# load_and_count_step

load_and_count_step, nets reached from selected ports:
Bar = 50 um.
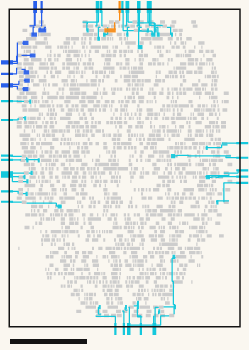

===== src/rtl/lc_pkg.sv =====
// lc_pkg: shared definitions for the load-and-count sequencer.
//   lc_mode_e          : counting mode encodings (wrap / modulo / saturate / hold)
//   DIR_UP, DIR_DOWN   : count direction encodings
//   LC_DEFAULT_WIDTH   : default counter width
package lc_pkg;

   typedef enum logic [1:0] {
      LC_MODE_WRAP = 2'b00,
      LC_MODE_MOD  = 2'b01,
      LC_MODE_SAT  = 2'b10,
      LC_MODE_HOLD = 2'b11
   } lc_mode_e;

   localparam logic DIR_UP   = 1'b0;
   localparam logic DIR_DOWN = 1'b1;

   localparam int LC_DEFAULT_WIDTH = 32;

endpackage


===== src/rtl/lc_next_calc.sv =====
// lc_next_calc: purely combinational next-count and terminal-count generator.
// Ports:
//   out   in  WIDTH   current counter value
//   step  in  STEP_W  current step (zero-extended to WIDTH internally)
//   dir   in  1       0 = up, 1 = down
//   mode  in  2       wrap / modulo / saturate / hold
//   limit in  WIDTH   inclusive upper bound for modulo and saturate
//   nxt   out WIDTH   value the counter takes if it counts this edge
//   tc    out 1       a wrap or clamp happens on this update
module lc_next_calc
   import lc_pkg::*;
#(
   parameter int WIDTH  = LC_DEFAULT_WIDTH,
   parameter int STEP_W = 8
) (
   input  logic [WIDTH-1:0]  out,
   input  logic [STEP_W-1:0] step,
   input  logic              dir,
   input  logic [1:0]        mode,
   input  logic [WIDTH-1:0]  limit,
   output logic [WIDTH-1:0]  nxt,
   output logic              tc
);

   logic [WIDTH-1:0] step_x;
   logic [WIDTH:0]   sum;
   logic [WIDTH:0]   diff;
   logic [WIDTH:0]   limit_x;
   logic             borrow;
   lc_mode_e         m;

   // One extra bit on sum/diff carries the carry-out and the borrow.
   assign step_x  = WIDTH'(step);
   assign sum     = {1'b0, out} + {1'b0, step_x};
   assign diff    = {1'b0, out} - {1'b0, step_x};
   assign borrow  = diff[WIDTH];
   assign limit_x = {1'b0, limit};
   assign m       = lc_mode_e'(mode);

   always_comb begin
      nxt = out;
      tc  = 1'b0;
      // A zero step never moves the counter, whatever the mode.
      if (step_x != '0) begin
         case (m)
            LC_MODE_WRAP: begin
               if (dir == DIR_UP) begin
                  nxt = sum[WIDTH-1:0];
                  tc  = sum[WIDTH];
               end else begin
                  nxt = diff[WIDTH-1:0];
                  tc  = borrow;
               end
            end
            LC_MODE_MOD: begin
               if (dir == DIR_UP) begin
                  if (out > limit) begin
                     // Out of range (e.g. after a load): restart at the bottom.
                     nxt = '0;
                     tc  = 1'b1;
                  end else if (sum > limit_x) begin
                     nxt = WIDTH'(sum - limit_x - 1'b1);
                     tc  = 1'b1;
                  end else begin
                     nxt = sum[WIDTH-1:0];
                  end
               end else begin
                  if (out > limit) begin
                     nxt = limit;
                     tc  = 1'b1;
                  end else if (borrow) begin
                     // Wrap around the 0..limit ring by the leftover amount.
                     nxt = limit + 1'b1 - (step_x - out);
                     tc  = 1'b1;
                  end else begin
                     nxt = diff[WIDTH-1:0];
                  end
               end
            end
            LC_MODE_SAT: begin
               if (dir == DIR_UP) begin
                  if (sum >= limit_x) begin
                     nxt = limit;
                     tc  = (out != limit);
                  end else begin
                     nxt = sum[WIDTH-1:0];
                  end
               end else begin
                  if (out <= step_x) begin
                     nxt = '0;
                     tc  = (out != '0);
                  end else begin
                     nxt = diff[WIDTH-1:0];
                  end
               end
            end
            default: begin
               nxt = out;
               tc  = 1'b0;
            end
         endcase
      end
   end

endmodule


===== src/rtl/load_and_count_step.sv =====
// load_and_count_step: parametrised load-and-count sequencer with programmable
// step, up/down direction and wrap / modulo / saturate / hold modes.
// Optional feature: define LOAD_COUNT_CMP_EN to enable the registered compare
// output 'match'; otherwise match is tied 0 and cmp_val is ignored.
// Ports:
//   clk      in   1       clock, rising edge
//   reset_n  in   1       synchronous active-low reset
//   en       in   1       count enable
//   load     in   1       load d (beats en)
//   d        in   WIDTH   load value
//   step_wr  in   1       write step_in to the step register
//   step_in  in   STEP_W  new step
//   dir      in   1       0 = up, 1 = down
//   mode     in   2       00 wrap, 01 modulo, 10 saturate, 11 hold
//   limit    in   WIDTH   inclusive bound for modulo/saturate
//   cmp_val  in   WIDTH   compare value
//   out      out  WIDTH   counter value
//   step_out out  STEP_W  step register
//   tc       out  1       wrap/clamp pulse, aligned with out
//   match    out  1       out == cmp_val, aligned with out
module load_and_count_step
   import lc_pkg::*;
#(
   parameter int WIDTH        = LC_DEFAULT_WIDTH,
   parameter int STEP_W       = 8,
   parameter int DEFAULT_STEP = 4
) (
   input  logic              clk,
   input  logic              reset_n,
   input  logic              en,
   input  logic              load,
   input  logic [WIDTH-1:0]  d,
   input  logic              step_wr,
   input  logic [STEP_W-1:0] step_in,
   input  logic              dir,
   input  logic [1:0]        mode,
   input  logic [WIDTH-1:0]  limit,
   input  logic [WIDTH-1:0]  cmp_val,
   output logic [WIDTH-1:0]  out,
   output logic [STEP_W-1:0] step_out,
   output logic              tc,
   output logic              match
);

   logic [WIDTH-1:0] calc_nxt;
   logic             calc_tc;
   logic [WIDTH-1:0] out_nxt;
   logic             tc_nxt;

   lc_next_calc #(
      .WIDTH  (WIDTH),
      .STEP_W (STEP_W)
   ) u_calc (
      .out   (out),
      .step  (step_out),
      .dir   (dir),
      .mode  (mode),
      .limit (limit),
      .nxt   (calc_nxt),
      .tc    (calc_tc)
   );

   // Counter value that will be registered this edge (reset handled in the flop).
   always_comb begin
      out_nxt = out;
      tc_nxt  = 1'b0;
      if (load) begin
         out_nxt = d;
      end else if (en) begin
         out_nxt = calc_nxt;
         tc_nxt  = calc_tc;
      end
   end

   // The count above sees the current step_out, so a step write on the same
   // edge only affects later counts.
   always_ff @(posedge clk) begin
      if (!reset_n) begin
         out      <= '0;
         step_out <= STEP_W'(DEFAULT_STEP);
         tc       <= 1'b0;
      end else begin
         out <= out_nxt;
         tc  <= tc_nxt;
         if (step_wr) begin
            step_out <= step_in;
         end
      end
   end

`ifdef LOAD_COUNT_CMP_EN
   // Compare against the incoming value so match lines up with out.
   always_ff @(posedge clk) begin
      if (!reset_n) begin
         match <= 1'b0;
      end else begin
         match <= (out_nxt == cmp_val);
      end
   end
`else
   logic cmp_unused;
   assign cmp_unused = ^cmp_val;
   assign match      = 1'b0;
`endif

endmodule


===== config.mk =====
export PLATFORM = sky130hd
export DESIGN_NAME = load_and_count_step
export DESIGN_NICKNAME = d
export VERILOG_FILES = /design/src/rtl/lc_pkg.sv /design/src/rtl/lc_next_calc.sv /design/src/rtl/load_and_count_step.sv
export SDC_FILE = /design/constraint.sdc
export NUM_CORES = 1
export LEC_CHECK = 0
export CELL_PAD_IN_SITES_DETAIL_PLACEMENT = 0
export CELL_PAD_IN_SITES_GLOBAL_PLACEMENT = 1
export CORE_ASPECT_RATIO = 1.4
export CORE_MARGIN = 4
export CORE_UTILIZATION = 41
export CTS_CLUSTER_SIZE = 10
export DETAILED_ROUTE_END_ITERATION = 10
export PLACE_DENSITY = 0.89
export SYNTH_ARGS = -nofsm -noshare
export SYNTH_HDL_FRONTEND = slang
export SYNTH_SLANG_ARGS = --single-unit

===== constraint.sdc =====
create_clock -name clk -period 7.2 [get_ports clk]
set_clock_uncertainty 0.05 [all_clocks]
set_input_delay 1.08 -clock clk [delete_from_list [all_inputs] [get_ports clk]]
set_output_delay 1.08 -clock clk [all_outputs]
set_load 0.1 [all_outputs]

# fetch_unit

### src/rtl/fetch_unit.sv
// fetch_unit: PC generator feeding a 2-entry {pc, instruction} buffer.
// Ports: clk, rst (async active-low), fetch_addr/fetch_req/request_data
//   (instruction memory, combinational read), redirect/redirect_pc
//   (flush and refetch), stall (downstream backpressure),
//   inst_valid/inst_out/pc_out (head of buffer).
// Optional: FETCH_MISALIGN_TRAP_EN adds output misaligned, which latches
//   on a redirect to a non-word-aligned target and halts fetch until reset.
module fetch_unit #(
    parameter logic [31:0] RESET_PC = 32'h0000_0000
) (
    input  logic        clk,
    input  logic        rst,
    output logic [31:0] fetch_addr,
    output logic        fetch_req,
    input  logic [31:0] request_data,
    input  logic        redirect,
    input  logic [31:0] redirect_pc,
    input  logic        stall,
`ifdef FETCH_MISALIGN_TRAP_EN
    output logic        misaligned,
`endif
    output logic        inst_valid,
    output logic [31:0] inst_out,
    output logic [31:0] pc_out
);

    logic [31:0] pc;
    logic [1:0]  count;
    logic        wr_ptr;
    logic        rd_ptr;
    logic [31:0] buf_pc   [2];
    logic [31:0] buf_inst [2];

    logic        pop_req;
    logic        pop;
    logic        push;
    logic        halted;
    logic [1:0]  count_nxt;
    logic [31:0] target;

`ifdef FETCH_MISALIGN_TRAP_EN
    logic trap;

    always_ff @(posedge clk or negedge rst) begin
        if (!rst) begin
            trap <= 1'b0;
        end else if (redirect && (redirect_pc[1:0] != 2'b00)) begin
            trap <= 1'b1;
        end
    end

    assign misaligned = trap;
    assign halted     = trap;
`else
    // Low target bits are don't-care when no trap is built in.
    logic unused_low_bits;
    assign unused_low_bits = ^redirect_pc[1:0];
    assign halted          = 1'b0;
`endif

    assign target     = {redirect_pc[31:2], 2'b00};
    assign fetch_addr = pc;
    assign inst_valid = (count != 2'd0);
    assign inst_out   = buf_inst[rd_ptr];
    assign pc_out     = buf_pc[rd_ptr];

    // Consumer handshake, before redirect gets a say.
    assign pop_req = inst_valid && !stall;

    // A redirect discards the head rather than consuming it.
    assign pop = pop_req && !redirect;

    // A full buffer can still accept a word when the head leaves this cycle.
    always_comb begin
        fetch_req = 1'b0;
        if (rst && !redirect && !halted) begin
            fetch_req = (count < 2'd2) || pop_req;
        end
    end

    assign push = fetch_req;

    always_comb begin
        count_nxt = count;
        unique case ({push, pop})
            2'b10:   count_nxt = count + 2'd1;
            2'b01:   count_nxt = count - 2'd1;
            default: count_nxt = count;
        endcase
    end

    always_ff @(posedge clk or negedge rst) begin
        if (!rst) begin
            pc     <= RESET_PC;
            count  <= 2'd0;
            wr_ptr <= 1'b0;
            rd_ptr <= 1'b0;
            for (int i = 0; i < 2; i++) begin
                buf_pc[i]   <= 32'h0;
                buf_inst[i] <= 32'h0;
            end
        end else if (redirect) begin
            pc     <= target;
            count  <= 2'd0;
            wr_ptr <= 1'b0;
            rd_ptr <= 1'b0;
        end else begin
            count <= count_nxt;
            if (push) begin
                buf_pc[wr_ptr]   <= pc;
                buf_inst[wr_ptr] <= request_data;
                wr_ptr           <= ~wr_ptr;
                pc               <= pc + 32'd4;
            end
            if (pop) begin
                rd_ptr <= ~rd_ptr;
            end
        end
    end

endmodule

### config.mk
export PLATFORM = sky130hd
export DESIGN_NAME = fetch_unit
export DESIGN_NICKNAME = d
export VERILOG_FILES = /design/src/rtl/fetch_unit.sv
export SDC_FILE = /design/constraint.sdc
export NUM_CORES = 1
export LEC_CHECK = 0
export ABC_CLOCK_PERIOD_IN_PS = 2760
export CAP_MARGIN = 20
export CORE_MARGIN = 2
export CORE_UTILIZATION = 30
export CTS_CLUSTER_SIZE = 28
export DETAILED_ROUTE_END_ITERATION = 12
export GPL_ROUTABILITY_DRIVEN = 0
export GPL_TIMING_DRIVEN = 0
export PLACE_DENSITY = 0.6
export SLEW_MARGIN = 25
export SYNTH_ARGS = -nofsm -noshare
export SYNTH_HDL_FRONTEND = slang
export SYNTH_SLANG_ARGS = --single-unit
### constraint.sdc
create_clock -name clk -period 2.76 [get_ports clk]
set_clock_uncertainty 0.2 [all_clocks]
set_input_delay 0.828 -clock clk [delete_from_list [all_inputs] [get_ports clk]]
set_output_delay 0.828 -clock clk [all_outputs]
set_load 0.005 [all_outputs]
load_and_count_step, cell density map:
Bar = 50 um. The die is cut into 15 by 20 equal tiles; white is low, dark blue is high, 0 to 100% covered.
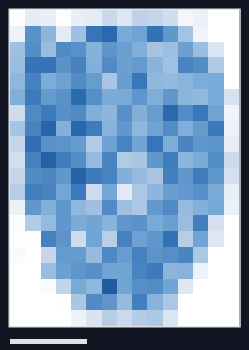
14% of the tiles are nearly empty. 2.7% of the tiles are over 75% full. The fullest tile reaches 83%. The mean over all tiles is 41%.

## Picture notes: 'nets reached from selected ports' of load_and_count_step
Cyan is d, bits 32, direction input, edge 11 top, 9 left, 7 bottom, 5 right, end cells 32, wire 681 um. Blue is step_in, bits 8, direction input, edge 5 left, 3 top, end cells 8, wire 105 um. Orange is tc, bits 1, direction output, edge top, end cells 1, wire 11.6 um.
Port Buf Inserts: 120
I/O pins: 154

==> run notes, load_and_count_step <==
Results of the flow run.

Summed over all sequential cells, the power is a little under 0.0003 W. Summing the areas of all xor and xnor instances in the mapped netlist gives between 8 and 9% of the synthesized area. The number of gates resized after CTS was 0.

Buffers added to address setup during post-CTS repair amount to 0. The power density normalized to cell area stands at 166 nW/um^2. The number of core rows stands at ~71. The initial cell density of the core stands at 41.9%. Counting endpoints that fail hold in the final report gives 0.

In this run, CTS created clock tree buffers numbering 5. In the CTS report, the clock slew at the register clock pins of the worst setup and hold paths is listed as approximately 0.08 ns. Yosys mapped a number of flops with a built-in enable equal to 0. The cell family contributing the most delay on the critical path is AND-OR/OR-AND gates.

The footprint of the flip-flops and latches stands at between 800 and 900 sq um. Logged for this run, the post-placement worst setup slack is 0.931 ns. Hold timing on the final database bottoms out at a slack of 0.535 ns. Overall power consumption after layout is estimated at 0.00216 W. By instance count, the leading cell after synthesis is sky130_fd_sc_hd__inv_1.

The flow ran to the end, and the final reports show no timing, DRC or antenna violations. The timing report lists the critical path depth as 19 cells.
==> load_and_count_step: sequential cells by signal, summed over array words and instances, names as in the netlist <==
register / count
tc: 1
out: 32
step_out: 8
==> load_and_count_step: cell families (layout without fill, tap and decap cells) <==
kind of cell    after synthesis  count (layout)
compound gates              555             555
simple gates                498             498
buf+inv                     260             318
fa+ha+maj                   152             152
xor+xnor                    110             110
mux                          48              48
flops                        41              41
other cells                   1               1
==> load_and_count_step: tightest hold or removal path, delay by kind of cell (launching register included) <==
family / cells / cell delay (ns)
compound gates: 1 / 0.08
buf+inv: 1 / 0.09
flops: 1 / 0.36
fetch_unit, supply network:
Bar = 50 um. Pins as bars on the die edge. Tap cells in grey.
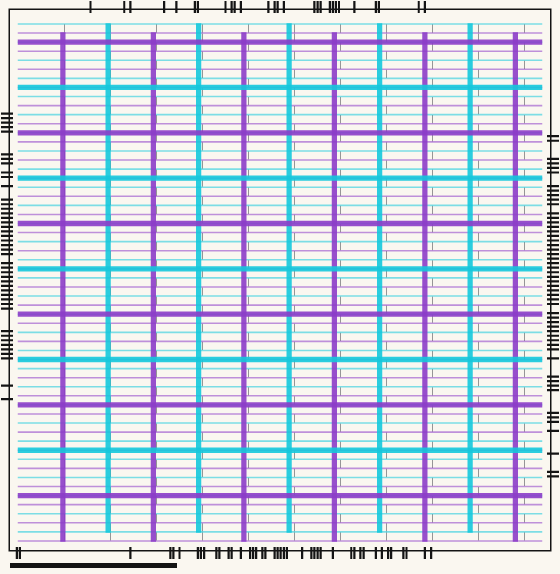
Purple is VSS. Cyan is VDD.
324 tap cells. 11 straps on met5. The core has 57 rows. 11 straps on met4. 58 met1 rails follow the rows.

==> run notes, fetch_unit <==
Results of the flow run.

The run finished with clean final reports. The final tally of max-slew violations stands at 0. Sequential power for this build is roughly 0.0033 W. Nets still carrying antenna violations after routing amount to 0. The power report shows net switching accounting for about 28% of the total.

The footprint of the flip-flops and latches stands at 3960 sq um. For this run, the slowest stage of the critical path takes around 0.42 ns. The largest part of the power goes to sequential cells.

The core area stands at between 20000 and 25000 sq um. The cell-mix breakdown from Yosys lists the simple-gate area share as approximately 9%. The sequential area share after synthesis stands at ~53%. The number of global-route vias before repair stands at about 5500. The library cell used most frequently in the layout, excluding fill and tap cells, is sky130_fd_sc_hd__mux2_2.

The number of nets in the layout stands at approximately 850. The utilization of the core after routing stands at 42.3%. For this design, the slowest cell found on the critical path is sky130_fd_sc_hd__dfrtp_2. The XOR/XNOR share of the synthesized area stands at around 1.1%. Yosys reports that the most numerous cell types are 186 x sky130_fd_sc_hd__mux2_2, 158 x sky130_fd_sc_hd__dfrtp_1, 27 x sky130_fd_sc_hd__nand2_1. In the Yosys stats the netlist draws on 44 distinct library cells. The number of non-clock inverters in the layout stands at 4. The number of gates resized after CTS was 154. The wire length of the first global-routing pass stands at between 30000 and 40000 um. The first detailed-routing pass took 5 iterations. The data arrival time of the critical path stands at around 1.7 ns. The power density normalized to cell area stands at about 730 nW/um^2.

At the later pin of the worst-skew pair, clock insertion delay measures roughly 0.42 ns. The detailed route wirelength on metal2 stands at between 9000 and 10000 um. Summed over all instances, the cell type with the most area after synthesis is sky130_fd_sc_hd__dfrtp_1.
-- fetch_unit: worst paths after layout --
path                            slack (ns)  cells past startpoint            to       start
worst max-delay path                  0.05                      5    pc_out[24]      rd_ptr
worst min-delay path                  0.13                      1  buf_inst[56]         rst
min in group clk                      0.30                      1    buf_pc[15]  buf_pc[15]
worst min register to register        0.30                      1    buf_pc[15]  buf_pc[15]
max in group asynchronous             1.36                      2  buf_inst[62]         rst
worst max register to register        0.45                      4  buf_inst[62]    count[1]

# ble4_lut4_cfg_flat

ble4_lut4_cfg_flat, sequential cells coloured by netlist name:
Bar = 20 um. Other sequential cells in the stronger grey, the rest of the logic in the fainter grey.
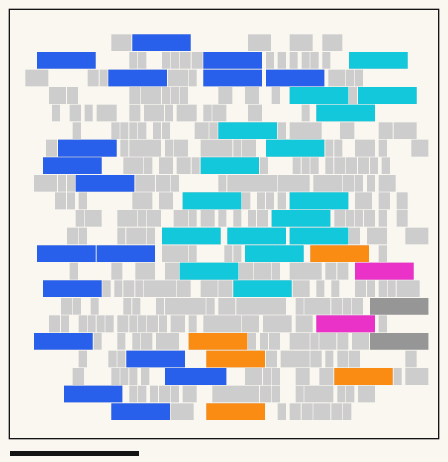

==> config.mk <==
export PLATFORM = sky130hd
export DESIGN_NAME = ble4_lut4_cfg_flat
export DESIGN_NICKNAME = d
export VERILOG_FILES = /design/src/rtl/ble4_lut4_cfg_pkg.sv /design/src/rtl/ble4_lut4_cfg_if.sv /design/src/rtl/ble4_lut4_cfg_chain.sv /design/src/rtl/ble4_lut4_cfg.sv /design/src/flat_wrapper.sv
export SDC_FILE = /design/constraint.sdc
export NUM_CORES = 1
export LEC_CHECK = 0
export ABC_AREA = 1
export CAP_MARGIN = 20
export CORE_UTILIZATION = 54
export CTS_CLUSTER_DIAMETER = 60
export DETAILED_ROUTE_END_ITERATION = 8
export HOLD_SLACK_MARGIN = 0.15
export PLACE_DENSITY_LB_ADDON = 0.3
export REMOVE_ABC_BUFFERS = 1
export SYNTH_ARGS = -nofsm -noshare
export SYNTH_HDL_FRONTEND = slang
export SYNTH_SLANG_ARGS = --single-unit
==> constraint.sdc <==
create_clock -name clk -period 1.89 [get_ports clk]
set_input_delay 0.2835 -clock clk [delete_from_list [all_inputs] [get_ports clk]]
set_output_delay 0.2835 -clock clk [all_outputs]
set_load 0.01 [all_outputs]
==> src/rtl/ble4_lut4_cfg_pkg.sv <==
`default_nettype none
// ============================================================================
// Module      : ble_cfg_pkg
// Description : Shared types and constants for the BLE4 configurable LUT.
// Revision    : 1.0 - initial release
// ============================================================================
package ble_cfg_pkg;

    localparam int   c_LUT_SIZE_DEF = 4;
    localparam int   c_CNT_W        = 5;
    localparam logic c_PAR_ODD      = 1'b1;

    typedef enum logic [1:0] {
        IDLE   = 2'd0,
        SHIFT  = 2'd1,
        ACTIVE = 2'd2
    } cfg_state_e;

    // Chain length: full truth table plus one parity bit.
    function automatic int frame_w(input int lut_size);
        return (2 ** lut_size) + 1;
    endfunction

endpackage
`default_nettype wire

==> src/rtl/ble4_lut4_cfg_if.sv <==
`default_nettype none
// ============================================================================
// Module      : ble4_lut4_cfg_if
// Description : Configuration-chain and LUT datapath bundle.
// Revision    : 1.0 - initial release
// ============================================================================
interface ble4_lut4_cfg_if
    import ble_cfg_pkg::*;
#(
    parameter int LUT_SIZE = c_LUT_SIZE_DEF
);
    logic                cfg_en;
    logic                ccff_head;
    logic                ccff_tail;
    logic [LUT_SIZE-1:0] lut_in;
    logic                lut_out;
    logic                cfg_valid;
    logic                cfg_err;

    modport master (
        output cfg_en, ccff_head, lut_in,
        input  ccff_tail, lut_out, cfg_valid, cfg_err
    );

    modport slave (
        input  cfg_en, ccff_head, lut_in,
        output ccff_tail, lut_out, cfg_valid, cfg_err
    );
endinterface
`default_nettype wire

==> src/rtl/ble4_lut4_cfg_chain.sv <==
`default_nettype none
// ============================================================================
// Module      : lut_cfg_chain
// Description : Serial config shift register, saturating bit counter, parity.
// Revision    : 1.0 - initial release
// ============================================================================
module lut_cfg_chain
    import ble_cfg_pkg::*;
#(
    parameter int FRAME_W = frame_w(c_LUT_SIZE_DEF)
) (
    input  wire logic               clk,
    input  wire logic               reset,
    input  wire logic               shift_i,
    input  wire logic               start_i,
    input  wire logic               head_i,
    output logic [FRAME_W-1:0]      sr_o,
    output logic [c_CNT_W-1:0]      cnt_o,
    output logic                    par_ok_o
);
    logic [FRAME_W-1:0] sr_q, sr_d;
    logic [c_CNT_W-1:0] cnt_q, cnt_d;

    always_comb begin
        sr_d  = sr_q;
        cnt_d = cnt_q;
        if (shift_i) begin
            sr_d = {sr_q[FRAME_W-2:0], head_i};
            // First bit of a frame restarts the count; otherwise saturate.
            if (start_i)
                cnt_d = c_CNT_W'(1);
            else if (cnt_q != {c_CNT_W{1'b1}})
                cnt_d = cnt_q + c_CNT_W'(1);
        end
    end

    always_ff @(posedge clk or negedge reset) begin
        if (!reset) begin
            sr_q  <= '0;
            cnt_q <= '0;
        end else begin
            sr_q  <= sr_d;
            cnt_q <= cnt_d;
        end
    end

    assign sr_o     = sr_q;
    assign cnt_o    = cnt_q;
    assign par_ok_o = ((^sr_q) == c_PAR_ODD);

endmodule
`default_nettype wire

==> src/rtl/ble4_lut4_cfg.sv <==
`default_nettype none
// ============================================================================
// Module      : ble4_lut4_cfg
// Description : Chain-programmed 4-input LUT with atomic, parity-checked commit.
// Revision    : 1.0 - initial release
// ============================================================================
module ble4_lut4_cfg
    import ble_cfg_pkg::*;
#(
    parameter int LUT_SIZE = c_LUT_SIZE_DEF,
    parameter int FRAME_W  = frame_w(LUT_SIZE)
) (
    input  wire logic       clk,
    input  wire logic       reset,
    ble4_lut4_cfg_if.slave  bus
);
    localparam int                 c_TT_W      = 2 ** LUT_SIZE;
    localparam logic [c_CNT_W-1:0] c_FRAME_CNT = c_CNT_W'(FRAME_W);

    cfg_state_e          state_q, state_d;
    logic [c_TT_W-1:0]   mem_q, mem_d;
    logic                valid_q, valid_d;
    logic                err_q, err_d;

    logic [FRAME_W-1:0]  w_sr;
    logic [c_CNT_W-1:0]  w_cnt;
    logic                w_par_ok;
    logic                w_start;

    assign w_start = (state_q != SHIFT);

    lut_cfg_chain #(
        .FRAME_W (FRAME_W)
    ) u_chain (
        .clk      (clk),
        .reset    (reset),
        .shift_i  (bus.cfg_en),
        .start_i  (w_start),
        .head_i   (bus.ccff_head),
        .sr_o     (w_sr),
        .cnt_o    (w_cnt),
        .par_ok_o (w_par_ok)
    );

    always_comb begin
        state_d = state_q;
        mem_d   = mem_q;
        valid_d = valid_q;
        err_d   = err_q;
        case (state_q)
            IDLE, ACTIVE: begin
                if (bus.cfg_en) begin
                    state_d = SHIFT;
                    err_d   = 1'b0;
                end
            end
            SHIFT: begin
                if (!bus.cfg_en) begin
                    // Commit only a full-length, odd-parity frame; otherwise keep old table.
                    if ((w_cnt == c_FRAME_CNT) && w_par_ok) begin
                        mem_d   = w_sr[c_TT_W-1:0];
                        valid_d = 1'b1;
                        state_d = ACTIVE;
                    end else begin
                        err_d   = 1'b1;
                        state_d = valid_q ? ACTIVE : IDLE;
                    end
                end
            end
            default: state_d = IDLE;
        endcase
    end

    always_ff @(posedge clk or negedge reset) begin
        if (!reset) begin
            state_q <= IDLE;
            mem_q   <= '0;
            valid_q <= 1'b0;
            err_q   <= 1'b0;
        end else begin
            state_q <= state_d;
            mem_q   <= mem_d;
            valid_q <= valid_d;
            err_q   <= err_d;
        end
    end

    // Gate on cfg_en directly so the output drops in the same cycle shifting starts.
    assign bus.lut_out   = ((state_q == ACTIVE) && !bus.cfg_en) ? mem_q[bus.lut_in] : 1'b0;
    assign bus.ccff_tail = w_sr[FRAME_W-1];
    assign bus.cfg_valid = valid_q;
    assign bus.cfg_err   = err_q;

endmodule
`default_nettype wire

==> src/flat_wrapper.sv <==
// flat-port wrapper written by rule: the top's interface ports become plain ports
module ble4_lut4_cfg_flat import ble_cfg_pkg::*;
#(
    parameter int LUT_SIZE = c_LUT_SIZE_DEF,
    parameter int FRAME_W  = frame_w(LUT_SIZE)
)
  (clk, reset, bus_cfg_en, bus_ccff_head, bus_lut_in, bus_ccff_tail, bus_lut_out, bus_cfg_valid, bus_cfg_err);
  ble4_lut4_cfg_if #(.LUT_SIZE(LUT_SIZE)) bus_i ();
  input  wire logic clk;
  input  wire logic reset;
  input wire logic [$bits(bus_i.cfg_en)-1:0] bus_cfg_en;
  input wire logic [$bits(bus_i.ccff_head)-1:0] bus_ccff_head;
  input wire logic [$bits(bus_i.lut_in)-1:0] bus_lut_in;
  output wire logic [$bits(bus_i.ccff_tail)-1:0] bus_ccff_tail;
  output wire logic [$bits(bus_i.lut_out)-1:0] bus_lut_out;
  output wire logic [$bits(bus_i.cfg_valid)-1:0] bus_cfg_valid;
  output wire logic [$bits(bus_i.cfg_err)-1:0] bus_cfg_err;
  assign bus_i.cfg_en = bus_cfg_en;
  assign bus_i.ccff_head = bus_ccff_head;
  assign bus_i.lut_in = bus_lut_in;
  assign bus_ccff_tail = bus_i.ccff_tail;
  assign bus_lut_out = bus_i.lut_out;
  assign bus_cfg_valid = bus_i.cfg_valid;
  assign bus_cfg_err = bus_i.cfg_err;
  ble4_lut4_cfg #(.LUT_SIZE(LUT_SIZE), .FRAME_W(FRAME_W)) u_core (.clk(clk), .reset(reset), .bus(bus_i));
endmodule
# pipe_mux_n

## config.mk

```make
export PLATFORM = sky130hd
export DESIGN_NAME = pipe_mux_n
export DESIGN_NICKNAME = d
export VERILOG_FILES = /design/src/rtl/pipe_mux_n.sv
export SDC_FILE = /design/constraint.sdc
export NUM_CORES = 1
export LEC_CHECK = 0
export CORE_MARGIN = 8
export CORE_UTILIZATION = 29
export CTS_CLUSTER_DIAMETER = 60
export CTS_CLUSTER_SIZE = 14
export DETAILED_ROUTE_END_ITERATION = 8
export PLACE_DENSITY = 0.83
export SLEW_MARGIN = 20
export SYNTH_ARGS = -nofsm -noshare
export SYNTH_HDL_FRONTEND = slang
export SYNTH_SLANG_ARGS = --single-unit
```

## constraint.sdc

```tcl
create_clock -name clk -period 1.19 [get_ports clk]
set_input_delay 0.119 -clock clk [delete_from_list [all_inputs] [get_ports clk]]
set_output_delay 0.119 -clock clk [all_outputs]
set_load 0.02 [all_outputs]
```

## src/rtl/pipe_mux_n.sv

```systemverilog
// Registered N-way channel selector with valid/ready output handshake and stall/flush control.
// Defining PIPE_MUX_SKID_EN adds a one-entry skid register so in_ready no longer depends on out_ready.
module pipe_mux_n #(
    parameter int              WIDTH     = 32,
    parameter int              N         = 4,
    parameter logic [WIDTH-1:0] RESET_VAL = '0,
    localparam int             SEL_W     = $clog2(N)
) (
    input  logic               clk,
    input  logic               reset,
    input  logic [N*WIDTH-1:0] in_bus,
    input  logic [SEL_W-1:0]   sel,
    input  logic               in_valid,
    output logic               in_ready,
    input  logic               flush,
    output logic [WIDTH-1:0]   out_data,
    output logic               out_valid,
    input  logic               out_ready,
    output logic               sel_err
);

    // N always fits in SEL_W+1 bits, so the compare needs no wider operands.
    function automatic logic sel_bad(input logic [SEL_W-1:0] s);
        return {1'b0, s} >= (SEL_W+1)'(N);
    endfunction

    // Out-of-range selects fall back to channel 0.
    function automatic logic [WIDTH-1:0] select_channel(input logic [N*WIDTH-1:0] bus,
                                                        input logic [SEL_W-1:0]   s);
        logic [WIDTH-1:0] r;
        r = bus[WIDTH-1:0];
        for (int k = 1; k < N; k++) begin
            if (s == SEL_W'(k)) r = bus[k*WIDTH +: WIDTH];
        end
        return r;
    endfunction

    logic             accept;
    logic [WIDTH-1:0] mux_data;

    assign accept   = in_valid & in_ready;
    assign mux_data = select_channel(in_bus, sel);

    always_ff @(posedge clk or posedge reset) begin
        if (reset)      sel_err <= 1'b0;
        else if (flush) sel_err <= 1'b0;
        else            sel_err <= accept & sel_bad(sel);
    end

`ifdef PIPE_MUX_SKID_EN
    typedef enum logic [1:0] {EMPTY, ONE, TWO} state_t;

    state_t           state, state_nxt;
    logic             load_in, load_from_skid, load_skid;
    logic [WIDTH-1:0] skid_data;

    assign in_ready  = (state != TWO);
    assign out_valid = (state != EMPTY);

    always_ff @(posedge clk or posedge reset) begin
        if (reset)      state <= EMPTY;
        else if (flush) state <= EMPTY;
        else            state <= state_nxt;
    end

    always_comb begin
        state_nxt      = state;
        load_in        = 1'b0;
        load_from_skid = 1'b0;
        load_skid      = 1'b0;
        case (state)
            EMPTY: begin
                if (accept) begin
                    state_nxt = ONE;
                    load_in   = 1'b1;
                end
            end
            ONE: begin
                if (accept && !out_ready) begin
                    state_nxt = TWO;
                    load_skid = 1'b1;
                end else if (accept) begin
                    load_in = 1'b1;
                end else if (out_ready) begin
                    state_nxt = EMPTY;
                end
            end
            TWO: begin
                if (out_ready) begin
                    state_nxt      = ONE;
                    load_from_skid = 1'b1;
                end
            end
            default: state_nxt = EMPTY;
        endcase
    end

    // Output and skid registers; the skid word reaches the output only after TWO drains.
    always_ff @(posedge clk or posedge reset) begin
        if (reset) begin
            out_data  <= RESET_VAL;
            skid_data <= RESET_VAL;
        end else if (flush) begin
            out_data  <= RESET_VAL;
            skid_data <= RESET_VAL;
        end else begin
            if (load_in)             out_data <= mux_data;
            else if (load_from_skid) out_data <= skid_data;
            if (load_skid)           skid_data <= mux_data;
        end
    end
`else
    assign in_ready = !out_valid | out_ready;

    always_ff @(posedge clk or posedge reset) begin
        if (reset) begin
            out_valid <= 1'b0;
            out_data  <= RESET_VAL;
        end else if (flush) begin
            out_valid <= 1'b0;
            out_data  <= RESET_VAL;
        end else if (accept) begin
            out_valid <= 1'b1;
            out_data  <= mux_data;
        end else if (out_ready) begin
            out_valid <= 1'b0;
        end
    end
`endif

endmodule
```

ble4_lut4_cfg_flat, placement view:
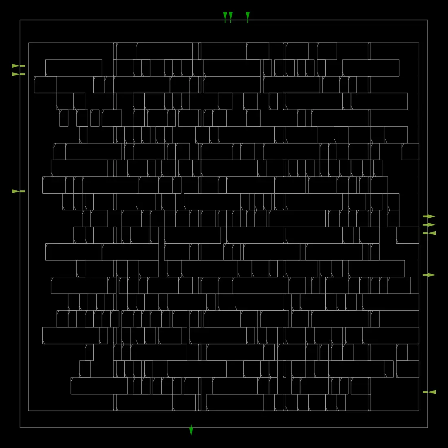
sequential share of cell area: 40.4%
final instance count without filler cells: 351
core region area: 3800 sq um
share of the core filled with cells: 68.5%

About 'sequential cells coloured by netlist name' of ble4_lut4_cfg_flat:
Blue is u_core.u_chain.sr_o, sequential cells 17. Cyan is u_core.mem_q, sequential cells 16. Orange is u_core.u_chain.cnt_o, sequential cells 5, where bottom middle. Magenta is u_core.state_q, sequential cells 2.
power in sequential cells: 0.00108 W
sequential cell area: 1050 sq um

==> run notes, ble4_lut4_cfg_flat <==
Results of the flow run.

The most used flip-flop cell after synthesis is sky130_fd_sc_hd__dfrtp_1. For this run, design rule violations remaining after detail routing come to 0. Non-clock inverters in the final layout number 27. The distinct cell type count of the synthesized netlist stands at 28. The first-pass detailed-route iteration total stands at 4.

The detail route stage leaves a number of antenna-violating nets equal to 0. The non-clock buffer contribution to total cell area stands at roughly 9%. Cells with a size suffix above 1 make up ~14% of the layout. Per the cell usage report, the commonest logic cell in the layout is sky130_fd_sc_hd__nand2_1. Summed over all nets, the switching power comes to 0.000896 W. The Yosys warning count stands at 0.

The post-synth area from yosys stat stands at 2230 sq um. The synthesis stats list as the most numerous cell sky130_fd_sc_hd__nand2_1. Per STA, the worst path accumulates the most delay in the family simple AND/OR/NAND/NOR gates. Counting every sink on the clock net gives 42. The buffers inserted during post-CTS setup optimization stands at 1. The final power report lists total power as about 0.0024 W.

Dividing the final minimum period by the clock period gives between 90% and 100%. Looking at the reg2reg group, the worst path ends at u_core.mem_q[1]. The height of the chip stands at 66.3 um. The run finished with clean final reports. Leaving out buffers and inverters, the combinational logic in the layout accounts for 1070 sq um. Counting plain and timing-repair buffers in the layout gives 27. The count of buffers added on input and output ports is 11.

STA classifies the critical path startpoint as a flip-flop. The share of synthesized area spent on multiplexers stands at less than 1%. Sequential elements use a little under half of the synthesized area. At the worst endpoint, the required time is between 2 and 2.5 ns. The script computed a power per unit cell area of about 930 nW/um^2.

The final routed wirelength across all metal layers stands at between 5000 and 6000 um. The first global-routing pass estimated 8380 um of wire. The final hold violation count recorded for this run is 0. The detailed router placed 1954 vias in this run. The layout overhead on the synthesized area stands at 16.7%. Among all stages on the critical path, the largest delay is contributed by sky130_fd_sc_hd__dfrtp_1. The final layout contains between 300 and 400 nets. The flip-flop count of the largest register after layout stands at 17. Per the run summary, max-cap violations total 0.
==> ble4_lut4_cfg_flat: metal layers <==
layer	wire [um]	GRT usage, %	vias up
met5	0	0	-
met4	46	5.59	0
li1	-	-	961
met1	2420	37.0	936
met2	2430	38.9	51
met3	279	6.55	6
==> ble4_lut4_cfg_flat: power by group through the flow <==
stage	Clock (W)	Sequential, W	Combinational (W)
3_5_place_dp	0	0.00110	0.000671
5_1_grt	0.000653	0.00110	0.000820
6_report	0.000602	0.00108	0.000741
3_3_place_gp	0	0.00109	0.000637
2_1_floorplan	0	0.00108	0.000474
4_1_cts	0.000604	0.00108	0.000683
pipe_mux_n, supply network:
Bar = 20 um. Pins as bars on the die edge. Tap cells in grey.
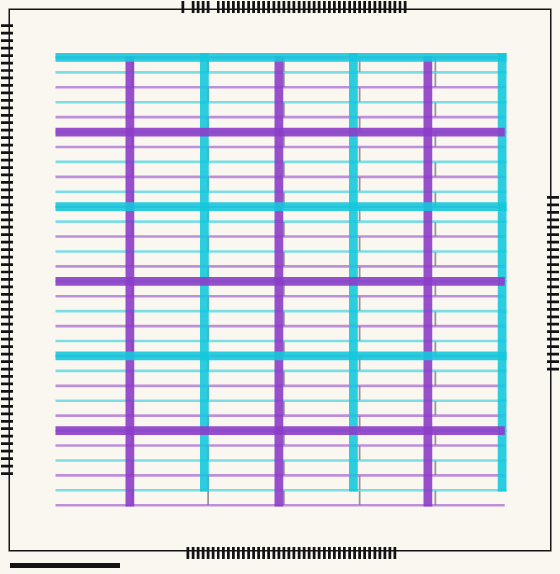
Purple is VSS. Cyan is VDD.
6 straps on met4. 31 met1 rails follow the rows. The core has 30 rows. 6 straps on met5.
horizontal extent of the die: 98.4 um
core region area: 6680 sq um
worst supply voltage drop on vdd: 0.391 mV
Chip Height: 98.4 um

==> run notes, pipe_mux_n <==
Results of the flow run.

The run finished with clean final reports. The commonest cells after synthesis are 33 x sky130_fd_sc_hd__dfrtp_1, 32 x sky130_fd_sc_hd__a22o_1, 30 x sky130_fd_sc_hd__mux4_2. The number of global-route vias before repair was approximately 2300. The initial cell density of the core stands at between 20% and 30%.

The final tally of max-slew violations stands at 0. The critical path goes through nand2b_4 > buf_6 > a21oi_4 > buf_12 > a22o_1. TritonCTS built the clock tree.

Cells with a size suffix above 1 make up about a fifth of the layout. Of the available clock period, the critical path in the final layout requires roughly 100%. The setup TNS stands at 0 ns. The fraction of registers with async set or reset after synthesis stands at 100%. The die footprint stands at approximately 9700 sq um. The H-tree depth stands at 2. The quantity of gates resized following cts stands at 35. The relative contribution of sequential cells to total power stands at 39.4%. The clock buffer count from CTS stands at 5. Tracing the worst setup path back leads to its startpoint at out_valid.

CTS placed an instance of sky130_fd_sc_hd__clkbuf_8 at the clock tree root. In the global route stage, overall resource usage came out at 17.2%. The total of flip-flops plus latches after synthesis stands at 33. The synthesized design spends more area on one cell type than any other, namely sky130_fd_sc_hd__dfrtp_1. The count of antenna diodes in the layout stands at 0. In this run the critical register-to-register path is captured at out_data[8]. The buffer levels on the longest clock path stands at 2. The placed instance area stands at 3830 sq um. The clock network fraction of design power stands at about a quarter. The total internal power stands at 0.00234 W. The number of cells reported by Yosys stat comes to between 100 and 150.

Setup repair after global routing could not meet its margin everywhere. Total power for the finished layout comes to around 0.0032 W. STA classifies the critical path endpoint as a flip-flop. The cell family contributing the most delay on the critical path is flip-flops. For reference, the clock transition at the flip-flops on the worst setup and hold paths is around 0.070 ns. The number of endpoints failing setup at the final stage stands at 0.
-- pipe_mux_n: cell type report --
cell class | count | area (sq um)
inverters | 2 | 7.51
repair buffers | 181 | 1820
flip-flops and latches | 33 | 827
clock buffers | 5 | 68.8
well taps | 80 | 100
fillers | 575 | 2790
multi-input cells | 69 | 1070
clock inverters | 1 | 5.00
-- pipe_mux_n: metal layers --
layer	track usage (%)	vias to the layer above	wire length, um
met4	3.31	0	74
li1	-	850	-
met2	32.2	92	4470
met1	17.9	927	3150
met5	0	-	0
met3	6.40	6	619

# mont_q_digit_serial

`config.mk`:
```
export PLATFORM = sky130hd
export DESIGN_NAME = mont_q_digit_serial
export DESIGN_NICKNAME = d
export VERILOG_FILES = /design/src/rtl/mont_pkg.sv /design/src/rtl/csa_compress_n.sv /design/src/rtl/mont_q_digit_serial.sv
export SDC_FILE = /design/constraint.sdc
export NUM_CORES = 2
export LEC_CHECK = 0
export CORE_MARGIN = 1
export CORE_UTILIZATION = 37
export DETAILED_ROUTE_END_ITERATION = 8
export PLACE_DENSITY_LB_ADDON = 0.2
export REMOVE_ABC_BUFFERS = 1
export SYNTH_ARGS = -nofsm -noshare
export SYNTH_HDL_FRONTEND = slang
export SYNTH_SLANG_ARGS = --single-unit
```
`constraint.sdc`:
```
create_clock -name clk -period 18.5 [get_ports clk]
set_clock_uncertainty 0.1 [all_clocks]
set_input_delay 5.55 -clock clk [delete_from_list [all_inputs] [get_ports clk]]
set_output_delay 5.55 -clock clk [all_outputs]
set_load 0.01 [all_outputs]
```
`src/rtl/mont_pkg.sv`:
```
// Shared definitions for the Montgomery quotient datapath.
//   state_t   : FSM states (IDLE, RUN, RESOLVE, DONE)
//   W_DEF     : default operand width
//   ceil_div  : integer ceiling division for elaboration-time sizing
package mont_pkg;

    typedef enum logic [1:0] {
        IDLE    = 2'd0,
        RUN     = 2'd1,
        RESOLVE = 2'd2,
        DONE    = 2'd3
    } state_t;

    localparam int W_DEF = 43;

    function automatic int ceil_div(input int a, input int b);
        return (a + b - 1) / b;
    endfunction

endpackage

```
`src/rtl/csa_compress_n.sv`:
```
// Compresses N rows of W bits to a carry-save pair (sum, carry) such that
// sum + carry == sum of all rows, mod 2^W.
// Built as a 3:2 CSA tree: each instance applies one level of full-adder
// compression to every complete group of three rows, passes the leftover
// rows through, and recurses on the smaller row set until two remain.
//   rows  : N input rows
//   sum   : output sum vector
//   carry : output carry vector (already shifted, bit W dropped)
module csa_compress_n #(
    parameter int N = 4,
    parameter int W = 8
) (
    input  logic [W-1:0] rows [N],
    output logic [W-1:0] sum,
    output logic [W-1:0] carry
);

    if (N == 1) begin : g_one
        assign sum   = rows[0];
        assign carry = '0;
    end else if (N == 2) begin : g_two
        assign sum   = rows[0];
        assign carry = rows[1];
    end else begin : g_level
        localparam int G  = N / 3;
        localparam int R  = N % 3;
        localparam int NN = 2 * G + R;

        logic [W-1:0] nxt [NN];

        for (genvar g = 0; g < G; g++) begin : g_fa
            assign nxt[2*g] = rows[3*g] ^ rows[3*g+1] ^ rows[3*g+2];
            // Shift within W bits: the carry out of bit W-1 is discarded (mod 2^W).
            assign nxt[2*g+1] = ((rows[3*g] & rows[3*g+1]) |
                                 (rows[3*g] & rows[3*g+2]) |
                                 (rows[3*g+1] & rows[3*g+2])) << 1;
        end

        for (genvar r = 0; r < R; r++) begin : g_pass
            assign nxt[2*G+r] = rows[3*G+r];
        end

        csa_compress_n #(.N(NN), .W(W)) u_next (
            .rows  (nxt),
            .sum   (sum),
            .carry (carry)
        );
    end

endmodule

```
`src/rtl/mont_q_digit_serial.sv`:
```
// Digit-serial Montgomery quotient generator:
//   q = (a_c + a_s) * p_prime mod 2^W, returned in carry-save form.
// DIGIT bits of p_prime are consumed per RUN cycle; their AND-rows plus the
// running accumulator pair are folded by one csa_compress_n instance.
// Optional macro Q_RESOLVE_EN adds a RESOLVE cycle that carry-propagates the
// pair so q_s holds the full quotient and q_c is 0.
// Handshake: a transfer happens on a rising edge where valid and ready are
// both high; a raised valid holds its data stable until that edge.
// Ports:
//   clk, rst_n          clock, asynchronous active-low reset
//   in_valid/in_ready   operand handshake (a_c, a_s, p_prime)
//   out_valid/out_ready quotient handshake (q_c, q_s)
//   busy                high whenever the FSM is not in IDLE
module mont_q_digit_serial
    import mont_pkg::*;
#(
    parameter int W     = W_DEF,
    parameter int DIGIT = 8
) (
    input  logic         clk,
    input  logic         rst_n,
    input  logic         in_valid,
    output logic         in_ready,
    input  logic [W-1:0] a_c,
    input  logic [W-1:0] a_s,
    input  logic [W-1:0] p_prime,
    output logic         out_valid,
    input  logic         out_ready,
    output logic [W-1:0] q_c,
    output logic [W-1:0] q_s,
    output logic         busy
);

    localparam int NCYC  = ceil_div(W, DIGIT);
    localparam int KW    = (NCYC > 1) ? $clog2(NCYC) : 1;
    localparam int NROWS = 2 * DIGIT + 2;
    localparam logic [KW-1:0] K_LAST = KW'(NCYC - 1);

    state_t         state;
    logic [KW-1:0]  k;
    logic [W-1:0]   a_c_r, a_s_r, p_r;
    logic [W-1:0]   acc_c, acc_s;
    logic [W-1:0]   rows [NROWS];
    logic [W-1:0]   csa_s, csa_c;
    logic [DIGIT-1:0] p_dig;
    int             base;

    // Row generation for digit k. Shifts of k*DIGIT+j >= W yield zero rows,
    // and the shifted-down p_prime supplies zeros past bit W-1, so the
    // partial last digit needs no special case.
    always_comb begin
        base  = int'(k) * DIGIT;
        p_dig = DIGIT'(p_r >> base);
        for (int j = 0; j < DIGIT; j++) begin
            rows[2*j]   = p_dig[j] ? (a_c_r << (base + j)) : '0;
            rows[2*j+1] = p_dig[j] ? (a_s_r << (base + j)) : '0;
        end
        rows[2*DIGIT]   = acc_c;
        rows[2*DIGIT+1] = acc_s;
    end

    csa_compress_n #(.N(NROWS), .W(W)) u_csa (
        .rows  (rows),
        .sum   (csa_s),
        .carry (csa_c)
    );

    always_ff @(posedge clk or negedge rst_n) begin
        if (!rst_n) begin
            state     <= IDLE;
            k         <= '0;
            a_c_r     <= '0;
            a_s_r     <= '0;
            p_r       <= '0;
            acc_c     <= '0;
            acc_s     <= '0;
            q_c       <= '0;
            q_s       <= '0;
            in_ready  <= 1'b0;
            out_valid <= 1'b0;
            busy      <= 1'b0;
        end else begin
            case (state)
                IDLE: begin
                    in_ready <= 1'b1;
                    if (in_valid && in_ready) begin
                        a_c_r    <= a_c;
                        a_s_r    <= a_s;
                        p_r      <= p_prime;
                        acc_c    <= '0;
                        acc_s    <= '0;
                        k        <= '0;
                        in_ready <= 1'b0;
                        busy     <= 1'b1;
                        state    <= RUN;
                    end
                end
                RUN: begin
                    acc_c <= csa_c;
                    acc_s <= csa_s;
                    k     <= k + 1'b1;
                    if (k == K_LAST) begin
`ifdef Q_RESOLVE_EN
                        state <= RESOLVE;
`else
                        state <= DONE;
`endif
                    end
                end
                RESOLVE: begin
`ifdef Q_RESOLVE_EN
                    acc_s <= acc_c + acc_s;
                    acc_c <= '0;
`endif
                    state <= DONE;
                end
                DONE: begin
                    // First DONE cycle loads the output registers; they then
                    // hold until the downstream handshake.
                    if (!out_valid) begin
                        q_c       <= acc_c;
                        q_s       <= acc_s;
                        out_valid <= 1'b1;
                    end else if (out_ready) begin
                        out_valid <= 1'b0;
                        busy      <= 1'b0;
                        in_ready  <= 1'b1;
                        state     <= IDLE;
                    end
                end
                default: state <= IDLE;
            endcase
        end
    end

endmodule
```
# car_light_sequencer_flat

$ cat config.mk
export PLATFORM = sky130hd
export DESIGN_NAME = car_light_sequencer_flat
export DESIGN_NICKNAME = d
export VERILOG_FILES = /design/src/rtl/car_light_sequencer_if.sv /design/src/rtl/car_light_sequencer.sv /design/src/flat_wrapper.sv
export SDC_FILE = /design/constraint.sdc
export NUM_CORES = 1
export LEC_CHECK = 0
export CAP_MARGIN = 20
export CORE_MARGIN = 3
export CORE_UTILIZATION = 59
export CTS_BUF_LIST = sky130_fd_sc_hd__clkbuf_4
export DETAILED_ROUTE_END_ITERATION = 12
export DONT_BUFFER_PORTS = 1
export PLACE_DENSITY = 0.81
export SYNTH_ARGS = -nofsm -noshare
export SYNTH_HDL_FRONTEND = slang
export SYNTH_SLANG_ARGS = --single-unit
$ cat constraint.sdc
create_clock -name clk -period 1.9 [get_ports clk]
set_input_delay 0.285 -clock clk [delete_from_list [all_inputs] [get_ports clk]]
set_output_delay 0.285 -clock clk [all_outputs]
set_load 0.02 [all_outputs]
$ cat src/rtl/car_light_sequencer_if.sv
// ---------------------------------------------------------------------------
// car_light_sequencer_if
//
// Groups the driver-switch inputs and the light-select outputs of the car
// light sequencer into one bundle.
//
//   req_left   : left indicator stalk, level
//   req_right  : right indicator stalk, level
//   req_hazard : hazard button, level
//   key        : key switch
//   door[3:0]  : door switches, 1 = open
//   sw_int[1:0]: interior main switch (0 ON, 1 DOOR, 2/3 OFF)
//   select_ext : external select (0 off, 1 right, 2 left, 3 both)
//   flash      : indicator flash waveform
//   select_int : interior select, same encoding as sw_int
//
// Modports:
//   master : switch side, drives the requests and observes the selects
//   slave  : the sequencer, consumes the requests and drives the selects
// ---------------------------------------------------------------------------
interface car_light_sequencer_if;
  logic       req_left;
  logic       req_right;
  logic       req_hazard;
  logic       key;
  logic [3:0] door;
  logic [1:0] sw_int;
  logic [1:0] select_ext;
  logic       flash;
  logic [1:0] select_int;

  modport master (
    output req_left,
    output req_right,
    output req_hazard,
    output key,
    output door,
    output sw_int,
    input  select_ext,
    input  flash,
    input  select_int
  );

  modport slave (
    input  req_left,
    input  req_right,
    input  req_hazard,
    input  key,
    input  door,
    input  sw_int,
    output select_ext,
    output flash,
    output select_int
  );
endinterface

$ cat src/rtl/car_light_sequencer.sv
// ---------------------------------------------------------------------------
// car_light_sequencer
//
// Arbitrates the indicator stalk and hazard button into the external-light
// select and generates the indicator flash waveform. Independently produces
// the interior-light select, holding the interior light on for a courtesy
// period after the last door closes while the main switch is in DOOR.
//
// Parameters:
//   BLINK_HALF      : cycles per flash half-period (>= 2)
//   COURTESY_CYCLES : cycles the interior light stays on after doors close (>= 1)
//
// Ports:
//   clk   : system clock, all state on the rising edge
//   rst_n : asynchronous active-low reset
//   bus   : car_light_sequencer_if.slave (requests in, selects/flash out)
//
// Optional feature macro: COMFORT_FLASH_EN
//   When defined, a dropped left/right request keeps the indicator running
//   until three on-phases have completed. When undefined the indicator
//   follows the request directly and the on-phase counter is absent.
//
// All outputs are registered: inputs sampled at edge t are visible after t.
// ---------------------------------------------------------------------------
module car_light_sequencer #(
  parameter int BLINK_HALF      = 8,
  parameter int COURTESY_CYCLES = 16
) (
  input  logic                        clk,
  input  logic                        rst_n,
  car_light_sequencer_if.slave        bus
);

  localparam int PW = $clog2(BLINK_HALF);
  localparam int CW = $clog2(COURTESY_CYCLES + 1);

  localparam logic [PW-1:0] PHASE_ZERO = PW'(0);
  localparam logic [PW-1:0] PHASE_ONE  = PW'(1);
  localparam logic [PW-1:0] PHASE_LAST = PW'(BLINK_HALF - 1);
  localparam logic [CW-1:0] HOLD_ZERO  = CW'(0);
  localparam logic [CW-1:0] HOLD_ONE   = CW'(1);
  localparam logic [CW-1:0] HOLD_LAST  = CW'(COURTESY_CYCLES - 1);

  // State values equal the external select code they drive.
  typedef enum logic [1:0] {
    IND_IDLE   = 2'd0,
    IND_RIGHT  = 2'd1,
    IND_LEFT   = 2'd2,
    IND_HAZARD = 2'd3
  } ind_state_e;

  typedef enum logic {
    INT_PASS = 1'b0,
    INT_HOLD = 1'b1
  } int_state_e;

  // Indicator path
  ind_state_e     ind_state_q, ind_state_d;
  ind_state_e     req_target_s;
  ind_state_e     ind_next_s;
  logic [PW-1:0]  phase_q, phase_d;
  logic           flash_q, flash_d;
  logic [1:0]     select_ext_q, select_ext_d;
  logic           phase_wrap_s;

`ifdef COMFORT_FLASH_EN
  logic [1:0]     onph_q, onph_d;
  logic           flash_fall_s;
`endif

  // Interior path
  int_state_e     int_state_q, int_state_d;
  logic [CW-1:0]  hold_cnt_q, hold_cnt_d;
  logic [3:0]     door_prev_q, door_prev_d;
  logic [1:0]     select_int_q, select_int_d;
  logic           door_close_s;

  // -------------------------------------------------------------------------
  // Indicator
  // -------------------------------------------------------------------------

  assign phase_wrap_s = (phase_q == PHASE_LAST);

  // Request arbitration: hazard first, then a single stalk; both stalks
  // together without hazard is treated as no request.
  always_comb begin
    if (bus.req_hazard) begin
      req_target_s = IND_HAZARD;
    end else if (bus.req_left && !bus.req_right) begin
      req_target_s = IND_LEFT;
    end else if (bus.req_right && !bus.req_left) begin
      req_target_s = IND_RIGHT;
    end else begin
      req_target_s = IND_IDLE;
    end
  end

`ifdef COMFORT_FLASH_EN
  assign flash_fall_s = flash_q && phase_wrap_s;

  // Next indicator state: a dropped left/right request is held until the
  // third on-phase ends (exit lands on the edge where flash would fall).
  // Any new non-idle request, and any hazard release, goes straight through.
  always_comb begin
    ind_next_s = req_target_s;
    if ((req_target_s == IND_IDLE) &&
        ((ind_state_q == IND_LEFT) || (ind_state_q == IND_RIGHT))) begin
      if ((onph_q == 2'd3) || (flash_fall_s && (onph_q == 2'd2))) begin
        ind_next_s = IND_IDLE;
      end else begin
        ind_next_s = ind_state_q;
      end
    end else begin
      ind_next_s = req_target_s;
    end
  end

  // Completed on-phase counter, saturating at 3; cleared on every restart.
  always_comb begin
    onph_d = onph_q;
    if ((ind_next_s == IND_IDLE) || (ind_next_s != ind_state_q)) begin
      onph_d = 2'd0;
    end else if (flash_fall_s && (onph_q != 2'd3)) begin
      onph_d = onph_q + 2'd1;
    end else begin
      onph_d = onph_q;
    end
  end

  // On-phase counter register.
  always_ff @(posedge clk or negedge rst_n) begin
    if (!rst_n) begin
      onph_q <= 2'd0;
    end else begin
      onph_q <= onph_d;
    end
  end
`else
  // Next indicator state follows the arbitrated request directly.
  always_comb begin
    ind_next_s = req_target_s;
  end
`endif

  // Flash phase generation and external select. Entering any non-idle state
  // from a different state restarts the waveform in its on-phase.
  always_comb begin
    ind_state_d  = ind_next_s;
    phase_d      = phase_q;
    flash_d      = flash_q;
    select_ext_d = 2'd0;
    if (ind_next_s == IND_IDLE) begin
      phase_d = PHASE_ZERO;
      flash_d = 1'b0;
    end else if (ind_next_s != ind_state_q) begin
      phase_d = PHASE_ZERO;
      flash_d = 1'b1;
    end else if (phase_wrap_s) begin
      phase_d = PHASE_ZERO;
      flash_d = ~flash_q;
    end else begin
      phase_d = phase_q + PHASE_ONE;
    end

    case (ind_next_s)
      IND_IDLE:   select_ext_d = 2'd0;
      IND_RIGHT:  select_ext_d = 2'd1;
      IND_LEFT:   select_ext_d = 2'd2;
      IND_HAZARD: select_ext_d = 2'd3;
      default:    select_ext_d = 2'd0;
    endcase
  end

  // Indicator state, phase and output registers.
  always_ff @(posedge clk or negedge rst_n) begin
    if (!rst_n) begin
      ind_state_q  <= IND_IDLE;
      phase_q      <= PHASE_ZERO;
      flash_q      <= 1'b0;
      select_ext_q <= 2'd0;
    end else begin
      ind_state_q  <= ind_state_d;
      phase_q      <= phase_d;
      flash_q      <= flash_d;
      select_ext_q <= select_ext_d;
    end
  end

  // -------------------------------------------------------------------------
  // Interior light
  // -------------------------------------------------------------------------

  // Last door closing: some door open last cycle, all closed now.
  assign door_close_s = (door_prev_q != 4'd0) && (bus.door == 4'd0);

  // Interior FSM: pass the main switch through, or force ON (code 0) for the
  // courtesy period. Key on, leaving DOOR position or reopening a door aborts
  // the hold; key on also blocks entry when it coincides with the close.
  always_comb begin
    int_state_d  = int_state_q;
    hold_cnt_d   = hold_cnt_q;
    select_int_d = bus.sw_int;
    door_prev_d  = bus.door;
    case (int_state_q)
      INT_PASS: begin
        if (door_close_s && (bus.sw_int == 2'd1) && !bus.key) begin
          int_state_d  = INT_HOLD;
          hold_cnt_d   = HOLD_ZERO;
          select_int_d = 2'd0;
        end else begin
          int_state_d  = INT_PASS;
          hold_cnt_d   = HOLD_ZERO;
          select_int_d = bus.sw_int;
        end
      end
      INT_HOLD: begin
        if ((hold_cnt_q == HOLD_LAST) || bus.key ||
            (bus.sw_int != 2'd1) || (bus.door != 4'd0)) begin
          int_state_d  = INT_PASS;
          hold_cnt_d   = HOLD_ZERO;
          select_int_d = bus.sw_int;
        end else begin
          int_state_d  = INT_HOLD;
          hold_cnt_d   = hold_cnt_q + HOLD_ONE;
          select_int_d = 2'd0;
        end
      end
      default: begin
        int_state_d  = INT_PASS;
        hold_cnt_d   = HOLD_ZERO;
        select_int_d = bus.sw_int;
      end
    endcase
  end

  // Interior state, courtesy counter, previous-door and output registers.
  // The previous-door register resets to zero so a door already open at
  // reset cannot look like a close on the first edge.
  always_ff @(posedge clk or negedge rst_n) begin
    if (!rst_n) begin
      int_state_q  <= INT_PASS;
      hold_cnt_q   <= HOLD_ZERO;
      door_prev_q  <= 4'd0;
      select_int_q <= 2'd2;
    end else begin
      int_state_q  <= int_state_d;
      hold_cnt_q   <= hold_cnt_d;
      door_prev_q  <= door_prev_d;
      select_int_q <= select_int_d;
    end
  end

  assign bus.select_ext = select_ext_q;
  assign bus.flash      = flash_q;
  assign bus.select_int = select_int_q;

endmodule
$ cat src/flat_wrapper.sv
// flat-port wrapper written by rule: the top's interface ports become plain ports
module car_light_sequencer_flat 
#(
  parameter int BLINK_HALF      = 8,
  parameter int COURTESY_CYCLES = 16
)
  (clk, rst_n, bus_req_left, bus_req_right, bus_req_hazard, bus_key, bus_door, bus_sw_int, bus_select_ext, bus_flash, bus_select_int);
  car_light_sequencer_if bus_i ();
  input  logic clk;
  input  logic rst_n;
  input wire logic [$bits(bus_i.req_left)-1:0] bus_req_left;
  input wire logic [$bits(bus_i.req_right)-1:0] bus_req_right;
  input wire logic [$bits(bus_i.req_hazard)-1:0] bus_req_hazard;
  input wire logic [$bits(bus_i.key)-1:0] bus_key;
  input wire logic [$bits(bus_i.door)-1:0] bus_door;
  input wire logic [$bits(bus_i.sw_int)-1:0] bus_sw_int;
  output wire logic [$bits(bus_i.select_ext)-1:0] bus_select_ext;
  output wire logic [$bits(bus_i.flash)-1:0] bus_flash;
  output wire logic [$bits(bus_i.select_int)-1:0] bus_select_int;
  assign bus_i.req_left = bus_req_left;
  assign bus_i.req_right = bus_req_right;
  assign bus_i.req_hazard = bus_req_hazard;
  assign bus_i.key = bus_key;
  assign bus_i.door = bus_door;
  assign bus_i.sw_int = bus_sw_int;
  assign bus_select_ext = bus_i.select_ext;
  assign bus_flash = bus_i.flash;
  assign bus_select_int = bus_i.select_int;
  car_light_sequencer #(.BLINK_HALF(BLINK_HALF), .COURTESY_CYCLES(COURTESY_CYCLES)) u_core (.clk(clk), .rst_n(rst_n), .bus(bus_i));
endmodule
# fifo_stream_reader

## src/rtl/fifo_stream_reader.sv

```systemverilog
// Pop-side adapter: drains a registered-read FIFO into a valid/ready stream with packet framing.
// A 3-entry prefetch buffer absorbs the one-cycle read latency so sink stalls never drop data.
module fifo_stream_reader #(
  parameter int unsigned DATA_WIDTH = 8,
  parameter int unsigned PKT_LEN    = 4
) (
  input  logic                  clk,
  input  logic                  rst_n,
  input  logic                  fifo_empty,
  output logic                  fifo_rd_en,
  input  logic [DATA_WIDTH-1:0] fifo_rd_data,
  input  logic                  flush,
  output logic                  m_valid,
  input  logic                  m_ready,
  output logic [DATA_WIDTH-1:0] m_data,
  output logic                  m_last,
  output logic [1:0]            level
);

  localparam int unsigned CntW = (PKT_LEN > 1) ? $clog2(PKT_LEN) : 1;
  localparam logic [CntW-1:0] LastCnt = CntW'(PKT_LEN - 1);

  logic [DATA_WIDTH-1:0] mem_q [3];
  logic [1:0]            head_q, head_d;
  logic [1:0]            tail_q, tail_d;
  logic [1:0]            count_q, count_d;
  logic                  in_flight_q;
  logic [CntW-1:0]       word_cnt_q, word_cnt_d;
  logic                  push, pop;
  logic [2:0]            occupancy;

  function automatic logic [1:0] ptr_inc(input logic [1:0] p);
    return (p == 2'd2) ? 2'd0 : p + 2'd1;
  endfunction

  // Reserve a slot for every outstanding pop so a returning word always has room.
  assign occupancy  = {1'b0, count_q} + {2'b00, in_flight_q};
  assign fifo_rd_en = rst_n & ~flush & ~fifo_empty & (occupancy < 3'd3);

  assign push    = in_flight_q;
  assign m_valid = (count_q != 2'd0);
  assign pop     = m_valid & m_ready;
  assign m_data  = m_valid ? mem_q[head_q] : '0;
  assign m_last  = m_valid & (word_cnt_q == LastCnt);
  assign level   = count_q;

  always_comb begin
    head_d     = head_q;
    tail_d     = tail_q;
    count_d    = count_q;
    word_cnt_d = word_cnt_q;
    if (push) begin
      tail_d = ptr_inc(tail_q);
    end
    if (pop) begin
      head_d     = ptr_inc(head_q);
      word_cnt_d = (word_cnt_q == LastCnt) ? '0 : word_cnt_q + 1'b1;
    end
    if (push && !pop) begin
      count_d = count_q + 2'd1;
    end else if (pop && !push) begin
      count_d = count_q - 2'd1;
    end
  end

  always_ff @(posedge clk or negedge rst_n) begin
    if (!rst_n) begin
      head_q      <= '0;
      tail_q      <= '0;
      count_q     <= '0;
      in_flight_q <= 1'b0;
      word_cnt_q  <= '0;
    end else if (flush) begin
      head_q      <= '0;
      tail_q      <= '0;
      count_q     <= '0;
      in_flight_q <= 1'b0;
      word_cnt_q  <= '0;
    end else begin
      head_q      <= head_d;
      tail_q      <= tail_d;
      count_q     <= count_d;
      in_flight_q <= fifo_rd_en;
      word_cnt_q  <= word_cnt_d;
    end
  end

  // Storage is qualified by in_flight, which reset clears, so it needs no reset itself.
  always_ff @(posedge clk) begin
    if (push && !flush) begin
      mem_q[tail_q] <= fifo_rd_data;
    end
  end

endmodule

```

## config.mk

```make
export PLATFORM = sky130hd
export DESIGN_NAME = fifo_stream_reader
export DESIGN_NICKNAME = d
export VERILOG_FILES = /design/src/rtl/fifo_stream_reader.sv
export SDC_FILE = /design/constraint.sdc
export NUM_CORES = 1
export LEC_CHECK = 0
export ABC_AREA = 1
export CORE_MARGIN = 4
export CORE_UTILIZATION = 35
export DETAILED_ROUTE_END_ITERATION = 12
export GPL_TIMING_DRIVEN = 0
export PLACE_DENSITY_LB_ADDON = 0.05
export SLEW_MARGIN = 20
export SYNTH_ARGS = -nofsm -noshare
export SYNTH_HDL_FRONTEND = slang
export SYNTH_SLANG_ARGS = --single-unit
```

## constraint.sdc

```tcl
create_clock -name clk -period 2.2 [get_ports clk]
set_clock_uncertainty 0.05 [all_clocks]
set_input_delay 0.44 -clock clk [delete_from_list [all_inputs] [get_ports clk]]
set_output_delay 0.44 -clock clk [all_outputs]
set_load 0.005 [all_outputs]
```

# lut_table_loader

**src/rtl/lut_cfg_pkg.sv**
```systemverilog
// Shared types and sizing helpers for the runtime-loadable LUT neuron layer.
// Stream layout: header carries the neuron index, data beats fill the table LSB-first.
package lut_cfg_pkg;

  typedef enum logic [1:0] {
    S_IDLE,
    S_DATA,
    S_DRAIN,
    S_COMMIT
  } cfg_state_e;

  localparam int CFG_HDR_IDX_LSB    = 0;
  localparam bit CFG_BEAT_LSB_FIRST = 1'b1;

  function automatic int table_bits(input int in_bits, input int out_bits);
    return (2 ** in_bits) * out_bits;
  endfunction

  function automatic int beats(input int in_bits, input int out_bits, input int cfg_w);
    return table_bits(in_bits, out_bits) / cfg_w;
  endfunction

  function automatic int idx_w(input int num_neurons);
    return (num_neurons > 1) ? $clog2(num_neurons) : 1;
  endfunction

endpackage

```
**src/rtl/lut_neuron_ram.sv**
```systemverilog
// One neuron's truth table: whole-table commit port plus a registered lookup port.
// Reads sampled on the commit edge see the previous contents.
module lut_neuron_ram
  import lut_cfg_pkg::*;
#(
  parameter int IN_BITS  = 6,
  parameter int OUT_BITS = 1
) (
  input  logic                                     clk_i,
  input  logic                                     rst_i,
  input  logic                                     we_i,
  input  logic [table_bits(IN_BITS, OUT_BITS)-1:0] wdata_i,
  input  logic                                     rd_en_i,
  input  logic                                     valid_i,
  input  logic [IN_BITS-1:0]                       raddr_i,
  output logic [OUT_BITS-1:0]                      rdata_o
);

  localparam int DEPTH = 2 ** IN_BITS;

  logic [OUT_BITS-1:0] mem [DEPTH];
  logic [OUT_BITS-1:0] rdata_q;

  // Table contents are deliberately left unreset; the loaded bit gates them instead.
  for (genvar e = 0; e < DEPTH; e++) begin : g_entry
    always_ff @(posedge clk_i) begin
      if (we_i) mem[e] <= wdata_i[e*OUT_BITS +: OUT_BITS];
    end
  end

  always_ff @(posedge clk_i) begin
    if (rst_i) rdata_q <= '0;
    else if (rd_en_i) rdata_q <= valid_i ? mem[raddr_i] : '0;
  end

  assign rdata_o = rdata_q;

endmodule

```
**src/rtl/lut_table_loader.sv**
```systemverilog
// Runtime-programmable LUT neuron layer: config stream into a shadow buffer,
// atomic per-neuron commit, and one-cycle registered lookups.
module lut_table_loader
  import lut_cfg_pkg::*;
#(
  parameter int IN_BITS     = 6,
  parameter int OUT_BITS    = 1,
  parameter int NUM_NEURONS = 16,
  parameter int CFG_W       = 8
) (
  input  logic                            clk,
  input  logic                            rst,
  input  logic                            cfg_valid,
  output logic                            cfg_ready,
  input  logic [CFG_W-1:0]                cfg_data,
  input  logic                            cfg_last,
  input  logic                            cfg_err_clr,
  output logic                            cfg_err,
  output logic                            busy,
  output logic [NUM_NEURONS-1:0]          loaded,
  input  logic                            in_valid,
  input  logic [NUM_NEURONS*IN_BITS-1:0]  in_data,
  output logic                            out_valid,
  output logic [NUM_NEURONS*OUT_BITS-1:0] out_data
);

  localparam int TABLE_BITS = table_bits(IN_BITS, OUT_BITS);
  localparam int BEATS      = beats(IN_BITS, OUT_BITS, CFG_W);
  localparam int IDX_W      = idx_w(NUM_NEURONS);
  localparam int CNT_W      = (BEATS > 1) ? $clog2(BEATS) : 1;
  localparam int OFF_W      = (TABLE_BITS > 1) ? $clog2(TABLE_BITS) : 1;
  localparam logic [CNT_W-1:0] LAST_CNT  = CNT_W'(BEATS - 1);
  localparam logic [CFG_W:0]   NUM_LIMIT = (CFG_W + 1)'(NUM_NEURONS);

  cfg_state_e             state_q;
  logic                   cfgReady_q;
  logic                   busy_q;
  logic                   cfgErr_q;
  logic [NUM_NEURONS-1:0] loaded_q;
  logic [IDX_W-1:0]       idx_q;
  logic [CNT_W-1:0]       cnt_q;
  logic [TABLE_BITS-1:0]  shadow_q;
  logic                   outValid_q;

  logic             cfgAccept;
  logic             hdrOutOfRange;
  logic             commitEn;
  logic [OFF_W-1:0] beatOff;

  assign cfgAccept = cfg_valid && cfgReady_q;
  assign commitEn  = (state_q == S_COMMIT);

  // The range check looks at the whole header beat, so an index that would
  // alias into range after truncation to IDX_W bits is still rejected.
  always_comb begin
    hdrOutOfRange = ({1'b0, cfg_data} >= NUM_LIMIT);
    beatOff = CFG_BEAT_LSB_FIRST ? OFF_W'(cnt_q) * OFF_W'(CFG_W)
                                 : (OFF_W'(LAST_CNT) - OFF_W'(cnt_q)) * OFF_W'(CFG_W);
  end

  always_ff @(posedge clk) begin
    if (rst) begin
      state_q    <= S_IDLE;
      cfgReady_q <= 1'b0;
      busy_q     <= 1'b0;
      cfgErr_q   <= 1'b0;
      loaded_q   <= '0;
      idx_q      <= '0;
      cnt_q      <= '0;
      shadow_q   <= '0;
    end else begin
      cfgReady_q <= 1'b1;
      // Clear is issued first so any error raised this cycle overrides it.
      if (cfg_err_clr) cfgErr_q <= 1'b0;
      case (state_q)
        S_IDLE: begin
          if (cfgAccept) begin
            if (hdrOutOfRange) begin
              cfgErr_q <= 1'b1;
              if (!cfg_last) begin
                state_q <= S_DRAIN;
                busy_q  <= 1'b1;
              end
            end else if (cfg_last) begin
              cfgErr_q <= 1'b1;
            end else begin
              state_q <= S_DATA;
              busy_q  <= 1'b1;
              idx_q   <= cfg_data[CFG_HDR_IDX_LSB +: IDX_W];
              cnt_q   <= '0;
            end
          end
        end
        S_DATA: begin
          if (cfgAccept) begin
            shadow_q[beatOff +: CFG_W] <= cfg_data;
            cnt_q <= cnt_q + CNT_W'(1);
            if (cnt_q == LAST_CNT) begin
              if (cfg_last) begin
                state_q    <= S_COMMIT;
                cfgReady_q <= 1'b0;
              end else begin
                cfgErr_q <= 1'b1;
                state_q  <= S_DRAIN;
              end
            end else if (cfg_last) begin
              cfgErr_q <= 1'b1;
              shadow_q <= '0;
              state_q  <= S_IDLE;
              busy_q   <= 1'b0;
            end
          end
        end
        S_DRAIN: begin
          if (cfgAccept && cfg_last) begin
            state_q <= S_IDLE;
            busy_q  <= 1'b0;
          end
        end
        S_COMMIT: begin
          loaded_q[idx_q] <= 1'b1;
          state_q         <= S_IDLE;
          busy_q          <= 1'b0;
        end
        default: begin
          state_q <= S_IDLE;
          busy_q  <= 1'b0;
        end
      endcase
    end
  end

  always_ff @(posedge clk) begin
    if (rst) outValid_q <= 1'b0;
    else outValid_q <= in_valid;
  end

  for (genvar n = 0; n < NUM_NEURONS; n++) begin : g_neuron
    lut_neuron_ram #(
      .IN_BITS (IN_BITS),
      .OUT_BITS(OUT_BITS)
    ) u_ram (
      .clk_i  (clk),
      .rst_i  (rst),
      .we_i   (commitEn && (idx_q == IDX_W'(n))),
      .wdata_i(shadow_q),
      .rd_en_i(in_valid),
      .valid_i(loaded_q[n]),
      .raddr_i(in_data[n*IN_BITS +: IN_BITS]),
      .rdata_o(out_data[n*OUT_BITS +: OUT_BITS])
    );
  end

  assign cfg_ready = cfgReady_q;
  assign cfg_err   = cfgErr_q;
  assign busy      = busy_q;
  assign loaded    = loaded_q;
  assign out_valid = outValid_q;

endmodule
```
**config.mk**
```make
export PLATFORM = sky130hd
export DESIGN_NAME = lut_table_loader
export DESIGN_NICKNAME = d
export VERILOG_FILES = /design/src/rtl/lut_cfg_pkg.sv /design/src/rtl/lut_neuron_ram.sv /design/src/rtl/lut_table_loader.sv
export SDC_FILE = /design/constraint.sdc
export NUM_CORES = 1
export LEC_CHECK = 0
export ABC_AREA = 1
export CAP_MARGIN = 30
export CORE_MARGIN = 1
export CORE_UTILIZATION = 38
export DETAILED_ROUTE_END_ITERATION = 16
export PLACE_DENSITY_LB_ADDON = 0.15
export SYNTH_ARGS = -nofsm -noshare
export SYNTH_HDL_FRONTEND = slang
export SYNTH_SLANG_ARGS = --single-unit
```
**constraint.sdc**
```tcl
create_clock -name clk -period 5.2 [get_ports clk]
set_input_delay 1.04 -clock clk [delete_from_list [all_inputs] [get_ports clk]]
set_output_delay 1.04 -clock clk [all_outputs]
set_load 0.005 [all_outputs]
```
lut_table_loader, nets reached from selected ports:
Bar = 100 um.
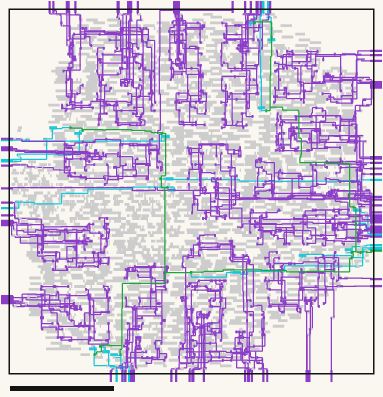
Purple is in_data, bits 96, direction input, edge 31 right, 25 top, 22 bottom, 18 left, end cells 1104, wire 18900 um. Green is in_valid, bits 1, direction input, edge right, end cells 17, wire 967 um. Cyan is loaded, bits 16, direction output, edge 6 right, 4 left, 3 top, 3 bottom, end cells 16, wire 1430 um.

==> run notes, lut_table_loader <==
Results of the flow run.

The run finished with clean final reports. Entering global routing, the biggest net connects 66 pins. The sequential area share after synthesis stands at between 70% and 80%. Across the whole layout, multi-input logic makes up between 20% and 30% of the cell area. The core area stands at between 100000 and 150000 sq um. The buffers inserted during post-CTS setup optimization stands at 0. The XOR/XNOR share of the synthesized area stands at 0%.

The global-route congestion overflow total stands at 0. The number of maximum-capacitance constraint violations stands at 0.

TritonCTS built the clock tree. In the layout the tool counted multi-input logic cells amounting to between 2000 and 2500. For reference, the critical path cell chain is nand2_1 > inv_1 > nand3_1 > nor2_4 > buf_4.

Looking at the critical path, the single cell with the biggest stage delay is sky130_fd_sc_hd__nor2_4. More flip-flops sit in one register than any other, and that register is g_neuron.u_ram.mem. All stages included, the depth of the critical timing path comes to 5.
## lut_table_loader: layer usage
| metal | global-route usage, % | vias to the layer above | share of wire (%) |
|---|---|---|---|
| li1 | - | 14200 | - |
| met1 | 36.0 | 15400 | 42 |
| met4 | 7.88 | 2 | 2.9 |
| met2 | 39.7 | 1435 | 46 |
| met3 | 4.54 | 225 | 9.0 |
| met5 | 0 | - | 0.0090 |
## lut_table_loader: logic make-up after synthesis
logic type,count (synthesis)
simple gates,2350
fa+ha+maj,5
buf+inv,381
flops,1133
compound gates,119
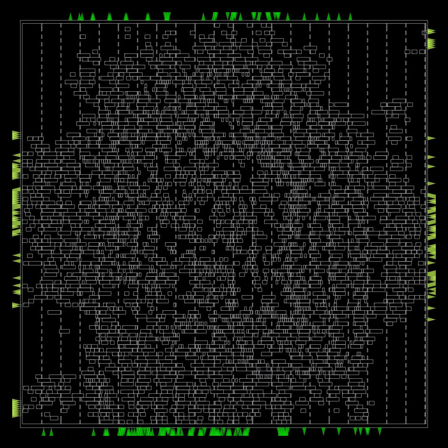
mont_q_digit_serial: placement view
sequential cells: 305
share of the core filled with cells: 42.8%

mont_q_digit_serial, cell density map:
Bar = 100 um. The die is cut into 29 by 29 equal tiles; white is low, dark blue is high, 0 to 100% covered.
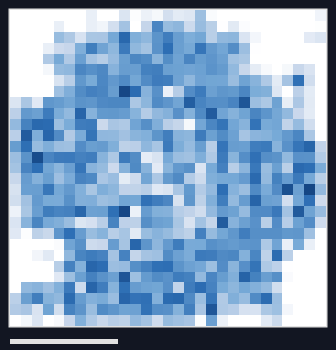
The mean over all tiles is 40%. The fullest tile reaches 91%. The emptiest ninth of the die: top right.
Floorplan Utilization: 37.4%
core region area: 83800 sq um

==> run notes, mont_q_digit_serial <==
Results of the flow run.

Clock-pin slew was measured on the worst setup and hold paths at 0.06 ns. Of all cell types, the one taking the most synthesized area is sky130_fd_sc_hd__fa_1.

During tapcell insertion the tool placed around 1100 well taps. The number of antenna violations at the first check in global routing is 0. In the final layout, flip-flops and latches occupy 7640 sq um. The worst-path maximum fanout stands at 70.

The final period utilization stands at 44.1%. The number of DRC markers after the initial detailed-route iteration stands at between 1000 and 1500. The flow ran to the end, and the final reports show no timing, DRC or antenna violations. The detailed router reported a total wirelength of roughly 90000 um. The count of cells along the worst register-to-register path stands at 20. Across all setup checks in the final design, the least slack found is between 10 and 15 ns.

The report gives the cell count of the worst hold path as 1.
[mont_q_digit_serial: logic make-up after synthesis]
family          Yosys count  share of synthesized area [%]
flops                   305                           24.3
buf+inv                 639                           7.87
mux                     300                           10.8
xor+xnor                 33                           1.05
fa+ha+maj               633                           39.6
other cells               1                         0.0119
compound gates          228                           5.43
simple gates            810                           10.9
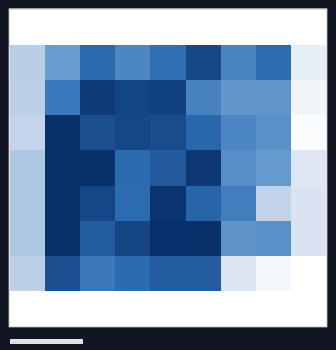
car_light_sequencer_flat: cell density map
Bar = 10 um. The die is cut into 9 by 9 equal tiles; white is low, dark blue is high, 0 to 100% covered.
The emptiest ninth of the die: bottom right. The fullest tile reaches 100%. 24% of the tiles are nearly empty. 37% of the tiles are over 75% full. The densest ninth of the die: middle. The mean over all tiles is 50%.
share of the core filled with cells: 79.1%
Floorplan Utilization: 68.5%
core region area: 1200 sq um

car_light_sequencer_flat, placement view:
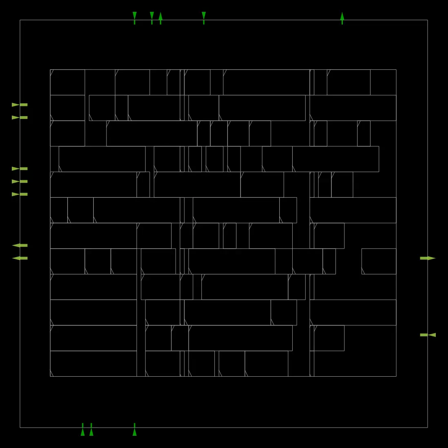
Cell Rows: 12
final instance count without filler cells: 89
filler cell count: 75
number of tap cells added at floorplan: 14
sequential share of cell area: 52.8%

==> run notes, car_light_sequencer_flat <==
Results of the flow run.

The total number of cells along the worst setup path stands at 5. The total nets after synthesis stands at 82. The count of antenna diodes in the layout stands at 0. The run finished with clean final reports. The flop count stands at 20. The transition time at the pin with the least slew margin stands at 0.830 ns. Counting the inverters off the clock network in the layout gives 5. In this run the worst hold path is classified as input port to flip-flop. The die covers about 1900 sq um. The number of nets in the layout stands at a little over 90. Yosys reports the multiplexer fraction of the synthesized area as 0%. The most frequently used library cell after synthesis is sky130_fd_sc_hd__dfrtp_1. The largest registers in the layout are u_core.hold_cnt_q (5), u_core.door_prev_q (4), u_core.phase_q (3).

Ranked by flip-flop count, first place goes to u_core.hold_cnt_q. Among logic cells in the layout, the one with the most instances is sky130_fd_sc_hd__dfrtp_1. Entering global routing, the biggest net connects 21 pins.

The clock-pin slew on the worst setup and hold paths stands at roughly 0.11 ns. The top achievable clock speed stands at approximately 560 MHz. In the setup report, the worst path falls into the class flip-flop to flip-flop. met1 track demand over resource after global routing is ~22%. For this block, the via count after detailed routing is between 500 and 600. The H-tree depth stands at 1. The Yosys warning count stands at 0.

The tree built by TritonCTS fans out to 20 sinks. Broken down by cell family, the worst path's largest delay share belongs to AND-OR/OR-AND gates. Per the post-route antenna check, the number of violating nets is 0.
-- car_light_sequencer_flat: stage by stage --
stage          worst slack (ns)  instance area, sq um
6_report                  0.130                   950
5_1_grt                  0.0653                   950
4_1_cts                   0.133                   950
3_5_place_dp              0.159                   837
3_3_place_gp              0.214                   837
2_1_floorplan             0.246                   823
-- car_light_sequencer_flat: timing repair --
item	4_1_cts	5_1_grt
buffers inserted	0	0
endpoints found under the hold margin	25	0
hold buffers	6	0
fifo_stream_reader, supply network:
Bar = 20 um. Pins as bars on the die edge. Tap cells in grey.
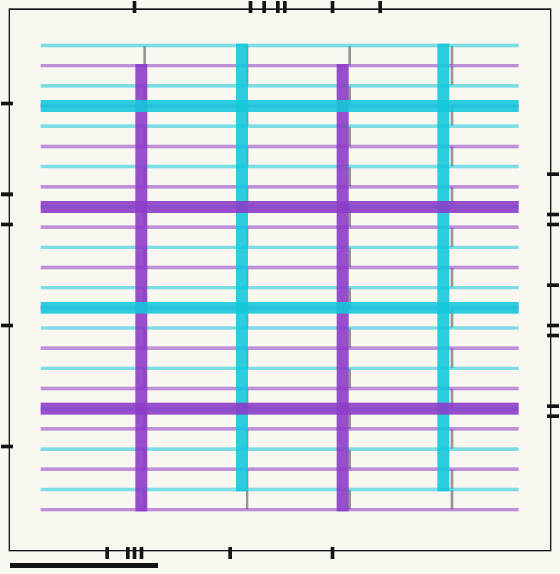
Cyan is VDD. Purple is VSS.
4 straps on met4. The core has 23 rows. 26 signal pins sit on the boundary.
core region area: 4030 sq um
horizontal extent of the die: 72.8 um
Chip Height: 72.8 um

fifo_stream_reader, cell density map:
Bar = 20 um. The die is cut into 7 by 7 equal tiles; white is low, dark blue is high, 0 to 100% covered.
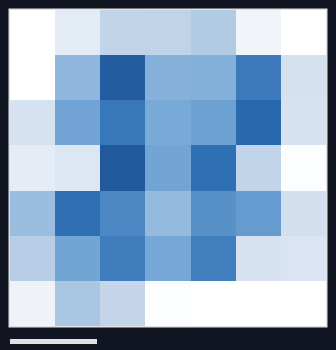
The mean over all tiles is 36%. The emptiest ninth of the die: bottom right. 16% of the tiles are nearly empty. 6.1% of the tiles are over 75% full. The fullest tile reaches 83%. The densest ninth of the die: middle.

==> run notes, fifo_stream_reader <==
Results of the flow run.

The flow ran to the end, and the final reports show no timing, DRC or antenna violations. Together, buffers and inverters on the worst path number 3. In this run the full chip footprint comes out at around 5300 sq um.

The wire length of the first global-routing pass stands at 4910 um. The synthesis run identifies the leading combinational cell family as simple AND/OR/NAND/NOR gates. Routed signal wires occupy layers up through met4.

The netlist area before placement stands at around 1500 sq um. In this run the critical register-to-register path is launched from in_flight_q. The STA report counts the stages on the worst setup path as 5. The number of buffers added on ports stands at 25. Global routing used 12.8% of the available tracks across all layers.

The count of pins on the block boundary stands at 26. The post-route antenna net violation count stands at 0. The number of tap instances stands at about 50.

Counting along the longest clock path gives a buffer depth of 2. The detailed router put a total of roughly 1300 um of wire on met1.

Summed over all nets, the half-perimeter wirelength after detailed placement is between 2000 and 2500 um.

The met3 track demand over resource in global routing stands at 4.55%. Gates resized during post-CTS repair numbered 13. For the worst setup path, the data required time is around 1.7 ns. The largest register by flop count is mem_q. Summing the areas of all and, or, nand and nor instances in the mapped netlist gives between 20 and 25% of the synthesized area. The sequential area share after synthesis stands at between 60 and 70%.

The DRC violation count after routing stands at 0. The fraction of the mapped netlist area in compound gates stands at under 10%. Static timing analysis puts the maximum clock frequency at roughly 480 MHz.

The post-synth tally of flip-flops with integrated enable stands at 24. The number of antenna diodes in the final layout is 0. The flip-flop count of the largest register after layout stands at 24.
## fifo_stream_reader: synth_stat cells (all sizes together), types with 2 or more instances
master,instances,area [sq um]
edfxtp,24,721
nand3,29,145
nand2,33,144
dfrtp,9,225
a21oi,2,10.0
o22ai,4,25.0
nor2,6,25.0
ha,3,37.5
o21ai,3,15.0
buf,4,28.8
inv,17,66.3
## fifo_stream_reader: metrics by stage
stage	instances	worst slack (ns)
2_1_floorplan	138	0.496
3_3_place_gp	213	-0.470
3_5_place_dp	213	-0.352
4_1_cts	225	0.00466
5_1_grt	226	0.0210
6_report	226	0.0988

==> screenshots <==
Sequential cells coloured by netlist name.
Plate I
Bar = 10 um. Other sequential cells in the stronger grey, the rest of the logic in the fainter grey.
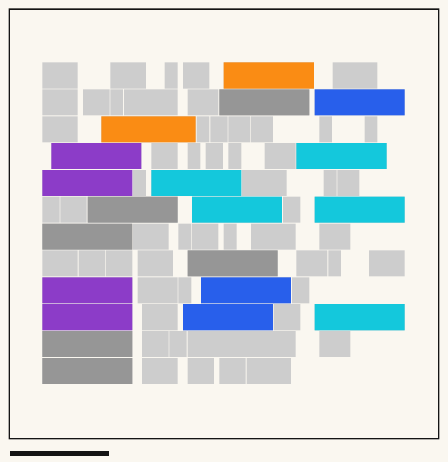
Plate II
Bar = 100 um. Other sequential cells in the stronger grey, the rest of the logic in the fainter grey.
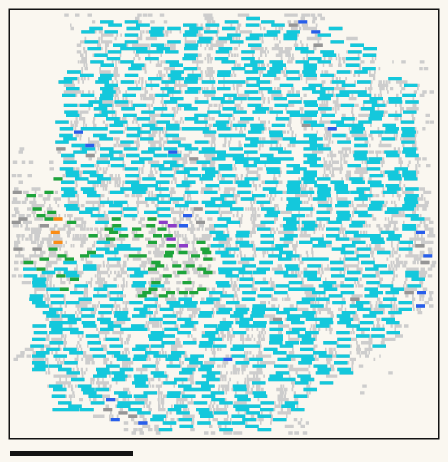
Plate III
Bar = 20 um. Other sequential cells in the stronger grey, the rest of the logic in the fainter grey.
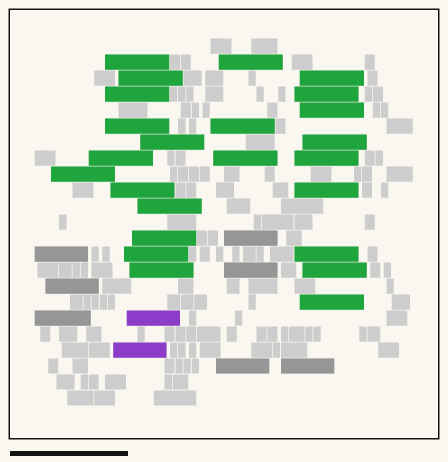
Plate IV
Bar = 100 um. Other sequential cells in the stronger grey, the rest of the logic in the fainter grey.
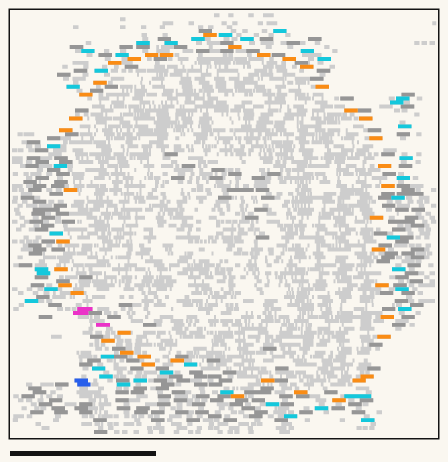
Plate IV -> mont_q_digit_serial
Plate III -> fifo_stream_reader
Plate I -> car_light_sequencer_flat
Plate II -> lut_table_loader



==> notes/layouts.md <==
Pictures saved along the way, in no particular order.

Cell density map.
(a)
Bar = 100 um. The die is cut into 35 by 35 equal tiles; white is low, dark blue is high, 0 to 100% covered.
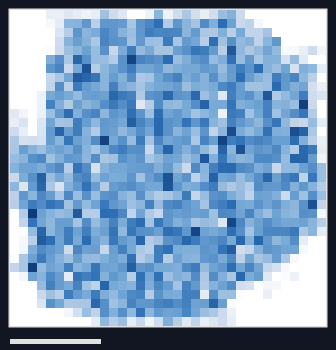
(b)
Bar = 50 um. The die is cut into 16 by 16 equal tiles; white is low, dark blue is high, 0 to 100% covered.
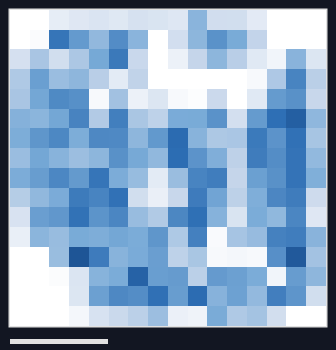
(c)
Bar = 20 um. The die is cut into 7 by 7 equal tiles; white is low, dark blue is high, 0 to 100% covered.
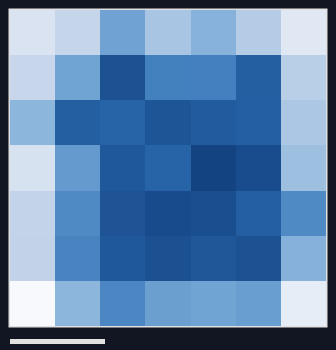
(d)
Bar = 20 um. The die is cut into 10 by 10 equal tiles; white is low, dark blue is high, 0 to 100% covered.
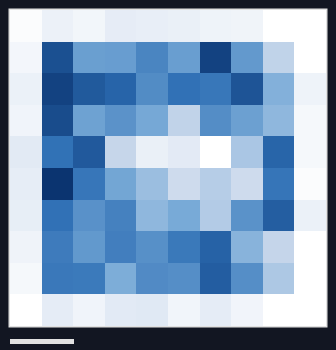
Of these, highest utilization: (c)
Of these, smallest die: (c)
| from | picture |
|---|---|
| fetch_unit | (b) |
| ble4_lut4_cfg_flat | (c) |
| lut_table_loader | (a) |
| pipe_mux_n | (d) |


==> gallery <==
Nets reached from selected ports.
panel A
Bar = 20 um.
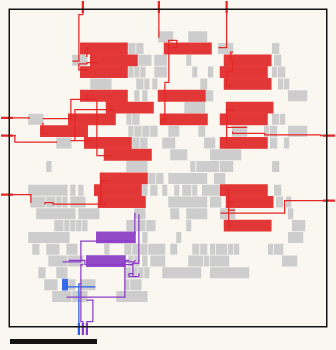
panel B
Bar = 100 um.
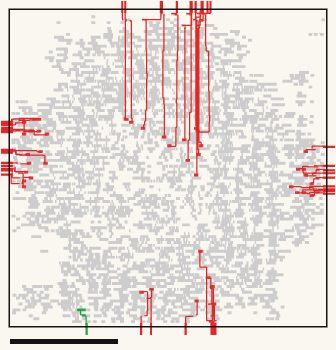
panel C
Bar = 10 um.
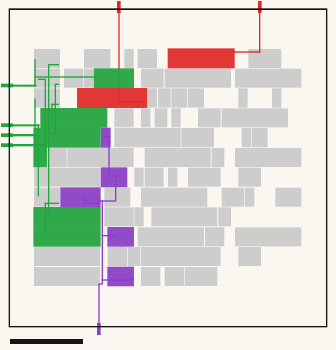
panel D
Bar = 20 um.
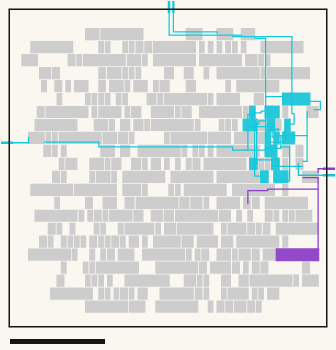
panel E
Bar = 50 um.
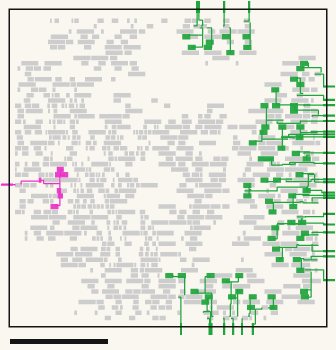
panel F
Bar = 20 um.
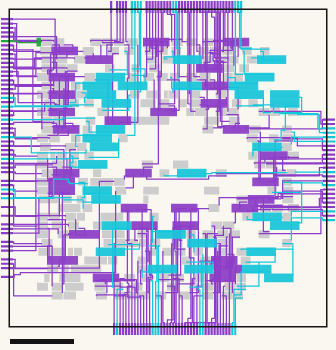
pipe_mux_n -> panel F
mont_q_digit_serial -> panel B
fifo_stream_reader -> panel A
ble4_lut4_cfg_flat -> panel D
fetch_unit -> panel E
car_light_sequencer_flat -> panel C
The one with the most cells is panel B.
The one with the largest die is panel B.

No activity file was given, so power comes from the tool's default toggle rates.
